######## design 1 ########
==> design_1/m4.png <==
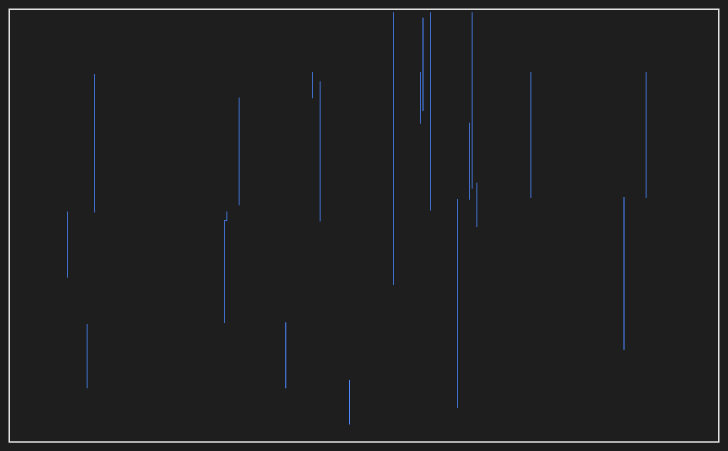

<file path="src/rtl/des_seq_pkg.sv">
// Shared types for the DES block sequencer: FSM state encoding, per-state output flags
// and default widths.
package des_seq_pkg;

    localparam int BLOCK_W_DEF = 64;
    localparam int KEY_W_DEF   = 64;
    localparam int CNT_W_DEF   = 16;
    localparam int TIMEOUT_DEF = 1023;

    typedef enum logic [2:0] {
        IDLE  = 3'd0,
        FETCH = 3'd1,
        RUN   = 3'd2,
        ACK   = 3'd3,
        OUT   = 3'd4,
        DONE  = 3'd5
    } state_t;

    typedef struct packed {
        logic busy;
        logic in_ready;
        logic core_enable;
        logic core_ack;
        logic out_valid;
        logic job_done;
    } flags_t;

    // Output flags are registered together with the state they belong to.
    function automatic flags_t state_flags(input state_t s);
        flags_t f;
        f             = '0;
        f.busy        = (s != IDLE);
        f.in_ready    = (s == FETCH);
        f.core_enable = (s == RUN);
        f.core_ack    = (s == ACK);
        f.out_valid   = (s == OUT);
        f.job_done    = (s == DONE);
        return f;
    endfunction

endpackage

</file>
<file path="src/rtl/des_seq_watchdog.sv">
// Watchdog for the RUN state: counts RUN cycles from a clear and flags expiry
// on the TIMEOUT-th cycle.
module des_seq_watchdog #(
    parameter int TIMEOUT = 1023
) (
    input  logic i_clk,
    input  logic i_rst_n,
    input  logic i_clear,
    input  logic i_run,
    output logic o_expired
);

    localparam int WD_W = $clog2(TIMEOUT + 1);

    logic [WD_W-1:0] r_cnt;

    // Counter value k-1 during the k-th RUN cycle, so expiry lands on cycle TIMEOUT.
    assign o_expired = i_run && (r_cnt == WD_W'(TIMEOUT - 1));

    always_ff @(posedge i_clk or negedge i_rst_n) begin
        if (!i_rst_n) begin
            r_cnt <= '0;
        end else if (i_clear) begin
            r_cnt <= '0;
        end else if (i_run && !o_expired) begin
            r_cnt <= r_cnt + 1'b1;
        end
    end

endmodule

</file>
<file path="src/rtl/des_block_sequencer.sv">
// Sequences ciphertext blocks through one DES decrypt core (enable/done/ack handshake).
// Define DES_CBC_EN for CBC chaining of the plaintext; the default build is ECB.
module des_block_sequencer
    import des_seq_pkg::*;
#(
    parameter int BLOCK_W = BLOCK_W_DEF,
    parameter int KEY_W   = KEY_W_DEF,
    parameter int CNT_W   = CNT_W_DEF,
    parameter int TIMEOUT = TIMEOUT_DEF
) (
    input  logic               clk,
    input  logic               reset,
    input  logic               start,
    input  logic [KEY_W-1:0]   cfg_key,
    input  logic [BLOCK_W-1:0] cfg_iv,
    input  logic [CNT_W-1:0]   num_blocks,
    output logic               busy,
    output logic               job_done,
    output logic               error,
    output logic [CNT_W-1:0]   blocks_done,
    input  logic               in_valid,
    input  logic [BLOCK_W-1:0] in_data,
    output logic               in_ready,
    output logic               out_valid,
    output logic [BLOCK_W-1:0] out_data,
    input  logic               out_ready,
    output logic [BLOCK_W-1:0] core_message,
    output logic [KEY_W-1:0]   core_key,
    output logic               core_enable,
    output logic               core_ack,
    input  logic               core_done,
    input  logic [BLOCK_W-1:0] core_result
);

    state_t             r_state;
    flags_t             r_flags;
    logic [KEY_W-1:0]   r_key;
    logic [CNT_W-1:0]   r_num;
    logic [CNT_W-1:0]   r_blocks_done;
    logic               r_error;
    logic [BLOCK_W-1:0] r_message;
    logic [BLOCK_W-1:0] r_out_data;

    logic               w_fetch_hs;
    logic               w_run;
    logic               w_expired;
    logic               w_job_start;
    logic [CNT_W-1:0]   w_count_nxt;
    logic [BLOCK_W-1:0] w_plain;

    assign w_fetch_hs  = (r_state == FETCH) && in_valid;
    assign w_run       = (r_state == RUN);
    assign w_job_start = (r_state == IDLE) && start && (num_blocks != '0);
    assign w_count_nxt = r_blocks_done + 1'b1;

`ifdef DES_CBC_EN
    // r_mask keeps the previous ciphertext (or IV) for the block currently in the core.
    logic [BLOCK_W-1:0] r_chain;
    logic [BLOCK_W-1:0] r_mask;

    always_ff @(posedge clk or negedge reset) begin
        if (!reset) begin
            r_chain <= '0;
            r_mask  <= '0;
        end else if (w_job_start) begin
            r_chain <= cfg_iv;
        end else if (w_fetch_hs) begin
            r_mask  <= r_chain;
            r_chain <= in_data;
        end
    end

    assign w_plain = core_result ^ r_mask;
`else
    logic w_unused_iv;
    assign w_unused_iv = ^cfg_iv;
    assign w_plain     = core_result;
`endif

    des_seq_watchdog #(
        .TIMEOUT   (TIMEOUT)
    ) u_watchdog (
        .i_clk     (clk),
        .i_rst_n   (reset),
        .i_clear   (w_fetch_hs),
        .i_run     (w_run),
        .o_expired (w_expired)
    );

    always_ff @(posedge clk or negedge reset) begin
        if (!reset) begin
            r_state       <= IDLE;
            r_flags       <= '0;
            r_key         <= '0;
            r_num         <= '0;
            r_blocks_done <= '0;
            r_error       <= 1'b0;
            r_message     <= '0;
            r_out_data    <= '0;
        end else begin
            case (r_state)
                IDLE: begin
                    if (w_job_start) begin
                        r_key         <= cfg_key;
                        r_num         <= num_blocks;
                        r_blocks_done <= '0;
                        r_error       <= 1'b0;
                        r_state       <= FETCH;
                        r_flags       <= state_flags(FETCH);
                    end else if (start) begin
                        r_state <= DONE;
                        r_flags <= state_flags(DONE);
                    end
                end
                FETCH: begin
                    if (in_valid) begin
                        r_message <= in_data;
                        r_state   <= RUN;
                        r_flags   <= state_flags(RUN);
                    end
                end
                RUN: begin
                    // A result arriving on the expiry cycle is still taken.
                    if (core_done) begin
                        r_out_data <= w_plain;
                        r_state    <= ACK;
                        r_flags    <= state_flags(ACK);
                    end else if (w_expired) begin
                        r_error <= 1'b1;
                        r_state <= DONE;
                        r_flags <= state_flags(DONE);
                    end
                end
                ACK: begin
                    if (!core_done) begin
                        r_state <= OUT;
                        r_flags <= state_flags(OUT);
                    end
                end
                OUT: begin
                    if (out_ready) begin
                        r_blocks_done <= w_count_nxt;
                        if (w_count_nxt == r_num) begin
                            r_state <= DONE;
                            r_flags <= state_flags(DONE);
                        end else begin
                            r_state <= FETCH;
                            r_flags <= state_flags(FETCH);
                        end
                    end
                end
                DONE: begin
                    r_state <= IDLE;
                    r_flags <= state_flags(IDLE);
                end
                default: begin
                    r_state <= IDLE;
                    r_flags <= state_flags(IDLE);
                end
            endcase
        end
    end

    assign busy         = r_flags.busy;
    assign in_ready     = r_flags.in_ready;
    assign core_enable  = r_flags.core_enable;
    assign core_ack     = r_flags.core_ack;
    assign out_valid    = r_flags.out_valid;
    assign job_done     = r_flags.job_done;
    assign error        = r_error;
    assign blocks_done  = r_blocks_done;
    assign out_data     = r_out_data;
    assign core_message = r_message;
    assign core_key     = r_key;

endmodule

</file>
<file path="config.mk">
export PLATFORM = sky130hd
export DESIGN_NAME = des_block_sequencer
export DESIGN_NICKNAME = d
export VERILOG_FILES = /design/src/rtl/des_seq_pkg.sv /design/src/rtl/des_seq_watchdog.sv /design/src/rtl/des_block_sequencer.sv
export SDC_FILE = /design/constraint.sdc
export NUM_CORES = 1
export LEC_CHECK = 0
export CAP_MARGIN = 20
export CORE_ASPECT_RATIO = 0.6
export CORE_MARGIN = 3
export CORE_UTILIZATION = 25
export CTS_CLUSTER_SIZE = 16
export DETAILED_ROUTE_END_ITERATION = 8
export PLACE_DENSITY_LB_ADDON = 0.3
export SYNTH_ARGS = -nofsm -noshare
export SYNTH_HDL_FRONTEND = slang
export SYNTH_HIERARCHICAL = 1
export SYNTH_SLANG_ARGS = --single-unit
</file>
<file path="constraint.sdc">
create_clock -name clk -period 3.5 [get_ports clk]
set_clock_uncertainty 0.15 [all_clocks]
set_input_delay 0.875 -clock clk [delete_from_list [all_inputs] [get_ports clk]]
set_output_delay 0.875 -clock clk [all_outputs]
set_load 0.03 [all_outputs]
</file>
######## design 2 ########
==> config.mk <==
export PLATFORM = sky130hd
export DESIGN_NAME = generation_scheduler
export DESIGN_NICKNAME = d
export VERILOG_FILES = /design/src/rtl/generation_scheduler.sv
export SDC_FILE = /design/constraint.sdc
export NUM_CORES = 1
export LEC_CHECK = 0
export ABC_AREA = 1
export CORE_MARGIN = 10
export CORE_UTILIZATION = 30
export CTS_BUF_LIST = sky130_fd_sc_hd__clkbuf_8
export DETAILED_ROUTE_END_ITERATION = 6
export GPL_TIMING_DRIVEN = 0
export MAX_ROUTING_LAYER = met4
export PLACE_DENSITY = 0.51
export SETUP_SLACK_MARGIN = 0.5
export SYNTH_ARGS = -nofsm -noshare
export SYNTH_HDL_FRONTEND = slang
export SYNTH_SLANG_ARGS = --single-unit
==> constraint.sdc <==
create_clock -name clk_in -period 14.9 [get_ports clk_in]
set_input_delay 4.47 -clock clk_in [delete_from_list [all_inputs] [get_ports clk_in]]
set_output_delay 4.47 -clock clk_in [all_outputs]
set_load 0.01 [all_outputs]
==> src/rtl/generation_scheduler.sv <==
// rtl/generation_scheduler.sv - generation pass sequencer with run/step control and edit filtering
module generation_scheduler #(
  parameter int DATA_WIDTH   = 16,
  parameter int BOARD_W      = 512,
  parameter int BOARD_H      = 512,
  parameter int POS_WIDTH    = 9,
  parameter int ADDR_WIDTH   = 14,
  parameter int TOGGLE_DEPTH = 4
) (
  input  logic                  clk_in,
  input  logic                  rst_in,
  input  logic                  start_in,
  output logic                  done_out,
  output logic                  start_out,
  input  logic                  done_in,
  output logic                  copy_mode_out,
  input  logic                  run_in,
  input  logic                  step_in,
  input  logic                  toggle_in,
  input  logic [POS_WIDTH-1:0]  toggle_x_in,
  input  logic [POS_WIDTH-1:0]  toggle_y_in,
  output logic                  toggle_ready_out,
  input  logic                  clear_in,
  input  logic [ADDR_WIDTH-1:0] addr_w_in,
  input  logic [DATA_WIDTH-1:0] data_w_in,
  input  logic                  wr_en_in,
  output logic [ADDR_WIDTH-1:0] addr_w_out,
  output logic [DATA_WIDTH-1:0] data_w_out,
  output logic                  wr_en_out,
  output logic [15:0]           gen_count_out
);

  localparam int BIT_W         = $clog2(DATA_WIDTH);
  localparam int WORDS_PER_ROW = BOARD_W / DATA_WIDTH;
  localparam int PTR_W         = (TOGGLE_DEPTH > 1) ? $clog2(TOGGLE_DEPTH) : 1;
  localparam int CNT_W         = $clog2(TOGGLE_DEPTH + 1);

  localparam logic [1:0] IDLE   = 2'd0;
  localparam logic [1:0] ACTIVE = 2'd1;
  localparam logic [1:0] FINISH = 2'd2;

  logic [1:0]            state;
  logic [ADDR_WIDTH-1:0] fifo_addr  [TOGGLE_DEPTH];
  logic [BIT_W-1:0]      fifo_bit   [TOGGLE_DEPTH];
  logic [ADDR_WIDTH-1:0] shift_addr [TOGGLE_DEPTH];
  logic [BIT_W-1:0]      shift_bit  [TOGGLE_DEPTH];
  logic [CNT_W-1:0]      count;
  logic [CNT_W-1:0]      active_count;
  logic [CNT_W-1:0]      pop_n;
  logic [CNT_W-1:0]      occ_after_pop;
  logic                  clear_pending;
  logic                  clear_active;
  logic                  step_pending;
  logic                  in_range;
  logic                  push_ok;
  logic                  pass_start;
  logic                  pass_end;
  logic                  evolve_now;
  logic [ADDR_WIDTH-1:0] push_addr;
  logic [BIT_W-1:0]      push_bit;
  logic [DATA_WIDTH-1:0] mask;

  assign toggle_ready_out = (count != CNT_W'(TOGGLE_DEPTH));
  assign pass_start       = (state == IDLE) && start_in;
  assign pass_end         = (state == ACTIVE) && done_in;
  assign evolve_now       = run_in || step_pending;
  assign in_range         = (32'(toggle_x_in) < BOARD_W) && (32'(toggle_y_in) < BOARD_H);
  assign push_ok          = toggle_in && toggle_ready_out && in_range && !clear_in;
  assign push_addr        = ADDR_WIDTH'(32'(toggle_y_in) * WORDS_PER_ROW + (32'(toggle_x_in) >> BIT_W));
  assign push_bit         = toggle_x_in[BIT_W-1:0];
  assign pop_n            = pass_end ? active_count : '0;
  assign occ_after_pop    = count - pop_n;

  // Head is always slot 0; popping shifts the surviving entries down.
  always_comb begin
    for (int i = 0; i < TOGGLE_DEPTH; i++) begin
      shift_addr[i] = fifo_addr[i];
      shift_bit[i]  = fifo_bit[i];
      if (i + int'(pop_n) < TOGGLE_DEPTH) begin
        shift_addr[i] = fifo_addr[PTR_W'(i + int'(pop_n))];
        shift_bit[i]  = fifo_bit[PTR_W'(i + int'(pop_n))];
      end
    end
  end

  always_comb begin
    mask = '0;
    for (int i = 0; i < TOGGLE_DEPTH; i++) begin
      if ((CNT_W'(i) < active_count) && (fifo_addr[i] == addr_w_in)) begin
        mask = mask ^ (DATA_WIDTH'(1) << fifo_bit[i]);
      end
    end
  end

  always_ff @(posedge clk_in) begin
    if (rst_in) begin
      count <= '0;
    end else if (clear_in) begin
      count <= '0;
    end else begin
      for (int i = 0; i < TOGGLE_DEPTH; i++) begin
        fifo_addr[i] <= shift_addr[i];
        fifo_bit[i]  <= shift_bit[i];
      end
      if (push_ok) begin
        fifo_addr[PTR_W'(occ_after_pop)] <= push_addr;
        fifo_bit[PTR_W'(occ_after_pop)]  <= push_bit;
      end
      count <= occ_after_pop + CNT_W'(push_ok);
    end
  end

  always_ff @(posedge clk_in) begin
    if (rst_in) begin
      state         <= IDLE;
      start_out     <= 1'b0;
      done_out      <= 1'b0;
      copy_mode_out <= 1'b1;
      gen_count_out <= '0;
      step_pending  <= 1'b0;
      clear_pending <= 1'b0;
      clear_active  <= 1'b0;
      active_count  <= '0;
    end else begin
      start_out     <= pass_start;
      done_out      <= (state == FINISH);
      step_pending  <= step_in || (step_pending && !(pass_start && evolve_now));
      clear_pending <= clear_in || (clear_pending && !pass_start);
      case (state)
        IDLE: begin
          if (start_in) begin
            copy_mode_out <= !evolve_now;
            clear_active  <= clear_pending;
            active_count  <= (clear_pending || clear_in) ? '0 : count;
            state         <= ACTIVE;
          end
        end
        ACTIVE: begin
          if (done_in) begin
            clear_active <= 1'b0;
            active_count <= '0;
            state        <= FINISH;
          end
        end
        FINISH: begin
          if (!copy_mode_out) begin
            gen_count_out <= gen_count_out + 16'd1;
          end
          state <= IDLE;
        end
        default: state <= IDLE;
      endcase
      // A flush removes the snapshotted entries too, so none may stay active.
      if (clear_in) begin
        active_count <= '0;
      end
    end
  end

  always_ff @(posedge clk_in) begin
    if (rst_in) begin
      addr_w_out <= '0;
      data_w_out <= '0;
      wr_en_out  <= 1'b0;
    end else begin
      addr_w_out <= addr_w_in;
      data_w_out <= clear_active ? '0 : (data_w_in ^ mask);
      wr_en_out  <= wr_en_in;
    end
  end

endmodule

######## design 3 ########
===== config.mk =====
export PLATFORM = sky130hd
export DESIGN_NAME = inst_prefetch_queue
export DESIGN_NICKNAME = d
export VERILOG_FILES = /design/src/rtl/inst_prefetch_queue.sv
export SDC_FILE = /design/constraint.sdc
export NUM_CORES = 1
export LEC_CHECK = 0
export ABC_AREA = 1
export CAP_MARGIN = 30
export CORE_MARGIN = 2
export CORE_UTILIZATION = 50
export CTS_CLUSTER_DIAMETER = 50
export CTS_CLUSTER_SIZE = 10
export DETAILED_ROUTE_END_ITERATION = 6
export GPL_TIMING_DRIVEN = 0
export PLACE_DENSITY = 0.73
export SKIP_LAST_GASP = 1
export SYNTH_ARGS = -nofsm -noshare
export SYNTH_HDL_FRONTEND = slang
export SYNTH_SLANG_ARGS = --single-unit

===== constraint.sdc =====
create_clock -name clk -period 12.1 [get_ports clk]
set_input_delay 1.815 -clock clk [delete_from_list [all_inputs] [get_ports clk]]
set_output_delay 1.815 -clock clk [all_outputs]
set_load 0.05 [all_outputs]

===== src/rtl/inst_prefetch_queue.sv =====
// Instruction prefetch queue: fetches from a one-cycle-latency ROM into a small FIFO
// that feeds decode, with branch redirect handling (optional single delay slot).
module inst_prefetch_queue #(
    parameter int          DEPTH      = 4,
    parameter logic [31:0] RESET_PC   = 32'h0000_0000,
    parameter bit          DELAY_SLOT = 1'b1
) (
    input  logic                       clk,
    input  logic                       rst,
    input  logic [31:0]                rom_data_i,
    output logic                       rom_ce_o,
    output logic [31:0]                rom_addr_o,
    input  logic                       id_ready_i,
    output logic                       id_valid_o,
    output logic [31:0]                id_pc_o,
    output logic [31:0]                id_inst_o,
    input  logic                       branch_flag_i,
    input  logic [31:0]                branch_target_address_i,
    output logic [$clog2(DEPTH+1)-1:0] count_o
);

    localparam int PW = $clog2(DEPTH);
    localparam int CW = $clog2(DEPTH+1);

    logic [31:0]   pc_mem   [DEPTH];
    logic [31:0]   inst_mem [DEPTH];

    logic [PW-1:0] head, tail;
    logic [CW-1:0] count;
    logic          inflight;
    logic [31:0]   inflight_pc;
    logic [31:0]   fetch_pc;

    logic [PW-1:0] head_n, tail_n;
    logic [CW-1:0] count_n;
    logic          inflight_n;
    logic [31:0]   inflight_pc_n;
    logic [31:0]   fetch_pc_n;

    logic          pop;
    logic          push;
    logic          issue;
    logic          redirect;
    logic          keep_entry;
    logic          slot_inflight;
    logic          slot_issue;
    logic          has_space;
    logic [CW:0]   occupancy;

    assign id_valid_o = (count != '0);
    assign id_pc_o    = id_valid_o ? pc_mem[head]   : 32'h0;
    assign id_inst_o  = id_valid_o ? inst_mem[head] : 32'h0;
    assign count_o    = count;
    assign rom_addr_o = fetch_pc;
    assign rom_ce_o   = issue;

    assign pop      = id_valid_o & id_ready_i;
    assign redirect = pop & branch_flag_i;

    // Delay-slot selection: an entry still queued behind the branch wins, then a
    // response already on its way, otherwise the slot is fetched right now.
    assign keep_entry    = DELAY_SLOT && (count > CW'(1));
    assign slot_inflight = DELAY_SLOT && !keep_entry && inflight;
    assign slot_issue    = DELAY_SLOT && !keep_entry && !inflight;

    // Entries already owned (queued + outstanding) must leave room for one more.
    always_comb begin
        occupancy = {1'b0, count} + {{CW{1'b0}}, inflight} - {{CW{1'b0}}, pop};
        has_space = occupancy < (CW+1)'(DEPTH);
    end

    always_comb begin
        issue = 1'b0;
        if (!rst) begin
            if (redirect) begin
                issue = slot_issue;
            end else begin
                issue = has_space;
            end
        end
    end

    assign push = inflight & (!redirect | slot_inflight);

    always_comb begin
        head_n  = head + PW'(pop);
        tail_n  = tail + PW'(push);
        count_n = count + CW'(push) - CW'(pop);
        if (redirect) begin
            if (!DELAY_SLOT) begin
                head_n  = '0;
                tail_n  = '0;
                count_n = '0;
            end else if (keep_entry) begin
                // Drop everything younger than the entry right behind the branch.
                head_n  = head + PW'(1);
                tail_n  = head + PW'(2);
                count_n = CW'(1);
            end else if (slot_issue) begin
                head_n  = '0;
                tail_n  = '0;
                count_n = '0;
            end
        end
    end

    always_comb begin
        inflight_n    = issue;
        inflight_pc_n = issue ? fetch_pc : inflight_pc;
        fetch_pc_n    = fetch_pc;
        if (redirect) begin
            fetch_pc_n = branch_target_address_i;
        end else if (issue) begin
            fetch_pc_n = fetch_pc + 32'd4;
        end
    end

    always_ff @(posedge clk or posedge rst) begin
        if (rst) begin
            head        <= '0;
            tail        <= '0;
            count       <= '0;
            inflight    <= 1'b0;
            inflight_pc <= 32'h0;
            fetch_pc    <= RESET_PC;
        end else begin
            head        <= head_n;
            tail        <= tail_n;
            count       <= count_n;
            inflight    <= inflight_n;
            inflight_pc <= inflight_pc_n;
            fetch_pc    <= fetch_pc_n;
        end
    end

    // Storage is never read unless count says so, so it needs no reset.
    always_ff @(posedge clk) begin
        if (push) begin
            pc_mem[tail]   <= inflight_pc;
            inst_mem[tail] <= rom_data_i;
        end
    end

endmodule

######## design 4 ########
===== config.mk =====
export PLATFORM = sky130hd
export DESIGN_NAME = pipeline_hazard_ctrl
export DESIGN_NICKNAME = d
export VERILOG_FILES = /design/src/rtl/pipe_ctrl_pkg.sv /design/src/rtl/hazard_cmp.sv /design/src/rtl/pipeline_hazard_ctrl.sv
export SDC_FILE = /design/constraint.sdc
export NUM_CORES = 1
export LEC_CHECK = 0
export CAP_MARGIN = 20
export CORE_MARGIN = 1.5
export CORE_UTILIZATION = 30
export CTS_BUF_LIST = sky130_fd_sc_hd__clkbuf_16
export DETAILED_ROUTE_END_ITERATION = 6
export GPL_TIMING_DRIVEN = 0
export SYNTH_ARGS = -nofsm -noshare
export SYNTH_HDL_FRONTEND = slang
export SYNTH_SLANG_ARGS = --single-unit

===== constraint.sdc =====
create_clock -name clk -period 4.5 [get_ports clk]
set_clock_uncertainty 0.2 [all_clocks]
set_input_delay 1.35 -clock clk [delete_from_list [all_inputs] [get_ports clk]]
set_output_delay 1.35 -clock clk [all_outputs]
set_load 0.1 [all_outputs]

===== src/rtl/pipe_ctrl_pkg.sv =====
// Shared encodings for the pipeline hazard controller: FSM states and the
// operand forwarding select codes.
package pipe_ctrl_pkg;

    typedef enum logic [1:0] {
        ST_IDLE = 2'b00,
        ST_RUN  = 2'b01,
        ST_HALT = 2'b10,
        ST_STEP = 2'b11
    } state_t;

    localparam logic [1:0] FWD_RF  = 2'b00;
    localparam logic [1:0] FWD_EXE = 2'b01;
    localparam logic [1:0] FWD_WB  = 2'b10;

    localparam logic [15:0] STALL_CNT_MAX = 16'hFFFF;

    function automatic logic is_issuing_state(state_t s);
        return (s == ST_RUN) || (s == ST_STEP);
    endfunction

endpackage


===== src/rtl/hazard_cmp.sv =====
// Compares one ID source register against the EXE and WB shadow destinations;
// reports a raw hit and the forwarding code (EXE has priority over WB).
module hazard_cmp
    import pipe_ctrl_pkg::*;
(
    input  logic       id_valid,
    input  logic       use_src,
    input  logic [4:0] rs,
    input  logic       exe_v,
    input  logic [4:0] exe_waddr,
    input  logic       wb_v,
    input  logic [4:0] wb_waddr,
    output logic       hit,
    output logic [1:0] fwd
);

    logic src_live;
    logic exe_match;
    logic wb_match;

    // r0 is hardwired zero, so it can never depend on an older write
    assign src_live  = id_valid && use_src && (rs != 5'd0);
    assign exe_match = src_live && exe_v && (rs == exe_waddr);
    assign wb_match  = src_live && wb_v  && (rs == wb_waddr);
    assign hit       = exe_match || wb_match;

    always_comb begin
        fwd = FWD_RF;
        if (exe_match) begin
            fwd = FWD_EXE;
        end else if (wb_match) begin
            fwd = FWD_WB;
        end
    end

endmodule


===== src/rtl/pipeline_hazard_ctrl.sv =====
// Issue/stall/forward control for a 4-stage IF/ID/EXE/WB pipeline with
// run/halt/single-step sequencing. Define PIPE_FORWARD_EN to forward instead of stall.
//
// state | meaning
// IDLE  | after reset, nothing issues until start
// RUN   | free-running issue, stalls on RAW hazards
// HALT  | issue stopped, shadow pipeline drains
// STEP  | issue exactly one instruction, then back to HALT
module pipeline_hazard_ctrl
    import pipe_ctrl_pkg::*;
(
    input  logic        clk,
    input  logic        rst,
    input  logic        start,
    input  logic        halt_req,
    input  logic        step_req,
    input  logic        id_valid,
    input  logic [4:0]  id_rs1,
    input  logic [4:0]  id_rs2,
    input  logic        id_use_rs1,
    input  logic        id_use_rs2,
    input  logic        id_wen,
    input  logic [4:0]  id_waddr,
    output logic        pc_en,
    output logic        ifid_en,
    output logic        bubble,
    output logic [1:0]  fwd_a,
    output logic [1:0]  fwd_b,
    output logic [1:0]  state,
    output logic [15:0] stall_cnt
);

`ifdef PIPE_FORWARD_EN
    localparam logic FWD_EN = 1'b1;
`else
    localparam logic FWD_EN = 1'b0;
`endif

    state_t     state_q;
    state_t     state_d;

    logic       exe_v;
    logic [4:0] exe_waddr;
    logic       wb_v;
    logic [4:0] wb_waddr;

    logic       hit_a;
    logic       hit_b;
    logic [1:0] cmp_fwd_a;
    logic [1:0] cmp_fwd_b;

    logic       active;
    logic       stall;
    logic       issue;
    logic       exe_load;

    hazard_cmp u_cmp_a (
        .id_valid  (id_valid),
        .use_src   (id_use_rs1),
        .rs        (id_rs1),
        .exe_v     (exe_v),
        .exe_waddr (exe_waddr),
        .wb_v      (wb_v),
        .wb_waddr  (wb_waddr),
        .hit       (hit_a),
        .fwd       (cmp_fwd_a)
    );

    hazard_cmp u_cmp_b (
        .id_valid  (id_valid),
        .use_src   (id_use_rs2),
        .rs        (id_rs2),
        .exe_v     (exe_v),
        .exe_waddr (exe_waddr),
        .wb_v      (wb_v),
        .wb_waddr  (wb_waddr),
        .hit       (hit_b),
        .fwd       (cmp_fwd_b)
    );

    always_ff @(posedge clk or negedge rst) begin
        if (!rst) begin
            state_q <= ST_IDLE;
        end else begin
            state_q <= state_d;
        end
    end

    always_comb begin
        state_d = state_q;
        case (state_q)
            ST_IDLE: if (start)    state_d = ST_RUN;
            ST_RUN:  if (halt_req) state_d = ST_HALT;
            ST_HALT: begin
                if (start)         state_d = ST_RUN;
                else if (step_req) state_d = ST_STEP;
            end
            ST_STEP: if (issue)    state_d = ST_HALT;
            default:               state_d = ST_IDLE;
        endcase
    end

    // With forwarding every hazard is resolved by the bypass, so nothing stalls
    always_comb begin
        active  = is_issuing_state(state_q);
        stall   = active && !FWD_EN && (hit_a || hit_b);
        issue   = active && !stall;
        pc_en   = issue;
        ifid_en = issue;
        bubble  = !issue;
        fwd_a   = FWD_EN ? cmp_fwd_a : FWD_RF;
        fwd_b   = FWD_EN ? cmp_fwd_b : FWD_RF;
    end

    assign state    = state_q;
    assign exe_load = issue && id_valid && id_wen && (id_waddr != 5'd0);

    // Shadow destinations keep advancing even when halted, so the pipe drains
    always_ff @(posedge clk or negedge rst) begin
        if (!rst) begin
            exe_v     <= 1'b0;
            exe_waddr <= 5'd0;
            wb_v      <= 1'b0;
            wb_waddr  <= 5'd0;
        end else begin
            wb_v      <= exe_v;
            wb_waddr  <= exe_waddr;
            exe_v     <= exe_load;
            exe_waddr <= exe_load ? id_waddr : 5'd0;
        end
    end

    always_ff @(posedge clk or negedge rst) begin
        if (!rst) begin
            stall_cnt <= 16'd0;
        end else if ((state_q == ST_IDLE) && start) begin
            stall_cnt <= 16'd0;
        end else if (stall && (stall_cnt != STALL_CNT_MAX)) begin
            stall_cnt <= stall_cnt + 16'd1;
        end
    end

endmodule


==> design_4/m3.png <==
Bar = 20 um.
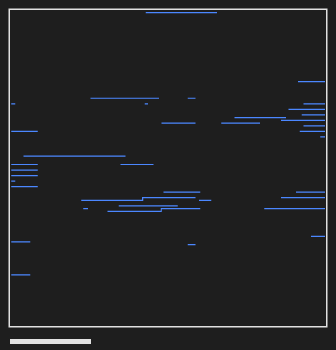
longest straight run: 24.8 um
nets with wire on the layer: 31
final wirelength: 4.33 mm
met3 Track Usage GR: 4.82%
DR vias: 1574

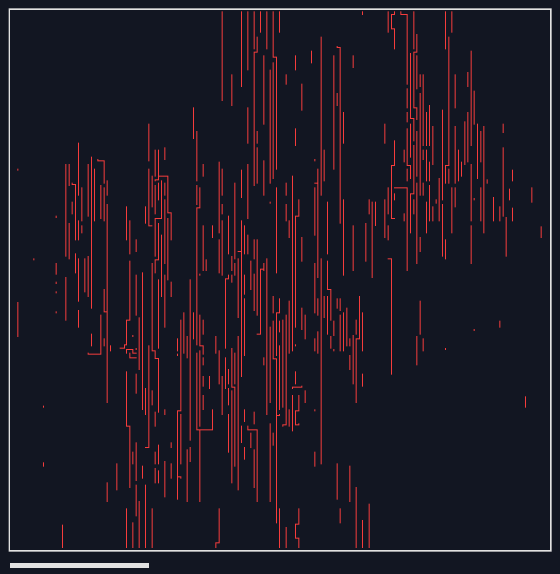
(design_4/m2.png)
Bar = 20 um.
wire length on this layer: 2110 um
main direction: vertical
met2 Track Usage GR: 24.4%

==> impl_metrics.yaml, design 4 <==
# synthesis and place-and-route metrics
setup_path:
  reg2reg_from: "wb_waddr[0]"
  cp_max_fo: 3
  path_depth: 8
  r2r_setup_slack_ps: 2090
final_timing:
  tightestPinTransition_ps: 990
drt:
  via_per_inst: 5.06
  wl_per_cell_um: 13.9
cells_and_area:
  area_dominant_class: "multi-input combinational cells"
  buffer_area_share_pct: 23.9
clock_tree:
  root_buffer: "clkbuf_16"
  path_clk_slew_ps: 50
  cts_tree: "done"
  htree_levels: 2
synthesis:
  ys_area_sq_um: 1680
  async_reset_ff_share_pct: 100
  yosys_warnings: 0
  muxShareOfSynthArea_pct: 1.19
  netlist_instances: 177
  topCellsByArea: "dfrtp_1 45%, xnor2_1 10%, or3_1 4.5%"
run_status:
  status: "finished clean"
pwr:
  p_seq_mw: 0.318
worst_hold_path:
  holdCritStartpoint: "exe_v"
floorplanning:
  tap_cells: 72
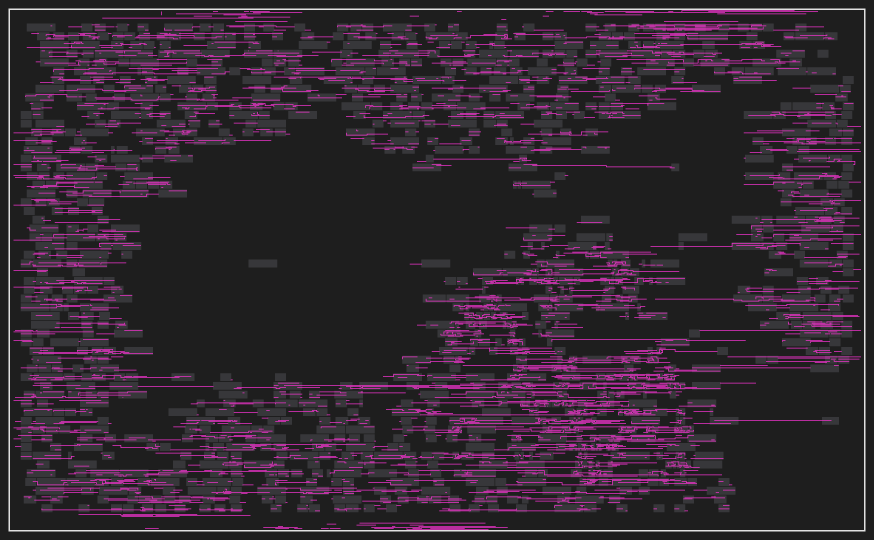
(design_1/m1.png)
Cells faint in the background.
share of all routed wire: 44%
nets with wire on the layer: 1228
longest straight run: 61.6 um
main direction: horizontal
final wirelength: 29.9 mm
met1 global-route usage: 18.0%
DR vias: 7417

## Picture notes: design_1/m4.png
wire length on this layer: 855 um
main direction: vertical

==> impl_metrics.yaml, design 1 <==
# synthesis and place-and-route metrics
floorplanning:
  fp.coreArea_sq_um: 39500
  num_rows: 56
synthesis:
  synthFlopType: "dfrtp_1"
  muxShareOfSynthArea_pct: 23.1
drt:
  routed.top_layer: "met4"
  first_pass_iters: 4
global_route:
  grt_max_degree: 76
  grtUsageMet3_pct: 3.97
  antenna_found_initial: 2
  grt_pass1_wl_mm: 46.2
final_timing:
  slew_violations: 0
setup_path:
  cpPeakStageDelay_ps: 750
  path_buffers: 1
  worst_r2r_endpoint: "r_state[2]"
  setup.worst_path.start_class: "flip-flop"
cells_and_area:
  fillCellCount: 3753
  nets: 1429
  n_all_buffers: 440
  inv_count: 4
  lay_top_cells: "427 x clkdlybuf4s50_1, 244 x dfrtp_1, 152 x mux2_2, 56 x mux2_1, 28 x nand2_1"
  buffer_area_share_pct: 28.2
  area_dominant_class: "flip-flops and latches"
  final_cell_area_sq_um: 15800
clock_tree:
  path_clk_slew_ps: 60
pwr:
  power_density_nw_per_um2: 951
  power_frac_seq_pct: 32.7
job:
  tool_warnings: 91
run_status:
  status: "finished clean"
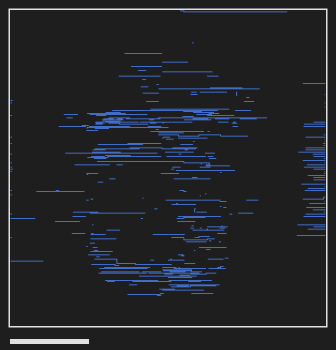
(design_2/m3.png)
Bar = 50 um.
main direction: horizontal
nets with wire on the layer: 210
longest straight run: 69.0 um
share of all routed wire: 8.2%
wire length on this layer: 3340 um

==> impl_metrics.yaml, design 2 <==
# synthesis and place-and-route metrics
run_status:
  status: "finished clean"
pwr:
  power_frac_seq_pct: 44.2
  power_leakage_nw: 5.12
  combPwrFrac_pct: 13.9
  power_leader: "registers"
place:
  place_inst: 2122
final_timing:
  fin_ws_ps: 5640
  layout_min_cycle_time_ps: 9260
global_route:
  gr-max-usage-layer: "met2"
  grt_pass1_wl_mm: 62.5
synthesis:
  netlist_instances: 1572
  ys_types: 41
  ys_ff: 133
  avgSynthCellArea_sq_um: 6.23
  fp_nets: 1637
setup_path:
  cp_max_fo: 18
  path_cells: "clkdlybuf4s50_1 > nand2_1 > nor2_2 > buf_2 > buf_2 > buf_2 > ha_1 > inv_1 > fa_1 > nand3_1 > clkbuf_1 > a21oi_4"
cells_and_area:
  n_antenna_cell: 0
clock_tree:
  path_clk_slew_ps: 80
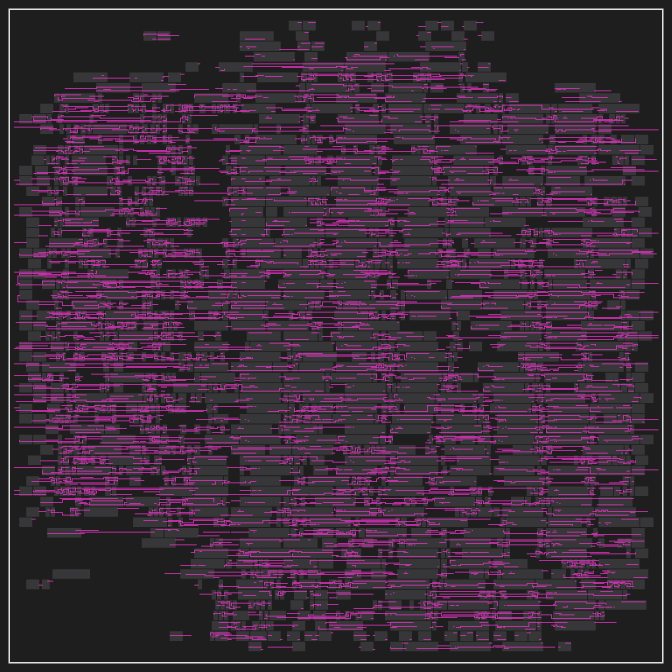
(design_3/m1.png)
Cells faint in the background.
nets with wire on the layer: 1534
share of all routed wire: 42%
wire length on this layer: 14600 um
met1 global-route usage: 32.4%
DR vias: 10500
final wirelength: 34.6 mm

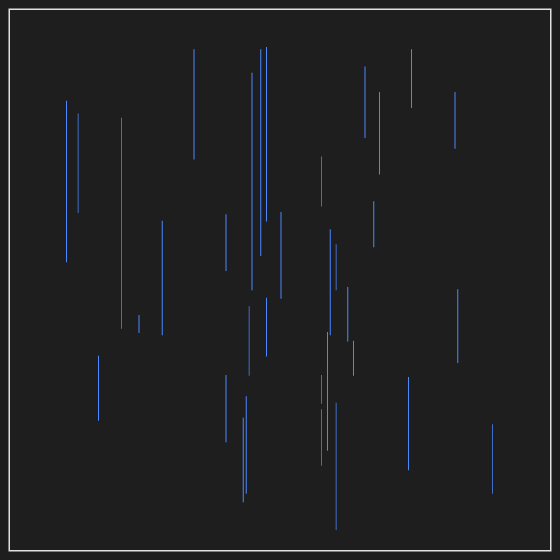
(design_3/m4.png)
wire length on this layer: 966 um
nets with wire on the layer: 22
main direction: vertical

==> impl_metrics.yaml, design 3 <==
# synthesis and place-and-route metrics
run_status:
  status: "finished clean"
synthesis:
  topCellsByArea: "edfxtp_1 55%, dfrtp_1 13%, nor2_1 8.0%"
  ys_sh_aoi_pct: 8.42
  synth_area_sq_um: 14000
clock_tree:
  postCtsHoldBufs: 0
  worstSkewPairLatency_ps: 520
  cts_buffer_depth: 3
drt:
  wl_met3_mm: 2.48
  drc: 0
setup_path:
  cpMostUsedCell: "nand2_1"
  path_cells: "clkdlybuf4s50_1 > inv_1 > nor2_1 > ha_1 > inv_1 > ha_1 > nand3_1 > nand2_1 > nand2_1 > nor2_1 > nand2_1 > nand2_1 > nand2_2 > buf_6 > inv_2 > clkdlybuf4s50_1"
cells_and_area:
  inv_count: 57
pwr:
  power_leader: "combinational logic"
floorplanning:
  ios: 169
  fp.coreArea_sq_um: 27700

######## design 5 ########
==> design_5/m4.png <==
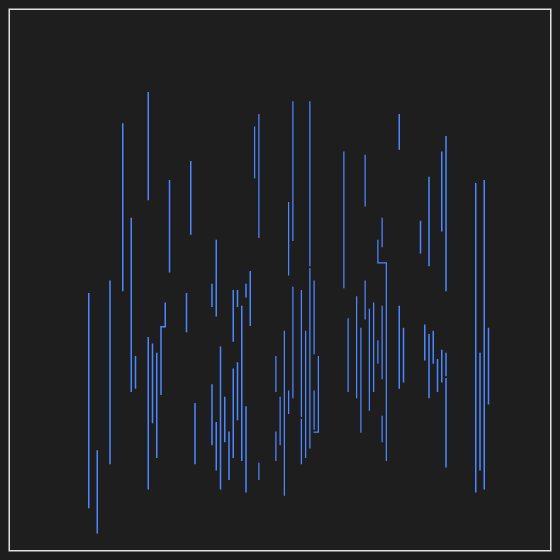

**src/rtl/alu_exec_unit.sv**
```systemverilog
// alu_exec_unit
//
// Registered, handshaked ALU execution stage. It consumes the 3-bit ALUControl
// code from the ALU decoder and returns a registered result and zero flag.
// ADD/SUB/AND/OR/SLT complete in one cycle. An optional iterative shifter
// (SLL/SRL/SRA) takes one cycle per bit of shift amount.
//
// Build option:
//   ALU_SHIFT_EN  - when defined, codes 100/110/111 perform SLL/SRL/SRA through
//                   the SHIFT state. When undefined, those codes execute as ADD
//                   and the FSM is IDLE/DONE only.
//
// Ports:
//   clk         in   clock, rising edge
//   rst_n       in   asynchronous active-low reset
//   in_valid    in   request valid
//   in_ready    out  request can be accepted this cycle
//   ALUControl  in   [2:0] operation code
//   SrcA        in   [WIDTH-1:0] operand A
//   SrcB        in   [WIDTH-1:0] operand B (shift amount in low log2(WIDTH) bits)
//   out_valid   out  result valid
//   out_ready   in   consumer accepts the result
//   ALUResult   out  [WIDTH-1:0] registered result
//   Zero        out  registered, 1 when ALUResult is zero

module alu_exec_unit #(
    parameter int unsigned WIDTH = 32
) (
    input  logic             clk,
    input  logic             rst_n,
    input  logic             in_valid,
    output logic             in_ready,
    input  logic [2:0]       ALUControl,
    input  logic [WIDTH-1:0] SrcA,
    input  logic [WIDTH-1:0] SrcB,
    output logic             out_valid,
    input  logic             out_ready,
    output logic [WIDTH-1:0] ALUResult,
    output logic             Zero
);

    // Elaboration-time parameter sanity check.
    if ((WIDTH < 8) || ((WIDTH & (WIDTH - 1)) != 0)) begin : g_bad_width
        $error("alu_exec_unit: WIDTH must be a power of two and at least 8");
    end

    localparam logic [1:0] ST_IDLE  = 2'd0;
    localparam logic [1:0] ST_DONE  = 2'd2;
`ifdef ALU_SHIFT_EN
    localparam logic [1:0] ST_SHIFT = 2'd1;
    localparam int unsigned SHW     = $clog2(WIDTH);
`endif

    logic [1:0]       state_q, state_d;
    logic [WIDTH-1:0] result_q, result_d;
    logic             zero_q, zero_d;

    logic             accept;
    logic             retire;
    logic             slt;
    logic [WIDTH-1:0] alu_out;

`ifdef ALU_SHIFT_EN
    logic [SHW-1:0]   cnt_q, cnt_d;
    // Low two bits of the shift code: 00 SLL, 10 SRL, 11 SRA.
    logic [1:0]       shop_q, shop_d;
    logic             is_shift;
    logic [SHW-1:0]   shamt;
    logic [WIDTH-1:0] shift_step;
`endif

    // ------------------------------------------------------------------
    // Handshake
    // ------------------------------------------------------------------
    // in_ready follows out_ready in DONE so a retire and a new accept can
    // share a cycle; this is the only combinational input-to-output path.
    always_comb begin
        in_ready  = (state_q == ST_IDLE) || ((state_q == ST_DONE) && out_ready);
        out_valid = (state_q == ST_DONE);
    end

    assign accept    = in_valid && in_ready;
    assign retire    = out_valid && out_ready;
    assign ALUResult = result_q;
    assign Zero      = zero_q;

    // ------------------------------------------------------------------
    // One-cycle datapath, evaluated on the incoming operands
    // ------------------------------------------------------------------
    assign slt = $signed(SrcA) < $signed(SrcB);

    always_comb begin
        case (ALUControl)
            3'b001:  alu_out = SrcA - SrcB;
            3'b010:  alu_out = SrcA & SrcB;
            3'b011:  alu_out = SrcA | SrcB;
            3'b101:  alu_out = {{(WIDTH - 1){1'b0}}, slt};
`ifdef ALU_SHIFT_EN
            // Shifts preload the working register with A; a shift by zero
            // therefore completes directly with A as the result.
            3'b100, 3'b110, 3'b111: alu_out = SrcA;
`endif
            // ADD and every unused code.
            default: alu_out = SrcA + SrcB;
        endcase
    end

`ifdef ALU_SHIFT_EN
    // ------------------------------------------------------------------
    // Iterative shifter: one bit position per cycle
    // ------------------------------------------------------------------
    assign is_shift = ALUControl[2] && (ALUControl[1:0] != 2'b01);
    assign shamt    = SrcB[SHW-1:0];

    always_comb begin
        case (shop_q)
            2'b10:   shift_step = {1'b0, result_q[WIDTH-1:1]};
            2'b11:   shift_step = {result_q[WIDTH-1], result_q[WIDTH-1:1]};
            default: shift_step = {result_q[WIDTH-2:0], 1'b0};
        endcase
    end
`endif

    // ------------------------------------------------------------------
    // Next-state logic
    // ------------------------------------------------------------------
    always_comb begin
        state_d  = state_q;
        result_d = result_q;
        zero_d   = zero_q;
`ifdef ALU_SHIFT_EN
        cnt_d    = cnt_q;
        shop_d   = shop_q;
`endif

        case (state_q)
            ST_IDLE: begin
                state_d = ST_IDLE;
            end
`ifdef ALU_SHIFT_EN
            ST_SHIFT: begin
                result_d = shift_step;
                zero_d   = (shift_step == '0);
                cnt_d    = cnt_q - 1'b1;
                // A count of 1 means this cycle performs the final shift.
                if (cnt_q == SHW'(1)) begin
                    state_d = ST_DONE;
                end
            end
`endif
            ST_DONE: begin
                if (retire) begin
                    state_d = ST_IDLE;
                end
            end
            default: begin
                state_d = ST_IDLE;
            end
        endcase

        // Accept is only possible from IDLE or from DONE while retiring, so
        // a new load overrides whatever the state decode chose above.
        if (accept) begin
            result_d = alu_out;
            zero_d   = (alu_out == '0);
            state_d  = ST_DONE;
`ifdef ALU_SHIFT_EN
            if (is_shift && (shamt != '0)) begin
                state_d = ST_SHIFT;
                cnt_d   = shamt;
                shop_d  = ALUControl[1:0];
            end
`endif
        end
    end

    // ------------------------------------------------------------------
    // State registers
    // ------------------------------------------------------------------
    always_ff @(posedge clk or negedge rst_n) begin
        if (!rst_n) begin
            state_q  <= ST_IDLE;
            result_q <= '0;
            zero_q   <= 1'b0;
        end else begin
            state_q  <= state_d;
            result_q <= result_d;
            zero_q   <= zero_d;
        end
    end

`ifdef ALU_SHIFT_EN
    always_ff @(posedge clk or negedge rst_n) begin
        if (!rst_n) begin
            cnt_q  <= '0;
            shop_q <= 2'b00;
        end else begin
            cnt_q  <= cnt_d;
            shop_q <= shop_d;
        end
    end
`endif

endmodule

```
**config.mk**
```make
export PLATFORM = sky130hd
export DESIGN_NAME = alu_exec_unit
export DESIGN_NICKNAME = d
export VERILOG_FILES = /design/src/rtl/alu_exec_unit.sv
export SDC_FILE = /design/constraint.sdc
export NUM_CORES = 1
export LEC_CHECK = 0
export CAP_MARGIN = 20
export CORE_MARGIN = 1
export CORE_UTILIZATION = 51
export CTS_BUF_LIST = sky130_fd_sc_hd__clkbuf_8
export CTS_CLUSTER_SIZE = 24
export DETAILED_ROUTE_END_ITERATION = 10
export GPL_TIMING_DRIVEN = 0
export HOLD_SLACK_MARGIN = 0.08
export PLACE_DENSITY = 0.76
export REMOVE_ABC_BUFFERS = 1
export SYNTH_ARGS = -nofsm -noshare
export SYNTH_HDL_FRONTEND = slang
export SYNTH_SLANG_ARGS = --single-unit
```
**constraint.sdc**
```tcl
create_clock -name clk -period 2.9 [get_ports clk]
set_input_delay 0.435 -clock clk [delete_from_list [all_inputs] [get_ports clk]]
set_output_delay 0.435 -clock clk [all_outputs]
set_load 0.01 [all_outputs]
```
######## design 6 ########
File: src/rtl/fp_div_issue_seq.sv
// Issue sequencer for a pipelined fixed-point divider: buffers operand pairs and issues them one at a time.
// Optional zero-divisor short-circuit enabled by defining FP_DIV_ZERO_CHK_EN.
module fp_div_issue_seq #(
  parameter int WIDTH = 32,
  parameter int DEPTH = 4
) (
  input  logic                   clk,
  input  logic                   reset,
  input  logic                   in_valid,
  output logic                   in_ready,
  input  logic [WIDTH-1:0]       in_left,
  input  logic [WIDTH-1:0]       in_right,
  output logic                   div_go,
  output logic [WIDTH-1:0]       div_left,
  output logic [WIDTH-1:0]       div_right,
  input  logic [WIDTH-1:0]       div_quotient,
  input  logic [WIDTH-1:0]       div_remainder,
  input  logic                   div_done,
  output logic                   out_valid,
  input  logic                   out_ready,
  output logic [WIDTH-1:0]       out_quotient,
  output logic [WIDTH-1:0]       out_remainder,
  output logic                   out_err,
  output logic [$clog2(DEPTH):0] count
);

  localparam int AW = $clog2(DEPTH);
  localparam logic [AW:0] FULL = (AW+1)'(DEPTH);

`ifdef FP_DIV_ZERO_CHK_EN
  typedef enum logic [1:0] {IDLE, RUN, BYPASS} state_t;
`else
  typedef enum logic [1:0] {IDLE, RUN} state_t;
`endif

  state_t           state;
  state_t           state_next;
  logic [WIDTH-1:0] fifo_left  [DEPTH];
  logic [WIDTH-1:0] fifo_right [DEPTH];
  logic [AW-1:0]    wr_ptr;
  logic [AW-1:0]    rd_ptr;
  logic             push;
  logic             pop;
  logic             capture;
  logic             out_free;
  logic             nonempty;
`ifdef FP_DIV_ZERO_CHK_EN
  logic             bypass_load;
`endif

  // No full-bypass: a pop in the same cycle does not reopen a full FIFO.
  assign in_ready = (count != FULL);
  assign push     = in_valid && in_ready;
  assign nonempty = (count != '0);
  assign out_free = !out_valid || out_ready;
  assign div_left  = fifo_left[rd_ptr];
  assign div_right = fifo_right[rd_ptr];

  // Go must fall in the done cycle itself, otherwise the divider restarts.
  assign div_go = (state == RUN) && !div_done && !reset;

  always_ff @(posedge clk) begin
    if (push) begin
      fifo_left[wr_ptr]  <= in_left;
      fifo_right[wr_ptr] <= in_right;
    end
  end

  always_ff @(posedge clk) begin
    if (reset) begin
      wr_ptr <= '0;
      rd_ptr <= '0;
      count  <= '0;
    end else begin
      if (push) wr_ptr <= wr_ptr + AW'(1);
      if (pop)  rd_ptr <= rd_ptr + AW'(1);
      case ({push, pop})
        2'b10:   count <= count + (AW+1)'(1);
        2'b01:   count <= count - (AW+1)'(1);
        default: count <= count;
      endcase
    end
  end

  always_ff @(posedge clk) begin
    if (reset) state <= IDLE;
    else       state <= state_next;
  end

  // Issue only when the output register is free or draining, so a capture never has to stall.
  always_comb begin
    state_next  = state;
    pop         = 1'b0;
    capture     = 1'b0;
`ifdef FP_DIV_ZERO_CHK_EN
    bypass_load = 1'b0;
`endif
    case (state)
      IDLE: begin
`ifdef FP_DIV_ZERO_CHK_EN
        if (nonempty && out_free) state_next = (div_right == '0) ? BYPASS : RUN;
`else
        if (nonempty && out_free) state_next = RUN;
`endif
      end
      RUN: begin
        if (div_done) begin
          state_next = IDLE;
          pop        = 1'b1;
          capture    = 1'b1;
        end
      end
`ifdef FP_DIV_ZERO_CHK_EN
      BYPASS: begin
        state_next  = IDLE;
        pop         = 1'b1;
        bypass_load = 1'b1;
      end
`endif
      default: state_next = IDLE;
    endcase
  end

  always_ff @(posedge clk) begin
    if (reset) begin
      out_valid     <= 1'b0;
      out_quotient  <= '0;
      out_remainder <= '0;
    end else if (capture) begin
      out_valid     <= 1'b1;
      out_quotient  <= div_quotient;
      out_remainder <= div_remainder;
`ifdef FP_DIV_ZERO_CHK_EN
    end else if (bypass_load) begin
      out_valid     <= 1'b1;
      out_quotient  <= '1;
      out_remainder <= div_left;
`endif
    end else if (out_valid && out_ready) begin
      out_valid <= 1'b0;
    end
  end

`ifdef FP_DIV_ZERO_CHK_EN
  always_ff @(posedge clk) begin
    if (reset)            out_err <= 1'b0;
    else if (capture)     out_err <= 1'b0;
    else if (bypass_load) out_err <= 1'b1;
  end
`else
  assign out_err = 1'b0;
`endif

endmodule

File: config.mk
export PLATFORM = sky130hd
export DESIGN_NAME = fp_div_issue_seq
export DESIGN_NICKNAME = d
export VERILOG_FILES = /design/src/rtl/fp_div_issue_seq.sv
export SDC_FILE = /design/constraint.sdc
export NUM_CORES = 1
export LEC_CHECK = 0
export CORE_MARGIN = 2
export CORE_UTILIZATION = 50
export CTS_CLUSTER_DIAMETER = 120
export DETAILED_ROUTE_END_ITERATION = 6
export PLACE_DENSITY = 0.79
export SLEW_MARGIN = 20
export SYNTH_ARGS = -nofsm -noshare
export SYNTH_HDL_FRONTEND = slang
export SYNTH_SLANG_ARGS = --single-unit
File: constraint.sdc
create_clock -name clk -period 3.8 [get_ports clk]
set_input_delay 0.76 -clock clk [delete_from_list [all_inputs] [get_ports clk]]
set_output_delay 0.76 -clock clk [all_outputs]
set_load 0.01 [all_outputs]
######## design 7 ########
`config.mk`:
```
export PLATFORM = sky130hd
export DESIGN_NAME = hero_ctrl
export DESIGN_NICKNAME = d
export VERILOG_FILES = /design/src/rtl/hero_ctrl.sv
export SDC_FILE = /design/constraint.sdc
export NUM_CORES = 1
export LEC_CHECK = 0
export CAP_MARGIN = 20
export CORE_MARGIN = 2
export CORE_UTILIZATION = 25
export CTS_BUF_LIST = sky130_fd_sc_hd__clkbuf_8
export DETAILED_ROUTE_END_ITERATION = 7
export PLACE_DENSITY = 0.53
export SETUP_SLACK_MARGIN = 0.4
export SLEW_MARGIN = 20
export SYNTH_ARGS = -nofsm -noshare
export SYNTH_HDL_FRONTEND = slang
export SYNTH_SLANG_ARGS = --single-unit
export TNS_END_PERCENT = 20
```
`constraint.sdc`:
```
create_clock -name clk -period 1.3 [get_ports clk]
set_input_delay 0.26 -clock clk [delete_from_list [all_inputs] [get_ports clk]]
set_output_delay 0.26 -clock clk [all_outputs]
set_load 0.02 [all_outputs]
```
`src/rtl/hero_ctrl.sv`:
```
// hero_ctrl: five-glyph hero sequencer - button-timed jump/duck actions, saturating
// score, per-slot pose codes and the one-hot digit scan for the shared segment bus.
module hero_ctrl #(
    parameter int TICK_DIV   = 4,
    parameter int SCAN_DIV   = 3,
    parameter int JUMP_TICKS = 2
) (
    input  logic       clk,
    input  logic       rst_n,
    input  logic       btn_up,
    input  logic       btn_down,
    output logic [1:0] sel_u,
    output logic [1:0] sel_i,
    output logic [1:0] sel_p,
    output logic [1:0] sel_f,
    output logic [1:0] sel_e,
    output logic [4:0] dig_en,
    output logic [2:0] hero_pos,
    output logic       busy,
    output logic [7:0] score
);
    localparam int TW = $clog2(TICK_DIV);
    localparam int SW = SCAN_DIV > 1 ? $clog2(SCAN_DIV) : 1;
    localparam int AW = $clog2(JUMP_TICKS + 1);

    // State encoding doubles as the pose code driven onto the hero slot.
    typedef enum logic [1:0] {IDLE = 2'd0, UP = 2'd1, DOWN = 2'd2} state_t;

    state_t        state;
    logic [2:0]    up_sync, dn_sync;
    logic [TW-1:0] tick_cnt;
    logic [AW-1:0] act_cnt;
    logic [SW-1:0] scan_cnt;
    logic          up_pulse, dn_pulse, tick, scan_wrap;
    logic [1:0]    pose;

    // Bit 0 = s1, bit 1 = s2, bit 2 = s2_d.
    always_ff @(posedge clk or negedge rst_n) begin
        if (!rst_n) begin
            up_sync <= '0;
            dn_sync <= '0;
        end else begin
            up_sync <= {up_sync[1:0], btn_up};
            dn_sync <= {dn_sync[1:0], btn_down};
        end
    end

    assign up_pulse  = up_sync[1] & ~up_sync[2];
    assign dn_pulse  = dn_sync[1] & ~dn_sync[2];
    assign tick      = tick_cnt == TW'(TICK_DIV - 1);
    assign scan_wrap = scan_cnt == SW'(SCAN_DIV - 1);

    always_ff @(posedge clk or negedge rst_n) begin
        if (!rst_n) begin
            state    <= IDLE;
            tick_cnt <= '0;
            act_cnt  <= '0;
            hero_pos <= '0;
            score    <= '0;
        end else begin
            tick_cnt <= tick ? '0 : tick_cnt + 1'b1;
            if (state == IDLE) begin
                if (up_pulse || dn_pulse) begin
                    state    <= up_pulse ? UP : DOWN;
                    act_cnt  <= AW'(JUMP_TICKS);
                    tick_cnt <= '0;
                end
            end else if (tick) begin
                act_cnt <= act_cnt - 1'b1;
                if (act_cnt == AW'(1)) begin
                    state    <= IDLE;
                    hero_pos <= hero_pos == 3'd4 ? 3'd0 : hero_pos + 3'd1;
                    score    <= score == 8'hFF ? score : score + 8'd1;
                end
            end
        end
    end

    always_ff @(posedge clk or negedge rst_n) begin
        if (!rst_n) begin
            scan_cnt <= '0;
            dig_en   <= 5'b00001;
        end else begin
            scan_cnt <= scan_wrap ? '0 : scan_cnt + 1'b1;
            if (scan_wrap)
                dig_en <= {dig_en[3:0], dig_en[4]};
        end
    end

    assign pose  = state;
    assign busy  = state != IDLE;
    assign sel_u = hero_pos == 3'd0 ? pose : 2'd0;
    assign sel_i = hero_pos == 3'd1 ? pose : 2'd0;
    assign sel_p = hero_pos == 3'd2 ? pose : 2'd0;
    assign sel_f = hero_pos == 3'd3 ? pose : 2'd0;
    assign sel_e = hero_pos == 3'd4 ? pose : 2'd0;
endmodule

```
==> design_7/m3.png <==
Bar = 20 um.
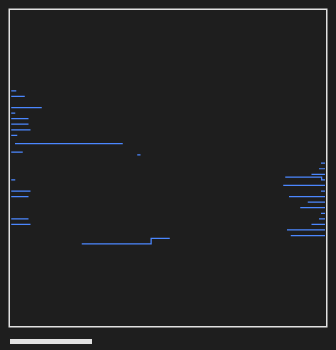
main direction: horizontal
wire length on this layer: 159 um
met3 Track Usage GR: 4.00%
DR vias: 977
final wirelength: 2.78 mm

==> impl_metrics.yaml, design 7 <==
# synthesis and place-and-route metrics
final_timing:
  fin_ws_ps: -257
  finalSetupViolations: 18
  layout_min_cycle_time_ps: 1560
cells_and_area:
  nets: 181
  flop-count: 30
  logic_area_sq_um: 716
  inv_count: 4
pwr:
  finalPower_mw: 4.05
  p_seq_mw: 1.30
clock_tree:
  worstSkewPairLatency_ps: 280
run_status:
  status: "finished with violations"
  violations: "negative setup slack"
synthesis:
  async_reset_ff_share_pct: 100
  ys_ff: 30
floorplanning:
  initCoreUtil_pct: 26.1
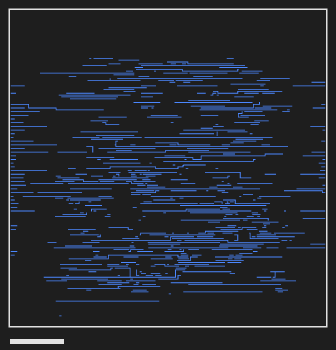
(design_5/m3.png)
Bar = 20 um.
wire length on this layer: 3570 um
nets with wire on the layer: 260
longest straight run: 63.5 um
share of all routed wire: 13%

Notes on design_5/m4.png above:
nets with wire on the layer: 66
longest straight run: 66.6 um
main direction: vertical
share of all routed wire: 5.4%
wire length on this layer: 1500 um

==> impl_metrics.yaml, design 5 <==
# synthesis and place-and-route metrics
global_route:
  gr-max-usage-layer: "met2"
final_timing:
  finalSetupViolations: 10
  fin_ws_ps: -884
  tightestPinTransition_ps: 1130
place:
  io_buffers: 105
setup_path:
  path_depth: 14
  cpMostUsedCell: "or4_4"
  path_buffers: 2
  cp_max_fo: 3
pwr:
  vdd_drop_max_v: 0.000319
  power_frac_seq_pct: 18.9
  p_comb_mw: 2.31
run_status:
  status: "finished with violations"
  violations: "negative setup slack"
floorplanning:
  initCoreUtil_pct: 52.8
  fp.dieH_um: 117
  ios: 106
  num_rows: 41
clock_tree:
  cts_tree: "done"
  worstSkewPairLatency_ps: 330
synthesis:
  synth.logic.top_family: "AND-OR/OR-AND gates"
  yosys_warnings: 0
  ys_top_cells_by_count: "99 x a21oi_1, 96 x ha_1, 96 x inv_1"
job:
  tool_warnings: 91
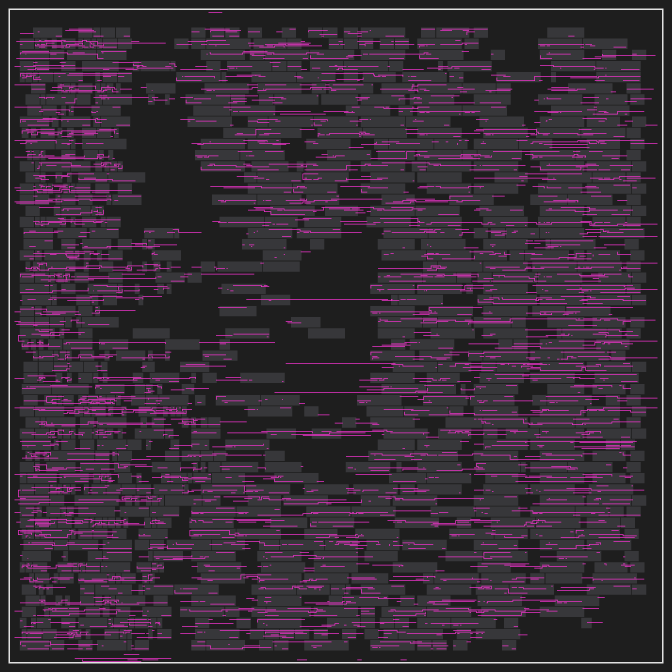
(design_6/m1.png)
Cells faint in the background.
longest straight run: 34.5 um
wire length on this layer: 9530 um
share of all routed wire: 38%
met1 global-route usage: 24.8%
DR vias: 6790

==> impl_metrics.yaml, design 6 <==
# synthesis and place-and-route metrics
pwr:
  p_comb_mw: 1.71
  finalPower_mw: 9.48
  power_leader: "registers"
global_route:
  gr-max-usage-layer: "met2"
  antenna_found_initial: 1
  grt_util_met2_pct: 33.2
  grt_max_degree: 77
  grt-ovfl-total: 0
setup_path:
  worst_r2r_endpoint: "count[2]"
  path_buffers: 2
  critPathSlowestCell: "dfxtp_4"
synthesis:
  ys_sh_xor_pct: 0.291
  synthFlopType: "edfxtp_1"
  edf_count: 256
drt:
  m1WireLength_mm: 9.53
  ant_nets: 0
run_status:
  status: "finished clean"
worst_hold_path:
  min_path_type: "reg2reg"
place:
  place_area_sq_um: 15000
  gp_congestion: 0.770
final_timing:
  fin_ws_ps: 466
cells_and_area:
  n_antenna_cell: 0
  final_cell_area_sq_um: 16200

==> gallery <==
Clock nets.
(a)
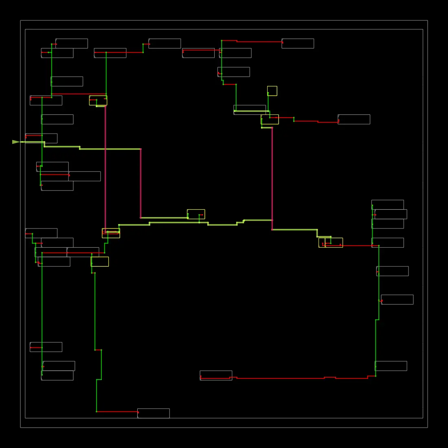
(b)
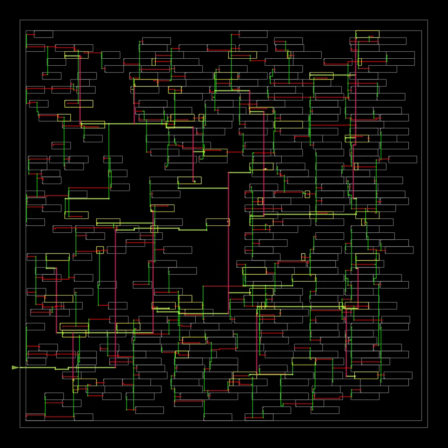
(c)
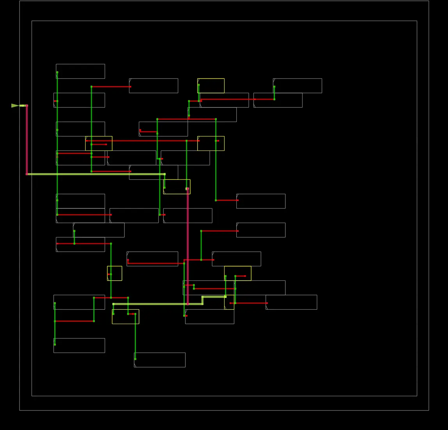
(c) comes from design 7.
(a) comes from design 5.
(b) comes from design 6.
The one with the most sequential cells is (b).
The one with the most clock buffers is (b).


######## design 8 ########
==> design_8/m3.png <==
Bar = 20 um.
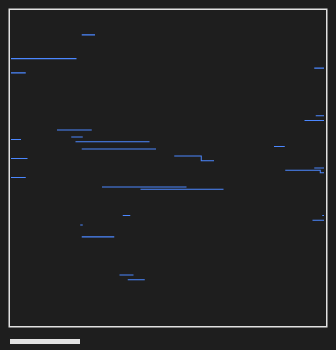

<file path="config.mk">
export PLATFORM = sky130hd
export DESIGN_NAME = ssp_tx_fifo_p
export DESIGN_NICKNAME = d
export VERILOG_FILES = /design/src/rtl/ssp_pkg.sv /design/src/rtl/ssp_fifo_ram.sv /design/src/rtl/ssp_tx_fifo_p.sv
export SDC_FILE = /design/constraint.sdc
export NUM_CORES = 1
export LEC_CHECK = 0
export CAP_MARGIN = 10
export CELL_PAD_IN_SITES_DETAIL_PLACEMENT = 0
export CELL_PAD_IN_SITES_GLOBAL_PLACEMENT = 1
export CORE_MARGIN = 2
export CORE_UTILIZATION = 41
export CTS_BUF_LIST = sky130_fd_sc_hd__clkbuf_8
export CTS_CLUSTER_DIAMETER = 60
export DETAILED_ROUTE_END_ITERATION = 8
export PLACE_DENSITY_LB_ADDON = 0.1
export SYNTH_ARGS = -nofsm -noshare
export SYNTH_HDL_FRONTEND = slang
export SYNTH_HIERARCHICAL = 1
export SYNTH_SLANG_ARGS = --single-unit
</file>
<file path="constraint.sdc">
create_clock -name PCLK -period 2.4 [get_ports PCLK]
set_input_delay 0.48 -clock PCLK [delete_from_list [all_inputs] [get_ports PCLK]]
set_output_delay 0.48 -clock PCLK [all_outputs]
set_load 0.05 [all_outputs]
</file>
<file path="src/rtl/ssp_pkg.sv">
// Shared constants for the SSP transmit FIFO.
// Default widths, depth, watermark and pointer-width helpers.
package ssp_pkg;

  localparam int DATA_W_DEF = 8;
  localparam int DEPTH_DEF  = 8;
  localparam int WMARK_DEF  = DEPTH_DEF / 2;
  localparam int PTR_W_DEF  = $clog2(DEPTH_DEF) + 1;

  // Extra MSB distinguishes full from empty.
  function automatic int ptr_w(input int depth);
    return $clog2(depth) + 1;
  endfunction

  function automatic int wmark_def(input int depth);
    return depth / 2;
  endfunction

endpackage

</file>
<file path="src/rtl/ssp_fifo_ram.sv">
// Register-array storage for the SSP transmit FIFO.
// One synchronous write port, one combinational read port.
module ssp_fifo_ram
  import ssp_pkg::*;
#(
  parameter int DATA_W = DATA_W_DEF,
  parameter int DEPTH  = DEPTH_DEF
) (
  input  logic                       PCLK,
  input  logic                       we,
  input  logic [$clog2(DEPTH)-1:0]   waddr,
  input  logic [DATA_W-1:0]          wdata,
  input  logic [$clog2(DEPTH)-1:0]   raddr,
  output logic [DATA_W-1:0]          rdata
);

  logic [DATA_W-1:0] mem [DEPTH];

  always_ff @(posedge PCLK) begin
    if (we) mem[waddr] <= wdata;
  end

  assign rdata = mem[raddr];

endmodule

</file>
<file path="src/rtl/ssp_tx_fifo_p.sv">
// SSP transmit FIFO: pointers, flags, watermark interrupt.
// Optional sticky OVERRUN flag under SSP_TXFIFO_OVERRUN_EN.
module ssp_tx_fifo_p
  import ssp_pkg::*;
#(
  parameter int DATA_W = DATA_W_DEF,
  parameter int DEPTH  = DEPTH_DEF,
  parameter int WMARK  = wmark_def(DEPTH)
) (
  input  logic                     PCLK,
  input  logic                     CLEAR_B,
  input  logic                     PSEL,
  input  logic                     PWRITE,
  input  logic [DATA_W-1:0]        IN_DATA,
  input  logic                     READ,
  output logic [DATA_W-1:0]        OUT_DATA,
  output logic                     READY,
  output logic                     FULL,
  output logic [$clog2(DEPTH):0]   LEVEL,
  output logic                     SSPTXINTR
`ifdef SSP_TXFIFO_OVERRUN_EN
  ,
  output logic                     OVERRUN
`endif
);

  localparam int PW = ptr_w(DEPTH);
  localparam int AW = PW - 1;

  logic [PW-1:0] wrptr;
  logic [PW-1:0] rdptr;
  logic          push_req;
  logic          push;
  logic          pop;

  assign push_req = PSEL & PWRITE;
  assign push     = push_req & ~FULL;
  assign pop      = READ & READY;

  always_ff @(posedge PCLK or negedge CLEAR_B) begin
    if (!CLEAR_B) begin
      wrptr <= '0;
      rdptr <= '0;
    end else begin
      if (push) wrptr <= wrptr + 1'b1;
      if (pop)  rdptr <= rdptr + 1'b1;
    end
  end

  assign READY = (wrptr != rdptr);
  assign FULL  = (wrptr[PW-1] != rdptr[PW-1]) &&
                 (wrptr[AW-1:0] == rdptr[AW-1:0]);
  assign LEVEL = wrptr - rdptr;
  assign SSPTXINTR = (LEVEL <= PW'(WMARK));

`ifdef SSP_TXFIFO_OVERRUN_EN
  // Sticky until reset; software must clear the block to acknowledge.
  always_ff @(posedge PCLK or negedge CLEAR_B) begin
    if (!CLEAR_B)           OVERRUN <= 1'b0;
    else if (push_req & FULL) OVERRUN <= 1'b1;
  end
`endif

  ssp_fifo_ram #(
    .DATA_W (DATA_W),
    .DEPTH  (DEPTH)
  ) u_ram (
    .PCLK  (PCLK),
    .we    (push),
    .waddr (wrptr[AW-1:0]),
    .wdata (IN_DATA),
    .raddr (rdptr[AW-1:0]),
    .rdata (OUT_DATA)
  );

endmodule

</file>
######## design 9 ########
[src/rtl/spike_sched_pkg.sv]
// Shared types and constants for the spike-count scheduler: FSM state encoding,
// default channel/count sizing and the channel-index width helper.
package spike_sched_pkg;

  typedef enum logic [1:0] {
    ST_IDLE  = 2'd0,
    ST_LOAD  = 2'd1,
    ST_ISSUE = 2'd2,
    ST_NEXT  = 2'd3
  } sched_state_t;

  localparam int DEF_NCH   = 4;
  localparam int DEF_CNT_W = 32;

  // A single channel still needs a one-bit index port.
  function automatic int ch_idx_w(input int n);
    return (n > 1) ? $clog2(n) : 1;
  endfunction

endpackage

[src/rtl/spike_edge_counter.sv]
// One spike channel: rising-edge detect on the raw level and a saturating
// edge counter that restarts on i_clear (an edge in the clear cycle counts as 1).
module spike_edge_counter
  import spike_sched_pkg::*;
#(
  parameter int CNT_W = DEF_CNT_W
) (
  input  logic             clk,
  input  logic             reset,
  input  logic             i_spike,
  input  logic             i_clear,
  output logic [CNT_W-1:0] o_count
);

  logic             r_prev;
  logic [CNT_W-1:0] r_cnt;
  logic             w_edge;
  logic             w_full;

  assign w_edge  = i_spike & ~r_prev;
  assign w_full  = &r_cnt;
  assign o_count = r_cnt;

  always_ff @(posedge clk) begin
    if (reset) begin
      r_prev <= 1'b0;
      r_cnt  <= '0;
    end else begin
      r_prev <= i_spike;
      if (i_clear) begin
        r_cnt <= {{(CNT_W-1){1'b0}}, w_edge};
      end else if (w_edge && !w_full) begin
        r_cnt <= r_cnt + CNT_W'(1);
      end
    end
  end

endmodule

[src/rtl/spike_cnt_scheduler.sv]
// Per-window spike counts scaled by a shared gain and issued one channel at a
// time to a shared muscle unit. Define SPKSCHED_SATURATE_EN to clamp products.
module spike_cnt_scheduler
  import spike_sched_pkg::*;
#(
  parameter  int NCH   = DEF_NCH,
  parameter  int CNT_W = DEF_CNT_W,
  localparam int CH_W  = ch_idx_w(NCH)
) (
  input  logic               clk,
  input  logic               reset,
  input  logic [NCH-1:0]     spike,
  input  logic               tick,
  input  logic [CNT_W-1:0]   gain,
  input  logic               gain_load,
  input  logic               m_ready,
  output logic               m_valid,
  output logic [CNT_W-1:0]   m_data,
  output logic [CH_W-1:0]    m_chan,
  output logic               clear_out,
  output logic               busy,
  output logic               overrun,
  output sched_state_t       dbg_state
);

  // Handshake: a word moves in any cycle where m_valid && m_ready; once m_valid
  // rises, it and m_data/m_chan hold unchanged until that cycle.

  localparam logic [CH_W-1:0] LAST_IDX = CH_W'(NCH - 1);

  sched_state_t     r_state;
  sched_state_t     w_next_state;
  logic [CH_W-1:0]  r_idx;
  logic [CNT_W-1:0] r_gain;
  logic [CNT_W-1:0] r_m_data;
  logic [CH_W-1:0]  r_m_chan;
  logic             r_overrun;
  logic [CNT_W-1:0] r_snap [NCH];
  logic [CNT_W-1:0] w_cnt  [NCH];
  logic [CNT_W-1:0] w_snap_sel;
  logic [CNT_W-1:0] w_prod_out;
  logic             w_take;
  logic             w_last;

  assign w_take = tick && (r_state == ST_IDLE) && !reset;
  assign w_last = (r_idx == LAST_IDX);

  for (genvar gi = 0; gi < NCH; gi++) begin : g_ch
    spike_edge_counter #(.CNT_W(CNT_W)) u_cnt (
      .clk     (clk),
      .reset   (reset),
      .i_spike (spike[gi]),
      .i_clear (w_take),
      .o_count (w_cnt[gi])
    );
  end

  assign w_snap_sel = r_snap[r_idx];

`ifdef SPKSCHED_SATURATE_EN
  logic [2*CNT_W-1:0] w_prod;
  assign w_prod     = {{CNT_W{1'b0}}, w_snap_sel} * {{CNT_W{1'b0}}, r_gain};
  assign w_prod_out = (|w_prod[2*CNT_W-1:CNT_W]) ? '1 : w_prod[CNT_W-1:0];
`else
  assign w_prod_out = CNT_W'({{CNT_W{1'b0}}, w_snap_sel} * {{CNT_W{1'b0}}, r_gain});
`endif

  always_ff @(posedge clk) begin
    if (reset) r_state <= ST_IDLE;
    else       r_state <= w_next_state;
  end

  always_comb begin
    w_next_state = r_state;
    m_valid      = 1'b0;
    busy         = 1'b1;
    clear_out    = w_take;
    case (r_state)
      ST_IDLE: begin
        busy = 1'b0;
        if (tick) w_next_state = ST_LOAD;
      end
      ST_LOAD:  w_next_state = ST_ISSUE;
      ST_ISSUE: begin
        m_valid = 1'b1;
        if (m_ready) w_next_state = ST_NEXT;
      end
      ST_NEXT:  w_next_state = w_last ? ST_IDLE : ST_LOAD;
      default:  w_next_state = ST_IDLE;
    endcase
  end

  // Product is registered in LOAD, so a later gain_load cannot disturb a word in flight.
  always_ff @(posedge clk) begin
    if (reset) begin
      r_idx     <= '0;
      r_gain    <= '0;
      r_m_data  <= '0;
      r_m_chan  <= '0;
      r_overrun <= 1'b0;
      for (int i = 0; i < NCH; i++) r_snap[i] <= '0;
    end else begin
      if (gain_load) r_gain <= gain;
      if (tick && (r_state != ST_IDLE)) r_overrun <= 1'b1;
      if (w_take) begin
        r_idx <= '0;
        for (int i = 0; i < NCH; i++) r_snap[i] <= w_cnt[i];
      end
      if (r_state == ST_LOAD) begin
        r_m_data <= w_prod_out;
        r_m_chan <= r_idx;
      end
      if ((r_state == ST_NEXT) && !w_last) r_idx <= r_idx + CH_W'(1);
    end
  end

  assign m_data    = r_m_data;
  assign m_chan    = r_m_chan;
  assign overrun   = r_overrun;
  assign dbg_state = r_state;

endmodule

[config.mk]
export PLATFORM = sky130hd
export DESIGN_NAME = spike_cnt_scheduler
export DESIGN_NICKNAME = d
export VERILOG_FILES = /design/src/rtl/spike_sched_pkg.sv /design/src/rtl/spike_edge_counter.sv /design/src/rtl/spike_cnt_scheduler.sv
export SDC_FILE = /design/constraint.sdc
export NUM_CORES = 2
export LEC_CHECK = 0
export CORE_UTILIZATION = 60
export DETAILED_ROUTE_END_ITERATION = 16
export PLACE_DENSITY = 0.82
export REMOVE_ABC_BUFFERS = 1
export SETUP_SLACK_MARGIN = 0.3
export SKIP_CTS_REPAIR_TIMING = 1
export SYNTH_ARGS = -nofsm -noshare
export SYNTH_HDL_FRONTEND = slang
export SYNTH_SLANG_ARGS = --single-unit
export TNS_END_PERCENT = 20
[constraint.sdc]
create_clock -name clk -period 9.1 [get_ports clk]
set_input_delay 0.91 -clock clk [delete_from_list [all_inputs] [get_ports clk]]
set_output_delay 0.91 -clock clk [all_outputs]
set_load 0.02 [all_outputs]
######## design 10 ########
===== config.mk =====
export PLATFORM = sky130hd
export DESIGN_NAME = hazard_sequencer
export DESIGN_NICKNAME = d
export VERILOG_FILES = /design/src/rtl/hazard_sequencer.sv
export SDC_FILE = /design/constraint.sdc
export NUM_CORES = 1
export LEC_CHECK = 0
export ABC_CLOCK_PERIOD_IN_PS = 3900
export CAP_MARGIN = 20
export CORE_AREA = 2 2 39 41
export CTS_CLUSTER_SIZE = 10
export DETAILED_ROUTE_END_ITERATION = 8
export DIE_AREA = 0 0 41 43
export PLACE_DENSITY = 0.75
export SYNTH_ARGS = -nofsm -noshare
export SYNTH_HDL_FRONTEND = slang
export SYNTH_SLANG_ARGS = --single-unit

===== constraint.sdc =====
create_clock -name clk_i -period 3.9 [get_ports clk_i]
set_input_delay 0.78 -clock clk_i [delete_from_list [all_inputs] [get_ports clk_i]]
set_output_delay 0.78 -clock clk_i [all_outputs]
set_load 0.005 [all_outputs]

===== src/rtl/hazard_sequencer.sv =====
// Pipeline hazard controller: load-use stalls, ID-resolved branch flushes, multi-cycle EX freeze.
// Optional stall-cycle performance counter enabled by defining HAZ_PERF_CNT_EN.
module hazard_sequencer #(
    parameter int unsigned MC_LAT = 4,
    parameter int unsigned PERF_W = 32
) (
    input  logic       clk_i,
    input  logic       rst_i,
    input  logic [4:0] id_rs1_i,
    input  logic [4:0] id_rs2_i,
    input  logic       id_use_rs2_i,
    input  logic       ex_memread_i,
    input  logic [4:0] ex_rd_i,
    input  logic       ex_mc_i,
    input  logic       id_br_taken_i,
    output logic       pc_write_o,
    output logic       ifid_write_o,
    output logic       ifid_flush_o,
    output logic       idex_write_o,
    output logic       idex_bubble_o,
    output logic       exmem_bubble_o,
    output logic       ex_mc_done_o
`ifdef HAZ_PERF_CNT_EN
    ,
    output logic [PERF_W-1:0] stall_cnt_o
`endif
);

    typedef enum logic [1:0] {
        IDLE    = 2'd0,
        BUSY    = 2'd1,
        RELEASE = 2'd2
    } state_e;

    localparam logic [3:0] MC_INIT = 4'(MC_LAT - 2);

    if (MC_LAT < 2 || MC_LAT > 15) begin : g_bad_mc_lat
        $error("hazard_sequencer: MC_LAT out of range 2..15");
    end
    if (PERF_W < 1) begin : g_bad_perf_w
        $error("hazard_sequencer: PERF_W must be at least 1");
    end

    state_e     state_q, state_d;
    logic [3:0] cnt_q, cnt_d;
    logic       freeze;
    logic       detect;
    logic       load_use;

    assign load_use = ex_memread_i && (ex_rd_i != 5'd0) &&
                      ((ex_rd_i == id_rs1_i) || (id_use_rs2_i && (ex_rd_i == id_rs2_i)));

    always_ff @(posedge clk_i or negedge rst_i) begin
        if (!rst_i) begin
            state_q <= IDLE;
            cnt_q   <= '0;
        end else begin
            state_q <= state_d;
            cnt_q   <= cnt_d;
        end
    end

    always_comb begin
        state_d        = state_q;
        cnt_d          = cnt_q;
        freeze         = 1'b0;
        detect         = 1'b0;
        pc_write_o     = 1'b1;
        ifid_write_o   = 1'b1;
        ifid_flush_o   = 1'b0;
        idex_write_o   = 1'b1;
        idex_bubble_o  = 1'b0;
        exmem_bubble_o = 1'b0;
        ex_mc_done_o   = 1'b0;

        case (state_q)
            IDLE: begin
                if (ex_mc_i) begin
                    freeze  = 1'b1;
                    cnt_d   = MC_INIT;
                    state_d = (MC_LAT == 2) ? RELEASE : BUSY;
                end else begin
                    detect = 1'b1;
                end
            end
            BUSY: begin
                freeze = 1'b1;
                if (cnt_q == 4'd1) begin
                    state_d = RELEASE;
                end else begin
                    cnt_d = cnt_q - 4'd1;
                end
            end
            RELEASE: begin
                ex_mc_done_o = 1'b1;
                detect       = 1'b1;
                cnt_d        = '0;
                state_d      = IDLE;
            end
            default: begin
                state_d = IDLE;
                cnt_d   = '0;
            end
        endcase

        // Input-driven decisions are suppressed while reset is asserted.
        if (!rst_i) begin
            freeze       = 1'b0;
            detect       = 1'b0;
            ex_mc_done_o = 1'b0;
        end

        if (freeze) begin
            pc_write_o     = 1'b0;
            ifid_write_o   = 1'b0;
            idex_write_o   = 1'b0;
            exmem_bubble_o = 1'b1;
        end else if (detect && load_use) begin
            pc_write_o    = 1'b0;
            ifid_write_o  = 1'b0;
            idex_bubble_o = 1'b1;
        end else if (detect && id_br_taken_i) begin
            ifid_flush_o = 1'b1;
        end
    end

`ifdef HAZ_PERF_CNT_EN
    logic [PERF_W-1:0] stall_cnt_q;

    always_ff @(posedge clk_i or negedge rst_i) begin
        if (!rst_i) begin
            stall_cnt_q <= '0;
        end else if (!pc_write_o && (stall_cnt_q != '1)) begin
            stall_cnt_q <= stall_cnt_q + PERF_W'(1);
        end
    end

    assign stall_cnt_o = stall_cnt_q;
`endif

endmodule


######## design 11 ########
### src/rtl/sm83_alu_seq.sv
// Purpose: sequences one 8-bit ADD/ADC/SUB/SBC/CP through the companion 4-bit ALU as a low and a high nibble pass.
// Latency: done (and result_we for non-CP ops) pulses 6 cycles after the cycle in which start is accepted.
// Backpressure: a start while busy is dropped; a start in the done cycle is accepted with no idle gap.
module sm83_alu_seq (
   input  logic       clk,
   input  logic       reset_n,
   input  logic       start,
   input  logic [2:0] op,
   input  logic [7:0] a_val,
   input  logic [7:0] b_val,
   input  logic       flags_we,
   input  logic [7:0] flags_in,
   output logic       busy,
   output logic       done,
   output logic       illegal,
   output logic [7:0] result,
   output logic       result_we,
   output logic [7:0] flags,
   output logic [7:0] alu_din,
   input  logic [7:0] alu_dout,
   input  logic       alu_carry,
   input  logic       alu_zero,
   output logic       alu_load_a,
   output logic       alu_load_b,
   output logic       alu_shift_oe,
   output logic       alu_result_oe,
   output logic       alu_op_low,
   output logic       alu_op_b_high,
   output logic       alu_negate,
   output logic       alu_carry_in,
   output logic       alu_shift_l,
   output logic       alu_shift_r,
   output logic       alu_no_carry_out,
   output logic       alu_force_carry,
   output logic       alu_ignore_carry,
   output logic       alu_op_a_oe,
   output logic       alu_bs_oe,
   output logic       alu_load_a_zero,
   output logic       alu_load_b_zero
);

   localparam logic [2:0] OP_ADD = 3'd0;
   localparam logic [2:0] OP_ADC = 3'd1;
   localparam logic [2:0] OP_SUB = 3'd2;
   localparam logic [2:0] OP_SBC = 3'd3;
   localparam logic [2:0] OP_CP  = 3'd4;

   typedef enum logic [2:0] {
      IDLE = 3'd0,
      LDA  = 3'd1,
      LDB  = 3'd2,
      LO   = 3'd3,
      HI   = 3'd4,
      WB   = 3'd5
   } state_t;

   state_t     state, state_n;
   logic [2:0] op_q;
   logic       cin_lo;     // carry-in for the low nibble pass, fixed when the op is accepted
   logic       hc, cy;     // raw ALU carries out of the low and high nibble passes
   logic       fz, fn, fh, fc;
   logic       accept, reject;
   logic       op_sub;
   logic       op_legal;
   logic [3:0] unused_flags_lo;

   assign op_legal        = (op <= OP_CP);
   assign op_sub          = (op_q != OP_ADD) && (op_q != OP_ADC);
   assign flags           = {fz, fn, fh, fc, 4'b0000};
   assign unused_flags_lo = flags_in[3:0];

   // ALU features this sequencer never uses stay parked
   assign alu_shift_l      = 1'b0;
   assign alu_shift_r      = 1'b0;
   assign alu_no_carry_out = 1'b0;
   assign alu_force_carry  = 1'b0;
   assign alu_ignore_carry = 1'b0;
   assign alu_op_a_oe      = 1'b0;
   assign alu_bs_oe        = 1'b0;
   assign alu_load_a_zero  = 1'b0;
   assign alu_load_b_zero  = 1'b0;

   // Next state plus per-state ALU control decode
   always_comb begin
      state_n       = state;
      accept        = 1'b0;
      reject        = 1'b0;
      busy          = 1'b0;
      alu_din       = 8'h00;
      alu_load_a    = 1'b0;
      alu_load_b    = 1'b0;
      alu_shift_oe  = 1'b0;
      alu_result_oe = 1'b0;
      alu_op_low    = 1'b0;
      alu_op_b_high = 1'b0;
      alu_negate    = 1'b0;
      alu_carry_in  = 1'b0;
      case (state)
         IDLE: begin
            if (start) begin
               if (op_legal) begin
                  accept  = 1'b1;
                  state_n = LDA;
               end else begin
                  reject  = 1'b1;
               end
            end
         end
         LDA: begin
            busy         = 1'b1;
            alu_din      = a_val;
            alu_shift_oe = 1'b1;
            alu_load_a   = 1'b1;
            state_n      = LDB;
         end
         LDB: begin
            busy         = 1'b1;
            alu_din      = b_val;
            alu_shift_oe = 1'b1;
            alu_load_b   = 1'b1;
            state_n      = LO;
         end
         LO: begin
            busy         = 1'b1;
            alu_op_low   = 1'b1;
            alu_negate   = op_sub;
            alu_carry_in = cin_lo;
            state_n      = HI;
         end
         HI: begin
            busy          = 1'b1;
            alu_op_b_high = 1'b1;
            alu_negate    = op_sub;
            alu_carry_in  = hc;
            state_n       = WB;
         end
         WB: begin
            busy          = 1'b1;
            alu_result_oe = 1'b1;
            state_n       = IDLE;
         end
         default: state_n = IDLE;
      endcase
   end

   // State register
   always_ff @(posedge clk) begin
      if (!reset_n) state <= IDLE;
      else          state <= state_n;
   end

   // Operation context: op, low-pass carry-in and the two nibble carries
   always_ff @(posedge clk) begin
      if (!reset_n) begin
         op_q   <= OP_ADD;
         cin_lo <= 1'b0;
         hc     <= 1'b0;
         cy     <= 1'b0;
      end else begin
         if (accept) begin
            op_q <= op;
            case (op)
               OP_ADC:  cin_lo <= fc;
               OP_SUB:  cin_lo <= 1'b1;
               OP_SBC:  cin_lo <= ~fc;
               OP_CP:   cin_lo <= 1'b1;
               default: cin_lo <= 1'b0;
            endcase
         end
         if (state == LO) hc <= alu_carry;
         if (state == HI) cy <= alu_carry;
      end
   end

   // Result register and single-cycle status pulses
   always_ff @(posedge clk) begin
      if (!reset_n) begin
         result    <= 8'h00;
         result_we <= 1'b0;
         done      <= 1'b0;
         illegal   <= 1'b0;
      end else begin
         done      <= (state == WB);
         illegal   <= reject;
         result_we <= (state == WB) && (op_q != OP_CP);
         if ((state == WB) && (op_q != OP_CP)) result <= alu_dout;
      end
   end

   // Flag register: WB update, overridden by a direct load in the same cycle
   always_ff @(posedge clk) begin
      if (!reset_n) begin
         {fz, fn, fh, fc} <= 4'b0000;
      end else if (flags_we) begin
         {fz, fn, fh, fc} <= flags_in[7:4];
      end else if (state == WB) begin
         fz <= alu_zero;
         fn <= op_sub;
         fh <= op_sub ? ~hc : hc;
         fc <= op_sub ? ~cy : cy;
      end
   end

endmodule
### config.mk
export PLATFORM = sky130hd
export DESIGN_NAME = sm83_alu_seq
export DESIGN_NICKNAME = d
export VERILOG_FILES = /design/src/rtl/sm83_alu_seq.sv
export SDC_FILE = /design/constraint.sdc
export NUM_CORES = 1
export LEC_CHECK = 0
export CORE_MARGIN = 1
export CORE_UTILIZATION = 38
export DETAILED_ROUTE_END_ITERATION = 10
export HOLD_SLACK_MARGIN = 0.02
export PLACE_DENSITY = 0.85
export REMOVE_ABC_BUFFERS = 1
export SYNTH_ARGS = -nofsm -noshare
export SYNTH_HDL_FRONTEND = slang
export SYNTH_SLANG_ARGS = --single-unit
### constraint.sdc
create_clock -name clk -period 2.1 [get_ports clk]
set_input_delay 0.42 -clock clk [delete_from_list [all_inputs] [get_ports clk]]
set_output_delay 0.42 -clock clk [all_outputs]
set_load 0.01 [all_outputs]
######## design 12 ########
===== config.mk =====
export PLATFORM = sky130hd
export DESIGN_NAME = systolic_feeder
export DESIGN_NICKNAME = d
export VERILOG_FILES = /design/src/rtl/systolic_feeder.sv
export SDC_FILE = /design/constraint.sdc
export NUM_CORES = 1
export LEC_CHECK = 0
export ABC_AREA = 1
export CELL_PAD_IN_SITES_DETAIL_PLACEMENT = 0
export CELL_PAD_IN_SITES_GLOBAL_PLACEMENT = 1
export CORE_MARGIN = 2
export CORE_UTILIZATION = 32
export DETAILED_ROUTE_END_ITERATION = 10
export PLACE_DENSITY_LB_ADDON = 0.2
export SYNTH_ARGS = -nofsm -noshare
export SYNTH_HDL_FRONTEND = slang
export SYNTH_SLANG_ARGS = --single-unit

===== constraint.sdc =====
create_clock -name clk -period 1.45 [get_ports clk]
set_input_delay 0.145 -clock clk [delete_from_list [all_inputs] [get_ports clk]]
set_output_delay 0.145 -clock clk [all_outputs]
set_load 0.05 [all_outputs]

===== src/rtl/systolic_feeder.sv =====
// Front-end for the systolic array: collects a weight tile, replays it into the array
// last-row-first, then streams data vectors with a per-lane diagonal skew.
module systolic_feeder #(
    parameter int MATRIX_SIZE = 2,
    parameter int DATA_SIZE   = 32
) (
    input  logic                   clk,
    input  logic                   reset,
    input  logic                   w_valid,
    output logic                   w_ready,
    input  logic [DATA_SIZE-1:0]   w_row [MATRIX_SIZE],
    input  logic                   d_valid,
    output logic                   d_ready,
    input  logic [DATA_SIZE-1:0]   d_vec [MATRIX_SIZE],
    input  logic                   d_last,
    output logic [DATA_SIZE-1:0]   out_weights [MATRIX_SIZE],
    output logic [MATRIX_SIZE-1:0] out_load_weight,
    output logic [DATA_SIZE-1:0]   out_data [MATRIX_SIZE],
    output logic [MATRIX_SIZE-1:0] out_enable_mult,
    output logic                   busy,
    output logic                   done
);

    localparam int IDX_W = (MATRIX_SIZE > 1) ? $clog2(MATRIX_SIZE) : 1;
    localparam logic [IDX_W-1:0] LAST_IDX = IDX_W'(MATRIX_SIZE - 1);

    localparam logic [2:0] IDLE      = 3'd0;
    localparam logic [2:0] W_COLLECT = 3'd1;
    localparam logic [2:0] W_LOAD    = 3'd2;
    localparam logic [2:0] D_STREAM  = 3'd3;
    localparam logic [2:0] D_DRAIN   = 3'd4;

    logic [2:0]             state;
    logic [IDX_W-1:0]       cnt;
    logic [IDX_W-1:0]       rd_idx;
    logic [DATA_SIZE-1:0]   w_buf [MATRIX_SIZE][MATRIX_SIZE];
    logic                   w_accept;
    logic                   d_accept;
    logic [DATA_SIZE-1:0]   lane_in  [MATRIX_SIZE];
    logic [DATA_SIZE-1:0]   tap_data [MATRIX_SIZE];
    logic [MATRIX_SIZE-1:0] tap_vld;

    // Handshake readies are held low while reset is asserted so every output reads 0.
    assign w_ready  = reset && ((state == IDLE) || (state == W_COLLECT));
    assign d_ready  = reset && (state == D_STREAM);
    assign busy     = (state != IDLE);
    assign w_accept = w_valid && w_ready;
    assign d_accept = d_valid && d_ready;
    assign rd_idx   = LAST_IDX - cnt - IDX_W'(1);

    always_comb begin
        for (int i = 0; i < MATRIX_SIZE; i++) begin
            lane_in[i] = d_accept ? d_vec[i] : '0;
        end
    end

    always_ff @(posedge clk or negedge reset) begin
        if (!reset) begin
            state           <= IDLE;
            cnt             <= '0;
            done            <= 1'b0;
            out_load_weight <= '0;
            for (int r = 0; r < MATRIX_SIZE; r++) begin
                out_weights[r] <= '0;
                for (int j = 0; j < MATRIX_SIZE; j++) begin
                    w_buf[r][j] <= '0;
                end
            end
        end else begin
            done <= 1'b0;
            case (state)
                IDLE, W_COLLECT: begin
                    if (w_accept) begin
                        for (int j = 0; j < MATRIX_SIZE; j++) begin
                            w_buf[cnt][j] <= w_row[j];
                        end
                        // The final row bypasses the buffer so W_LOAD can present it on its first cycle.
                        if (cnt == LAST_IDX) begin
                            state           <= W_LOAD;
                            cnt             <= '0;
                            out_load_weight <= '1;
                            for (int j = 0; j < MATRIX_SIZE; j++) begin
                                out_weights[j] <= w_row[j];
                            end
                        end else begin
                            state <= W_COLLECT;
                            cnt   <= cnt + IDX_W'(1);
                        end
                    end
                end
                W_LOAD: begin
                    if (cnt == LAST_IDX) begin
                        state           <= D_STREAM;
                        cnt             <= '0;
                        out_load_weight <= '0;
                        for (int j = 0; j < MATRIX_SIZE; j++) begin
                            out_weights[j] <= '0;
                        end
                    end else begin
                        cnt <= cnt + IDX_W'(1);
                        for (int j = 0; j < MATRIX_SIZE; j++) begin
                            out_weights[j] <= w_buf[rd_idx][j];
                        end
                    end
                end
                D_STREAM: begin
                    if (d_accept && d_last) begin
                        state <= D_DRAIN;
                        cnt   <= '0;
                    end
                end
                D_DRAIN: begin
                    if (cnt == LAST_IDX) begin
                        state <= IDLE;
                        cnt   <= '0;
                        done  <= 1'b1;
                    end else begin
                        cnt <= cnt + IDX_W'(1);
                    end
                end
                default: begin
                    state <= IDLE;
                    cnt   <= '0;
                end
            endcase
        end
    end

    // Lane i gets i delay stages ahead of the shared output register.
    for (genvar i = 0; i < MATRIX_SIZE; i++) begin : g_lane
        if (i == 0) begin : g_direct
            assign tap_data[i] = lane_in[i];
            assign tap_vld[i]  = d_accept;
        end else begin : g_skew
            logic [DATA_SIZE-1:0] sk_data [i];
            logic [i-1:0]         sk_vld;

            always_ff @(posedge clk or negedge reset) begin
                if (!reset) begin
                    sk_vld <= '0;
                    for (int s = 0; s < i; s++) begin
                        sk_data[s] <= '0;
                    end
                end else begin
                    sk_data[0] <= lane_in[i];
                    sk_vld[0]  <= d_accept;
                    for (int s = 1; s < i; s++) begin
                        sk_data[s] <= sk_data[s-1];
                        sk_vld[s]  <= sk_vld[s-1];
                    end
                end
            end

            assign tap_data[i] = sk_data[i-1];
            assign tap_vld[i]  = sk_vld[i-1];
        end
    end

    always_ff @(posedge clk or negedge reset) begin
        if (!reset) begin
            out_enable_mult <= '0;
            for (int i = 0; i < MATRIX_SIZE; i++) begin
                out_data[i] <= '0;
            end
        end else begin
            out_enable_mult <= tap_vld;
            for (int i = 0; i < MATRIX_SIZE; i++) begin
                out_data[i] <= tap_data[i];
            end
        end
    end

endmodule



## Gallery

M3 wires.
shot_01.png
Bar = 50 um.
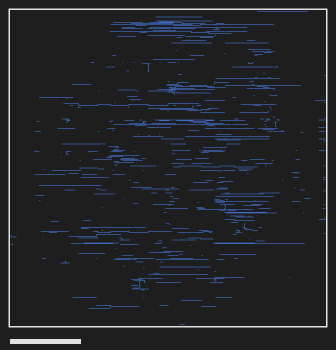
shot_02.png
Bar = 50 um.
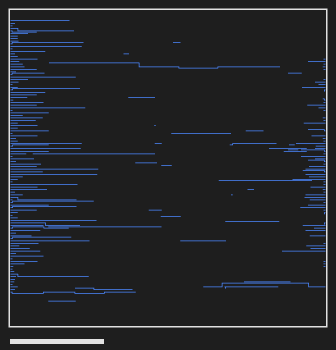
shot_03.png
Bar = 20 um.
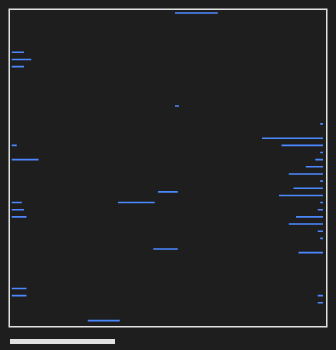
shot_04.png
Bar = 10 um.
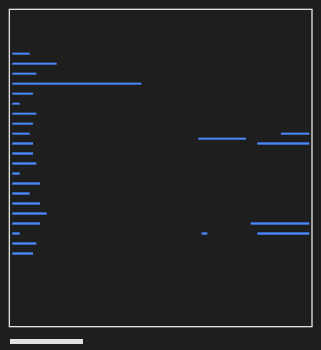
Design 11 is shot_03.png.
Design 9 is shot_01.png.
Design 12 is shot_02.png.
Design 10 is shot_04.png.

==> design_9/m2.png <==
Bar = 50 um.
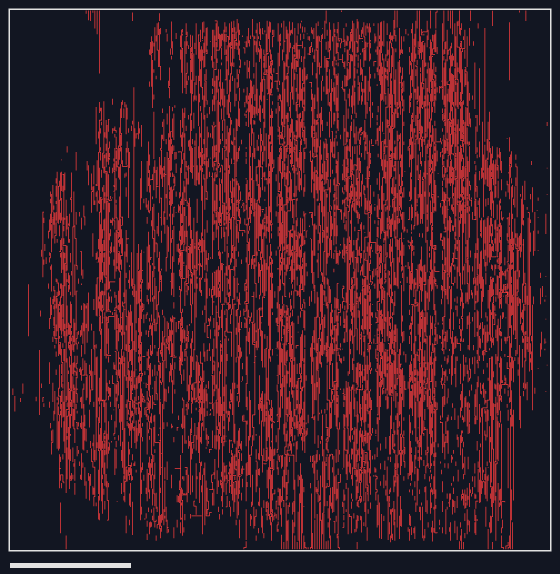
wire length on this layer: 34.1 mm
main direction: vertical
share of all routed wire: 50%
longest straight run: 81.8 um
nets with wire on the layer: 3084

==> impl_metrics.yaml, design 9 <==
# synthesis and place-and-route metrics
run_status:
  status: "finished clean"
floorplanning:
  num_rows: 80
synthesis:
  ys_area_sq_um: 29500
  topCellsByArea: "fa_1 28%, dfxtp_1 14%, edfxtp_1 13%"
  synth.logic.top_family: "adder cells"
  async_reset_ff_share_pct: 0
clock_tree:
  worstSkewPairLatency_ps: 590
  htree_levels: 2
  path_clk_slew_ps: 60
cells_and_area:
  comb_cells: 2072
  sh_seq_area_pct: 24.9
  logic_area_sq_um: 19400
setup_path:
  worstRegToRegCells: 26
  critPathRequiredTime_ps: 9520
drt:
  drt_iter0_drc: 1513
final_timing:
  rsz0062_at_grt: "no"
global_route:
  gr-max-usage-layer: "met2"
  grt_pass1_wl_mm: 112
place:
  place_area_sq_um: 30700
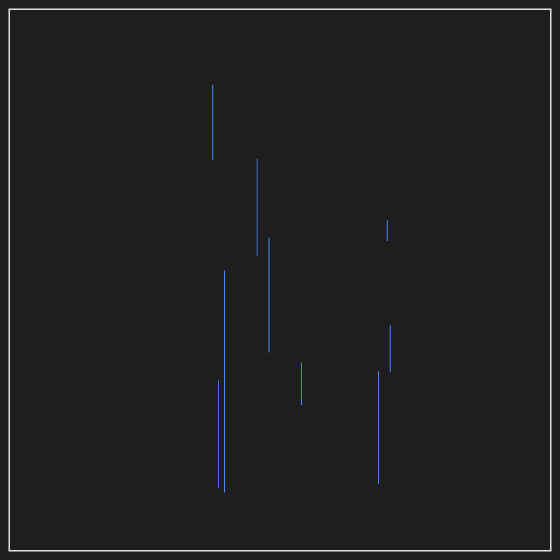
(design_12/m4.png)
main direction: vertical
longest straight run: 68.7 um

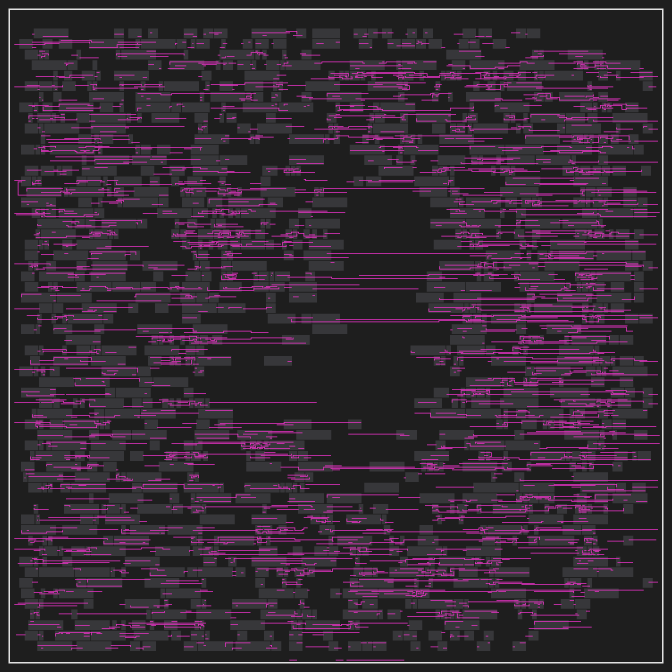
(design_12/m1.png)
Cells faint in the background.
wire length on this layer: 10700 um
nets with wire on the layer: 1147
main direction: horizontal
longest straight run: 43.7 um
met1 global-route usage: 22.7%
final wirelength: 25.2 mm
DR vias: 6661

==> impl_metrics.yaml, design 12 <==
# synthesis and place-and-route metrics
final_timing:
  fin_ws_ps: -287
  hold_viol: 0
  slew_violations: 0
  final.setup_skew_ps: 6.15
  finalSetupViolations: 133
synthesis:
  synth.logic.top_family: "simple AND/OR/NAND/NOR gates"
  top_area_share_pct: 67.6
  fp_nets: 971
cells_and_area:
  drive_gt1_share_pct: 26.5
run_status:
  violations: "negative setup slack"
  status: "finished with violations"
place:
  gp_congestion: 0.771
setup_path:
  cp-startpoint: "state[1]"
  endpoint_kind: "flip-flop"
drt:
  ant_nets: 0
clock_tree:
  cts_resized: 19
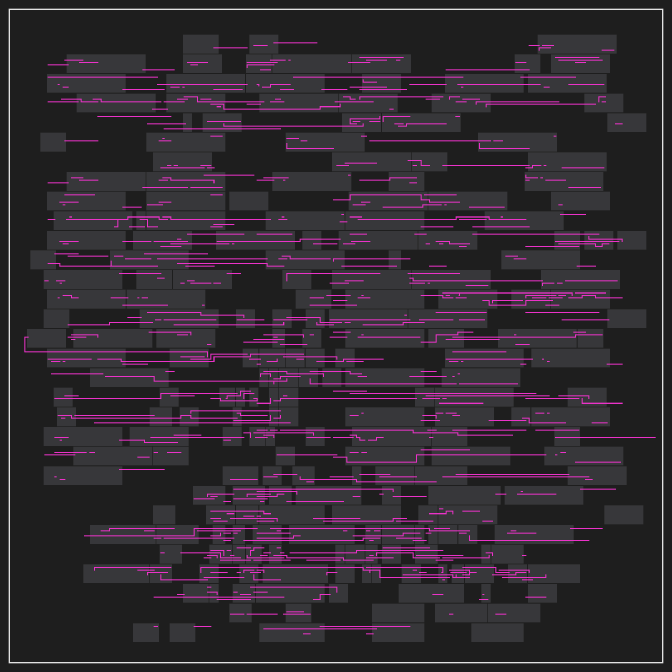
(design_8/m1.png)
Cells faint in the background.
longest straight run: 27.1 um
wire length on this layer: 2680 um
main direction: horizontal
share of all routed wire: 44%
nets with wire on the layer: 218

## Picture notes: design_8/m3.png
nets with wire on the layer: 20
main direction: horizontal
wire length on this layer: 200 um
final wirelength: 6.09 mm
met3 Track Usage GR: 3.59%
DR vias: 1634

==> impl_metrics.yaml, design 8 <==
# synthesis and place-and-route metrics
cells_and_area:
  n_all_buffers: 60
  layout_top_cell: "edfxtp_1"
  final_cell_area_sq_um: 4040
  nets: 243
setup_path:
  path_depth: 5
  path_buffers: 1
  reg2reg_from: "wrptr[1]"
final_timing:
  finalSetupViolations: 8
  finalCritPeriodShare_pct: 101
  fin_ws_ps: -35.5
synthesis:
  ys_area_sq_um: 3060
  fp_nets: 177
  top_area_share_pct: 62.8
  ys_sh_simple_pct: 4.17
  yosysMostFrequentCell: "edfxtp_1"
run_status:
  violations: "negative setup slack"
  status: "finished with violations"
floorplanning:
  ios: 28
place:
  post-place-ws_ps: 55.5
global_route:
  grt_util_met2_pct: 27.1
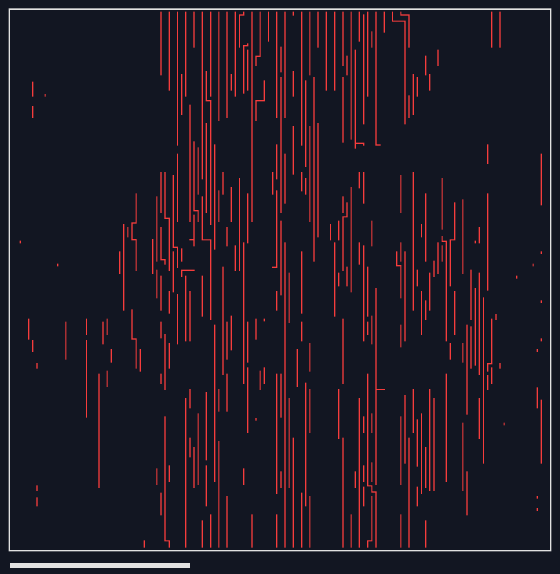
(design_11/m2.png)
Bar = 20 um.
nets with wire on the layer: 212
main direction: vertical
share of all routed wire: 51%
DR vias: 1171
final wirelength: 3.06 mm

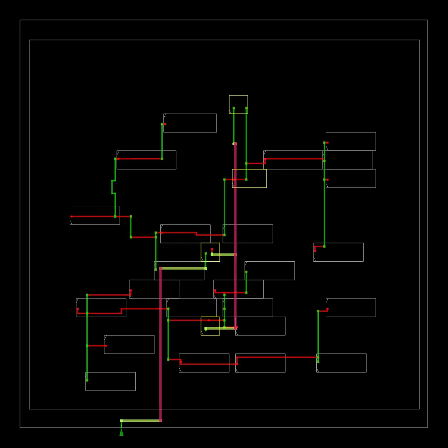
(design_11/clock_nets.png)
FF+latch count: 24
clock latency (worst-skew pair): 320 ps
CTS Buf Count: 3

==> impl_metrics.yaml, design 11 <==
# synthesis and place-and-route metrics
run_status:
  status: "finished clean"
drt:
  drc: 0
global_route:
  gr-max-usage-layer: "met2"
  grt_pass1_wl_mm: 4.56
cells_and_area:
  nets: 255
  seqCellArea_sq_um: 489
place:
  dpl.hpwl_mm: 2.40
setup_path:
  path_delay_family: "buffers and inverters"
  worst_r2r_endpoint: "result[4]"
  cp_max_fo: 10
synthesis:
  yosys.stat.seqShare_pct: 37.5
  ys_area_sq_um: 1280
  synthFlopType: "dfxtp_1"
  edf_count: 0
  synth.logic.top_family: "simple AND/OR/NAND/NOR gates"
  ys_sh_simple_pct: 21.8
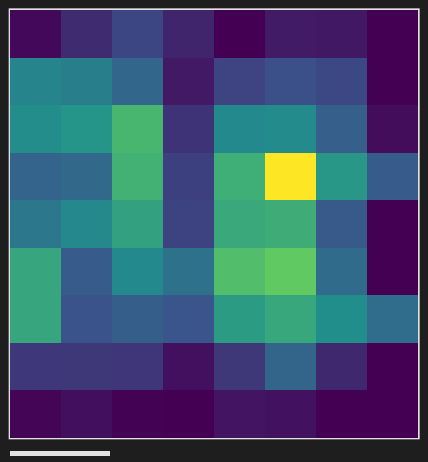
(design_10/route_heat.png)
Bar = 10 um. 8 x 9 tiles, from dark purple (low) to yellow (high), scaled to the fullest tile. Values are wire area over tile area, all layers added.
densest ninth of the die: center
tiles over half the peak: 21%
emptiest ninth of the die: upper right
nearly empty tiles: 15%
fullest tile: 0.40
drt wl/cell: 12.0 um
DR vias: 531
Tot GR Track Use: 17.6%
final wirelength: 1.26 mm

==> impl_metrics.yaml, design 10 <==
# synthesis and place-and-route metrics
run_status:
  status: "finished clean"
clock_tree:
  cts_tree: "done"
  postCtsHoldBufs: 0
  path_clk_slew_ps: 40
  clock_sinks: 6
place:
  gp_congestion: 0.770
worst_hold_path:
  holdPathEnd: "cnt_q[1]"
  hold_depth: 2
cells_and_area:
  nets: 114
  fillCellCount: 140
  logic_area_sq_um: 320
  final_util_pct: 58.5
setup_path:
  path_cells: "clkdlybuf4s50_1 > or3_1 > o311a_1 > a21oi_1 > clkdlybuf4s50_1"
  crit_type: "in2out"
  timing.critical_path.to: "ifid_write_o"
final_timing:
  final.setup_skew_ps: 0.656
floorplanning:
  ios: 28
global_route:
  met1_usage_pct: 19.5

######## design 13 ########
<file path="src/rtl/switch_toggle_conditioner.sv">
// rtl/switch_toggle_conditioner.sv - synchronise, debounce and tick-align DIP switch flicks
//
// Ports:
//   clk        : system clock, all state on rising edge
//   rst        : synchronous active-low reset
//   game_tick  : one-cycle strobe releasing captured flicks (tie high for per-cycle release)
//   DPSwitch   : raw asynchronous switch inputs
//   sw_stable  : debounced switch level
//   toggle     : one-cycle pulse per channel that flicked since the previous game_tick
//   toggle_any : OR of toggle, registered alongside it
module switch_toggle_conditioner #(
    parameter int WIDTH           = 8,
    parameter int DEBOUNCE_CYCLES = 16,
    parameter int CNT_W           = 5
) (
    input  logic             clk,
    input  logic             rst,
    input  logic             game_tick,
    input  logic [WIDTH-1:0] DPSwitch,
    output logic [WIDTH-1:0] sw_stable,
    output logic [WIDTH-1:0] toggle,
    output logic             toggle_any
);

    localparam logic [CNT_W-1:0] LP_CNT_LAST = CNT_W'(DEBOUNCE_CYCLES - 1);

    logic [WIDTH-1:0] r_sync1;
    logic [WIDTH-1:0] r_sync2;
    logic [CNT_W-1:0] r_cnt [WIDTH];
    logic [WIDTH-1:0] r_stable;
    logic [WIDTH-1:0] r_pending;
    logic [WIDTH-1:0] r_toggle;
    logic             r_toggle_any;

    logic [WIDTH-1:0] w_edge;
    logic [WIDTH-1:0] w_stable_nxt;
    logic [CNT_W-1:0] w_cnt_nxt [WIDTH];

    // Per-channel debounce: the count only advances while the synchronised
    // level disagrees with the accepted level; any agreement restarts it.
    always_comb begin
        w_edge       = '0;
        w_stable_nxt = r_stable;
        for (int i = 0; i < WIDTH; i++) begin
            w_cnt_nxt[i] = '0;
            if (r_sync2[i] != r_stable[i]) begin
                if (r_cnt[i] == LP_CNT_LAST) begin
                    w_stable_nxt[i] = r_sync2[i];
                    w_edge[i]       = 1'b1;
                end else begin
                    w_cnt_nxt[i] = r_cnt[i] + 1'b1;
                end
            end
        end
    end

    always_ff @(posedge clk) begin
        if (!rst) begin
            r_sync1      <= '0;
            r_sync2      <= '0;
            r_stable     <= '0;
            r_pending    <= '0;
            r_toggle     <= '0;
            r_toggle_any <= 1'b0;
            for (int i = 0; i < WIDTH; i++) begin
                r_cnt[i] <= '0;
            end
        end else begin
            r_sync1  <= DPSwitch;
            r_sync2  <= r_sync1;
            r_stable <= w_stable_nxt;
            for (int i = 0; i < WIDTH; i++) begin
                r_cnt[i] <= w_cnt_nxt[i];
            end
            if (game_tick) begin
                // An edge landing on the tick belongs to the next window.
                r_toggle     <= r_pending;
                r_toggle_any <= |r_pending;
                r_pending    <= w_edge;
            end else begin
                r_toggle     <= '0;
                r_toggle_any <= 1'b0;
                r_pending    <= r_pending | w_edge;
            end
        end
    end

    assign sw_stable  = r_stable;
    assign toggle     = r_toggle;
    assign toggle_any = r_toggle_any;

endmodule

</file>
<file path="config.mk">
export PLATFORM = sky130hd
export DESIGN_NAME = switch_toggle_conditioner
export DESIGN_NICKNAME = d
export VERILOG_FILES = /design/src/rtl/switch_toggle_conditioner.sv
export SDC_FILE = /design/constraint.sdc
export NUM_CORES = 1
export LEC_CHECK = 0
export CORE_MARGIN = 3
export CORE_UTILIZATION = 54
export CTS_CLUSTER_SIZE = 12
export DETAILED_ROUTE_END_ITERATION = 10
export PLACE_DENSITY = 0.76
export SLEW_MARGIN = 20
export SYNTH_ARGS = -nofsm -noshare
export SYNTH_HDL_FRONTEND = slang
export SYNTH_SLANG_ARGS = --single-unit
</file>
<file path="constraint.sdc">
create_clock -name clk -period 2.64 [get_ports clk]
set_clock_uncertainty 0.05 [all_clocks]
set_input_delay 0.66 -clock clk [delete_from_list [all_inputs] [get_ports clk]]
set_output_delay 0.66 -clock clk [all_outputs]
set_load 0.01 [all_outputs]
</file>
######## design 14 ########
[src/rtl/mem_arbiter.sv]
// Two-port (instruction fetch / data) arbiter in front of a single-port memory
// with fixed read latency MEM_LAT; round-robin on ties, one transaction at a time.
module mem_arbiter #(
    parameter int unsigned MEM_LAT = 2
) (
    input  logic        CLK,
    input  logic        RESET,
    input  logic        IF_REQ,
    input  logic [31:0] IF_ADDR,
    output logic        IF_ACK,
    output logic [31:0] IF_RDATA,
    input  logic        DM_REQ,
    input  logic        DM_WE,
    input  logic [31:0] DM_ADDR,
    input  logic [31:0] DM_WDATA,
    output logic        DM_ACK,
    output logic [31:0] DM_RDATA,
    output logic [31:0] MEM_ADDR,
    output logic        MEM_WR,
    output logic [31:0] MEM_DIN,
    input  logic [31:0] MEM_DOUT,
    output logic        BUSY,
    output logic [1:0]  ARB_ESTADO
);

    typedef enum logic [1:0] {
        StIdle   = 2'd0,
        StAccess = 2'd1,
        StWait   = 2'd2,
        StDone   = 2'd3
    } state_e;

    localparam logic GntIf = 1'b0;
    localparam logic GntDm = 1'b1;
    localparam logic [2:0] WaitLoad = (MEM_LAT > 1) ? 3'(MEM_LAT - 2) : 3'd0;

    state_e      state_q, state_d;
    logic        gnt_q, gnt_d;
    logic        last_gnt_q, last_gnt_d;
    logic [31:0] addr_q, addr_d;
    logic        we_q, we_d;
    logic [31:0] wdata_q, wdata_d;
    logic [2:0]  cnt_q, cnt_d;
    logic [31:0] if_rdata_q, if_rdata_d;
    logic [31:0] dm_rdata_q, dm_rdata_d;
    logic        capture;

    always_comb begin
        state_d    = state_q;
        gnt_d      = gnt_q;
        last_gnt_d = last_gnt_q;
        addr_d     = addr_q;
        we_d       = we_q;
        wdata_d    = wdata_q;
        cnt_d      = cnt_q;
        if_rdata_d = if_rdata_q;
        dm_rdata_d = dm_rdata_q;
        capture    = 1'b0;

        unique case (state_q)
            StIdle: begin
                if (IF_REQ || DM_REQ) begin
                    // On a tie the port not granted last wins; otherwise the lone requester.
                    if (IF_REQ && DM_REQ) gnt_d = ~last_gnt_q;
                    else                  gnt_d = DM_REQ ? GntDm : GntIf;
                    last_gnt_d = gnt_d;
                    addr_d     = (gnt_d == GntDm) ? DM_ADDR : IF_ADDR;
                    we_d       = (gnt_d == GntDm) && DM_WE;
                    wdata_d    = DM_WDATA;
                    state_d    = StAccess;
                end
            end
            StAccess: begin
                if (we_q) begin
                    state_d = StDone;
                end else if (MEM_LAT == 1) begin
                    capture = 1'b1;
                    state_d = StDone;
                end else begin
                    cnt_d   = WaitLoad;
                    state_d = StWait;
                end
            end
            StWait: begin
                if (cnt_q == 3'd0) begin
                    capture = 1'b1;
                    state_d = StDone;
                end else begin
                    cnt_d = cnt_q - 3'd1;
                end
            end
            StDone: begin
                state_d = StIdle;
            end
        endcase

        if (capture) begin
            if (gnt_q == GntDm) dm_rdata_d = MEM_DOUT;
            else                if_rdata_d = MEM_DOUT;
        end
    end

    always_ff @(posedge CLK) begin
        if (RESET) begin
            state_q    <= StIdle;
            gnt_q      <= GntIf;
            last_gnt_q <= GntDm;
            addr_q     <= 32'd0;
            we_q       <= 1'b0;
            wdata_q    <= 32'd0;
            cnt_q      <= 3'd0;
            if_rdata_q <= 32'd0;
            dm_rdata_q <= 32'd0;
        end else begin
            state_q    <= state_d;
            gnt_q      <= gnt_d;
            last_gnt_q <= last_gnt_d;
            addr_q     <= addr_d;
            we_q       <= we_d;
            wdata_q    <= wdata_d;
            cnt_q      <= cnt_d;
            if_rdata_q <= if_rdata_d;
            dm_rdata_q <= dm_rdata_d;
        end
    end

    assign IF_ACK     = (state_q == StDone) && (gnt_q == GntIf);
    assign DM_ACK     = (state_q == StDone) && (gnt_q == GntDm);
    assign IF_RDATA   = if_rdata_q;
    assign DM_RDATA   = dm_rdata_q;
    assign MEM_ADDR   = addr_q;
    assign MEM_DIN    = wdata_q;
    // Masked by RESET so a reset cycle can never commit a store.
    assign MEM_WR     = (state_q == StAccess) && we_q && !RESET;
    assign BUSY       = (state_q != StIdle);
    assign ARB_ESTADO = state_q;

endmodule

[config.mk]
export PLATFORM = sky130hd
export DESIGN_NAME = mem_arbiter
export DESIGN_NICKNAME = d
export VERILOG_FILES = /design/src/rtl/mem_arbiter.sv
export SDC_FILE = /design/constraint.sdc
export NUM_CORES = 1
export LEC_CHECK = 0
export CORE_UTILIZATION = 43
export CTS_BUF_LIST = sky130_fd_sc_hd__clkbuf_16
export DETAILED_ROUTE_END_ITERATION = 8
export PLACE_DENSITY = 0.85
export SLEW_MARGIN = 25
export SYNTH_ARGS = -nofsm -noshare
export SYNTH_HDL_FRONTEND = slang
export SYNTH_SLANG_ARGS = --single-unit
[constraint.sdc]
create_clock -name CLK -period 2.94 [get_ports CLK]
set_clock_uncertainty 0.2 [all_clocks]
set_input_delay 0.441 -clock CLK [delete_from_list [all_inputs] [get_ports CLK]]
set_output_delay 0.441 -clock CLK [all_outputs]
set_load 0.005 [all_outputs]
==> design_13/m2.png <==
Bar = 20 um.
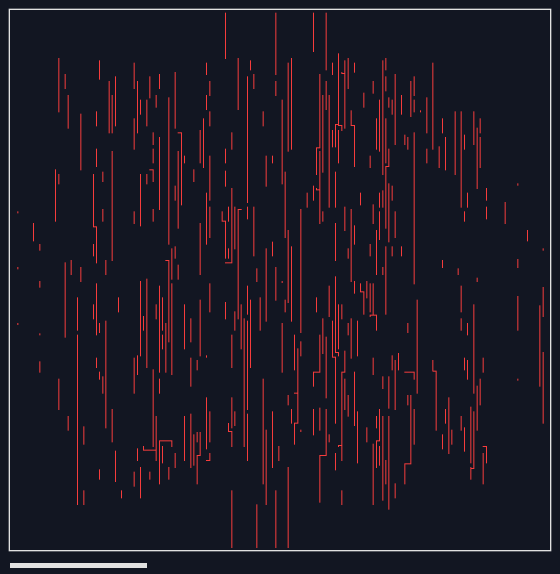
longest straight run: 24.8 um
share of all routed wire: 45%
main direction: vertical
wire length on this layer: 1790 um

==> impl_metrics.yaml, design 13 <==
# synthesis and place-and-route metrics
setup_path:
  worst_r2r_endpoint: "r_cnt[1][6]"
  path_delay_family: "buffers and inverters"
synthesis:
  ys_top_cells_by_count: "81 x dfxtp_1, 40 x nor2_1"
  largest_area_cell: "dfxtp_1"
  synthFlopType: "dfxtp_1"
  yosys.stat.seqShare_pct: 56.4
  ys_sh_xor_pct: 7.31
cells_and_area:
  logic_area_sq_um: 1150
  n_all_buffers: 30
  area_dominant_class: "flip-flops and latches"
run_status:
  status: "finished clean"
final_timing:
  fin_ws_ps: 630
  hold_viol: 0
  layout_min_cycle_time_ps: 2010
floorplanning:
  chip_area_sq_um: 6240
clock_tree:
  root_buffer: "clkbuf_8"
place:
  place_area_sq_um: 3210
pwr:
  p_seq_mw: 1.24
global_route:
  grt_util_met2_pct: 23.8
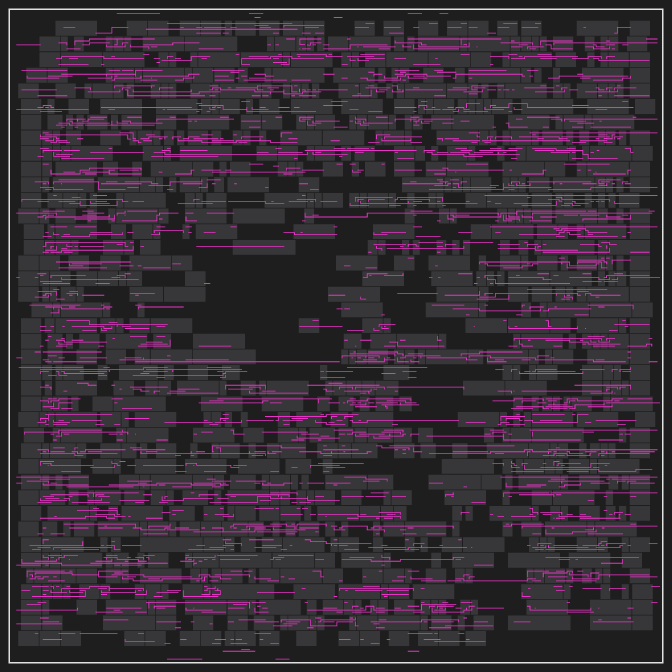
(design_14/m1.png)
Cells faint in the background.
longest straight run: 35.4 um
wire length on this layer: 6110 um
share of all routed wire: 39%
DR vias: 5352
final wirelength: 15.7 mm

==> impl_metrics.yaml, design 14 <==
# synthesis and place-and-route metrics
cells_and_area:
  comb_cells: 468
  area_dominant_class: "non-clock buffers"
  n_all_buffers: 275
drt:
  drc: 0
  wl_per_cell_um: 14.5
  via_per_inst: 4.93
global_route:
  antenna_found_initial: 0
  track_usage_pct: 25.3
place:
  place_inst: 1054
  io_buffers: 266
floorplanning:
  fp.dieH_um: 113
  fp.dieW_um: 113
synthesis:
  yosysMostFrequentCell: "nand2_1"
  fp_nets: 802
  ys_top_cells_by_count: "225 x nand2_1, 136 x dfxtp_1, 130 x a21oi_1"
run_status:
  status: "finished clean"
clock_tree:
  worstSkewPairLatency_ps: 410
  path_clk_slew_ps: 50
pwr:
  p_clk_share_pct: 31.2
  vdd_drop_max_v: 0.000434
setup_path:
  cpMostUsedCell: "inv_1"

==> layout pictures side by side <==
Clock nets.
Plate I
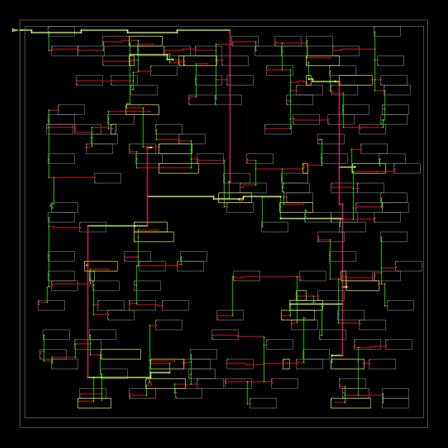
Plate II
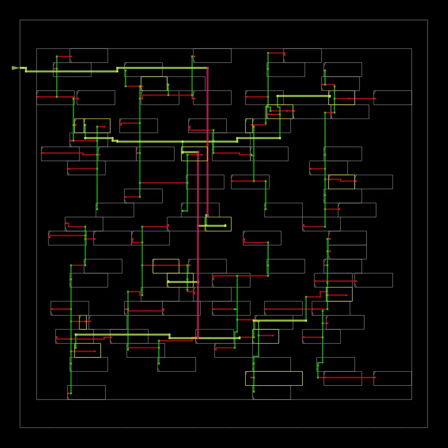
Plate II comes from design 13.
Plate I comes from design 14.


######## design 15 ########
<file path="src/rtl/counter_updown_mod.sv">
// Parametrised synchronous up/down modulo counter with parallel load,
// synchronous clear, wrap or saturate behaviour at the limits, a one-cycle
// terminal-count pulse and a sticky overflow flag.
module counter_updown_mod #(
  parameter int unsigned WIDTH    = 8,
  parameter int unsigned MAX_VAL  = 255,
  parameter bit          SATURATE = 1'b0
) (
  input  logic             clk,
  input  logic             reset,
  input  logic             enable,
  input  logic             up_dn,
  input  logic             load,
  input  logic [WIDTH-1:0] load_val,
  input  logic             clear,
  input  logic             ovf_clr,
  output logic [WIDTH-1:0] count,
  output logic             tc,
  output logic             ovf,
  output logic             at_max,
  output logic             at_zero
);

  localparam logic [WIDTH-1:0] MAX_C = WIDTH'(MAX_VAL);
  localparam logic [WIDTH-1:0] ONE   = {{(WIDTH-1){1'b0}}, 1'b1};

  // A load above the modulus is clamped to the top value rather than truncated.
  function automatic logic [WIDTH-1:0] clamp_load(input logic [WIDTH-1:0] v);
    return (v > MAX_C) ? MAX_C : v;
  endfunction

  // One counting step in WIDTH-bit arithmetic; the limit cases never reach
  // the +1/-1 path, so MAX_VAL = 2^WIDTH-1 cannot spill into unused bits.
  function automatic logic [WIDTH-1:0] step_count(input logic [WIDTH-1:0] c,
                                                  input logic up);
    if (up) begin
      if (c == MAX_C) return SATURATE ? c : '0;
      return c + ONE;
    end
    if (c == '0) return SATURATE ? c : MAX_C;
    return c - ONE;
  endfunction

  logic limit_event;

  assign at_max  = (count == MAX_C);
  assign at_zero = (count == '0);

  // A limit event is a counting step attempted at the boundary in the current direction.
  always_comb begin
    limit_event = enable && !clear && !load && (up_dn ? at_max : at_zero);
  end

  // Count register with reset > clear > load > enable priority.
  always_ff @(posedge clk) begin
    if (reset) begin
      count <= '0;
    end else if (clear) begin
      count <= '0;
    end else if (load) begin
      count <= clamp_load(load_val);
    end else if (enable) begin
      count <= step_count(count, up_dn);
    end
  end

  // Terminal-count pulse: high only for the cycle after a limit event.
  always_ff @(posedge clk) begin
    if (reset) begin
      tc <= 1'b0;
    end else begin
      tc <= limit_event;
    end
  end

  // Sticky overflow: a new event beats a simultaneous clear request.
  always_ff @(posedge clk) begin
    if (reset) begin
      ovf <= 1'b0;
    end else if (limit_event) begin
      ovf <= 1'b1;
    end else if (ovf_clr) begin
      ovf <= 1'b0;
    end
  end

endmodule

</file>
<file path="config.mk">
export PLATFORM = sky130hd
export DESIGN_NAME = counter_updown_mod
export DESIGN_NICKNAME = d
export VERILOG_FILES = /design/src/rtl/counter_updown_mod.sv
export SDC_FILE = /design/constraint.sdc
export NUM_CORES = 1
export LEC_CHECK = 0
export CAP_MARGIN = 20
export CORE_MARGIN = 1
export CORE_UTILIZATION = 49
export DETAILED_ROUTE_END_ITERATION = 8
export PLACE_DENSITY = 0.88
export SYNTH_ARGS = -nofsm -noshare
export SYNTH_HDL_FRONTEND = slang
export SYNTH_SLANG_ARGS = --single-unit
</file>
<file path="constraint.sdc">
create_clock -name clk -period 3.15 [get_ports clk]
set_input_delay 0.63 -clock clk [delete_from_list [all_inputs] [get_ports clk]]
set_output_delay 0.63 -clock clk [all_outputs]
set_load 0.01 [all_outputs]
</file>
==> impl_metrics.yaml <==
# synthesis and place-and-route metrics
synthesis:
  yosysMostFrequentCell: "dfxtp_1"
  synthFlopType: "dfxtp_1"
  ys_sh_xor_pct: 5.98
pwr:
  switching_power_mw: 0.109
  finalPower_mw: 0.346
  p_clk_share_pct: 25.5
  power_frac_seq_pct: 42.6
  intPower_mw: 0.237
drt:
  routed_wirelength_mm: 2.24
  drt_iter0_drc: 38
clock_tree:
  path_clk_slew_ps: 60
cells_and_area:
  final_cell_area_sq_um: 1120
  clock_cell_area_share_pct: 2.01
  stdcell_count: 154
  nets: 150
global_route:
  grt_max_degree: 13
setup_path:
  cpPeakStageDelay_ps: 530
  cp-startpoint: "count[1]"
run_status:
  status: "finished clean"
worst_hold_path:
  holdPathEnd: "ovf"
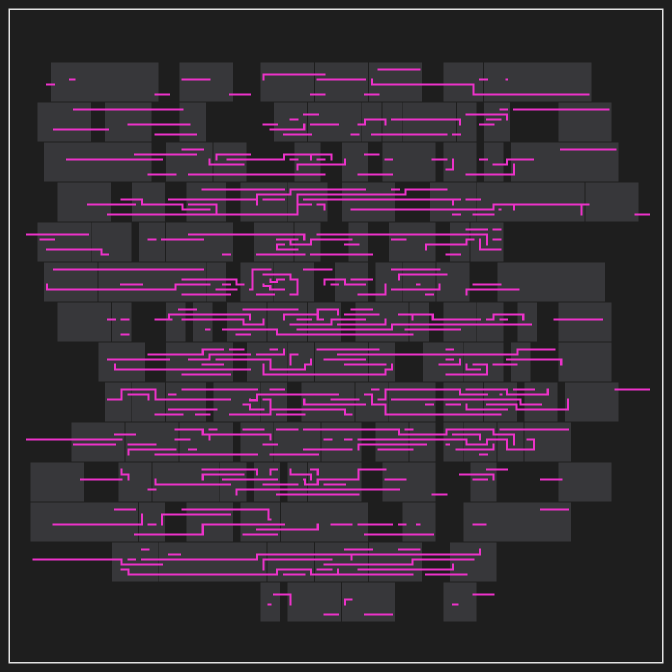
(design_15/m1.png)
Cells faint in the background.
longest straight run: 15.2 um
share of all routed wire: 42%



## Gallery

M3 wires.
picture 1
Bar = 20 um.
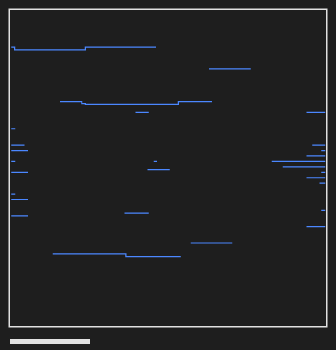
picture 2
Bar = 10 um.
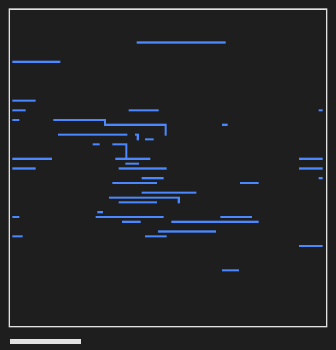
picture 3
Bar = 50 um.
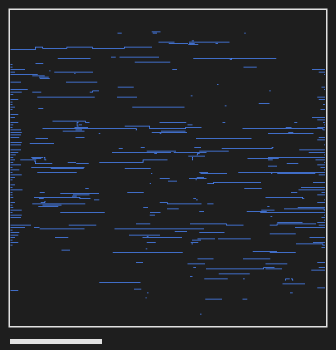
picture 4
Bar = 100 um.
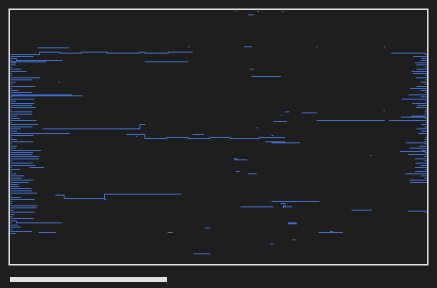
picture 5
Bar = 20 um.
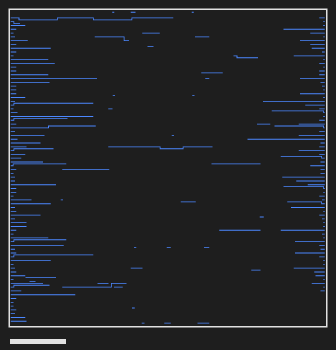
picture 6
Bar = 50 um.
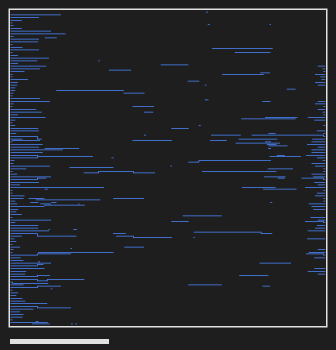
Design 6 is picture 6.
Design 3 is picture 3.
Design 1 is picture 4.
Design 13 is picture 1.
Design 14 is picture 5.
Design 15 is picture 2.

Key to picture 2:
longest straight run: 12.2 um
main direction: horizontal


==> screenshots <==
Routed metal per tile.
panel A
Bar = 10 um. 9 x 9 tiles, from dark purple (low) to yellow (high), scaled to the fullest tile. Values are wire area over tile area, all layers added.
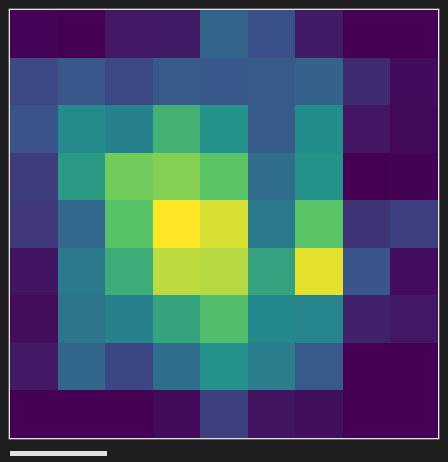
panel B
Bar = 20 um. 16 x 16 tiles, from dark purple (low) to yellow (high), scaled to the fullest tile. Values are wire area over tile area, all layers added.
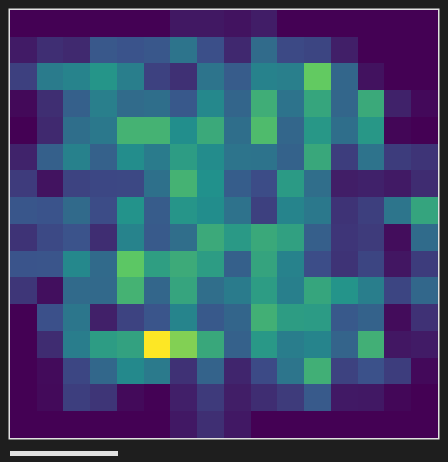
panel C
Bar = 20 um. 18 x 18 tiles, from dark purple (low) to yellow (high), scaled to the fullest tile. Values are wire area over tile area, all layers added.
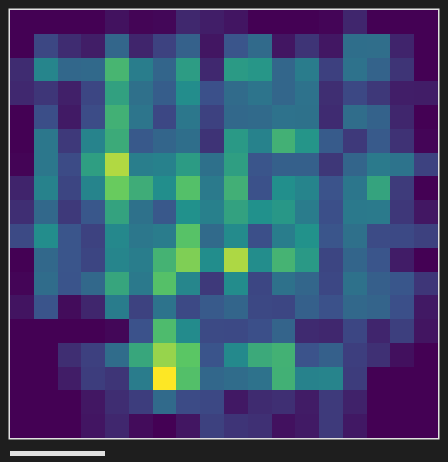
panel D
Bar = 20 um. 16 x 16 tiles, from dark purple (low) to yellow (high), scaled to the fullest tile. Values are wire area over tile area, all layers added.
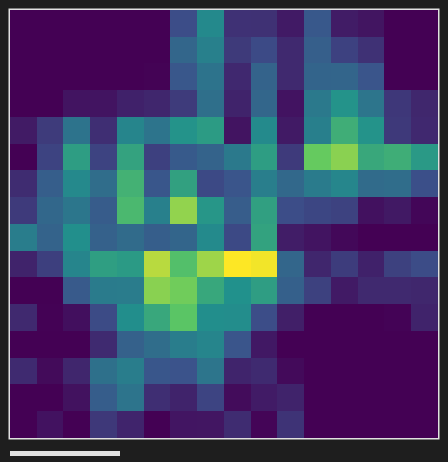
panel E
Bar = 20 um. 12 x 12 tiles, from dark purple (low) to yellow (high), scaled to the fullest tile. Values are wire area over tile area, all layers added.
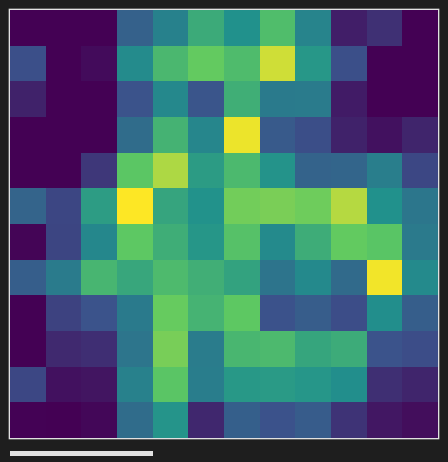
panel F
Bar = 20 um. 15 x 15 tiles, from dark purple (low) to yellow (high), scaled to the fullest tile. Values are wire area over tile area, all layers added.
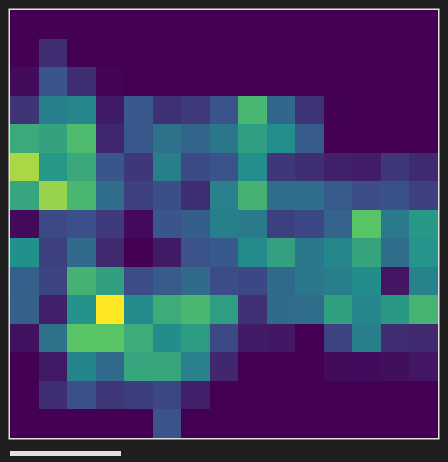
panel E: design 11
panel F: design 7
panel A: design 15
panel D: design 4
panel B: design 13
panel C: design 8
The one with the smallest die is panel A.
The one with the largest die is panel C.

Power and IR drop assume default switching activity.
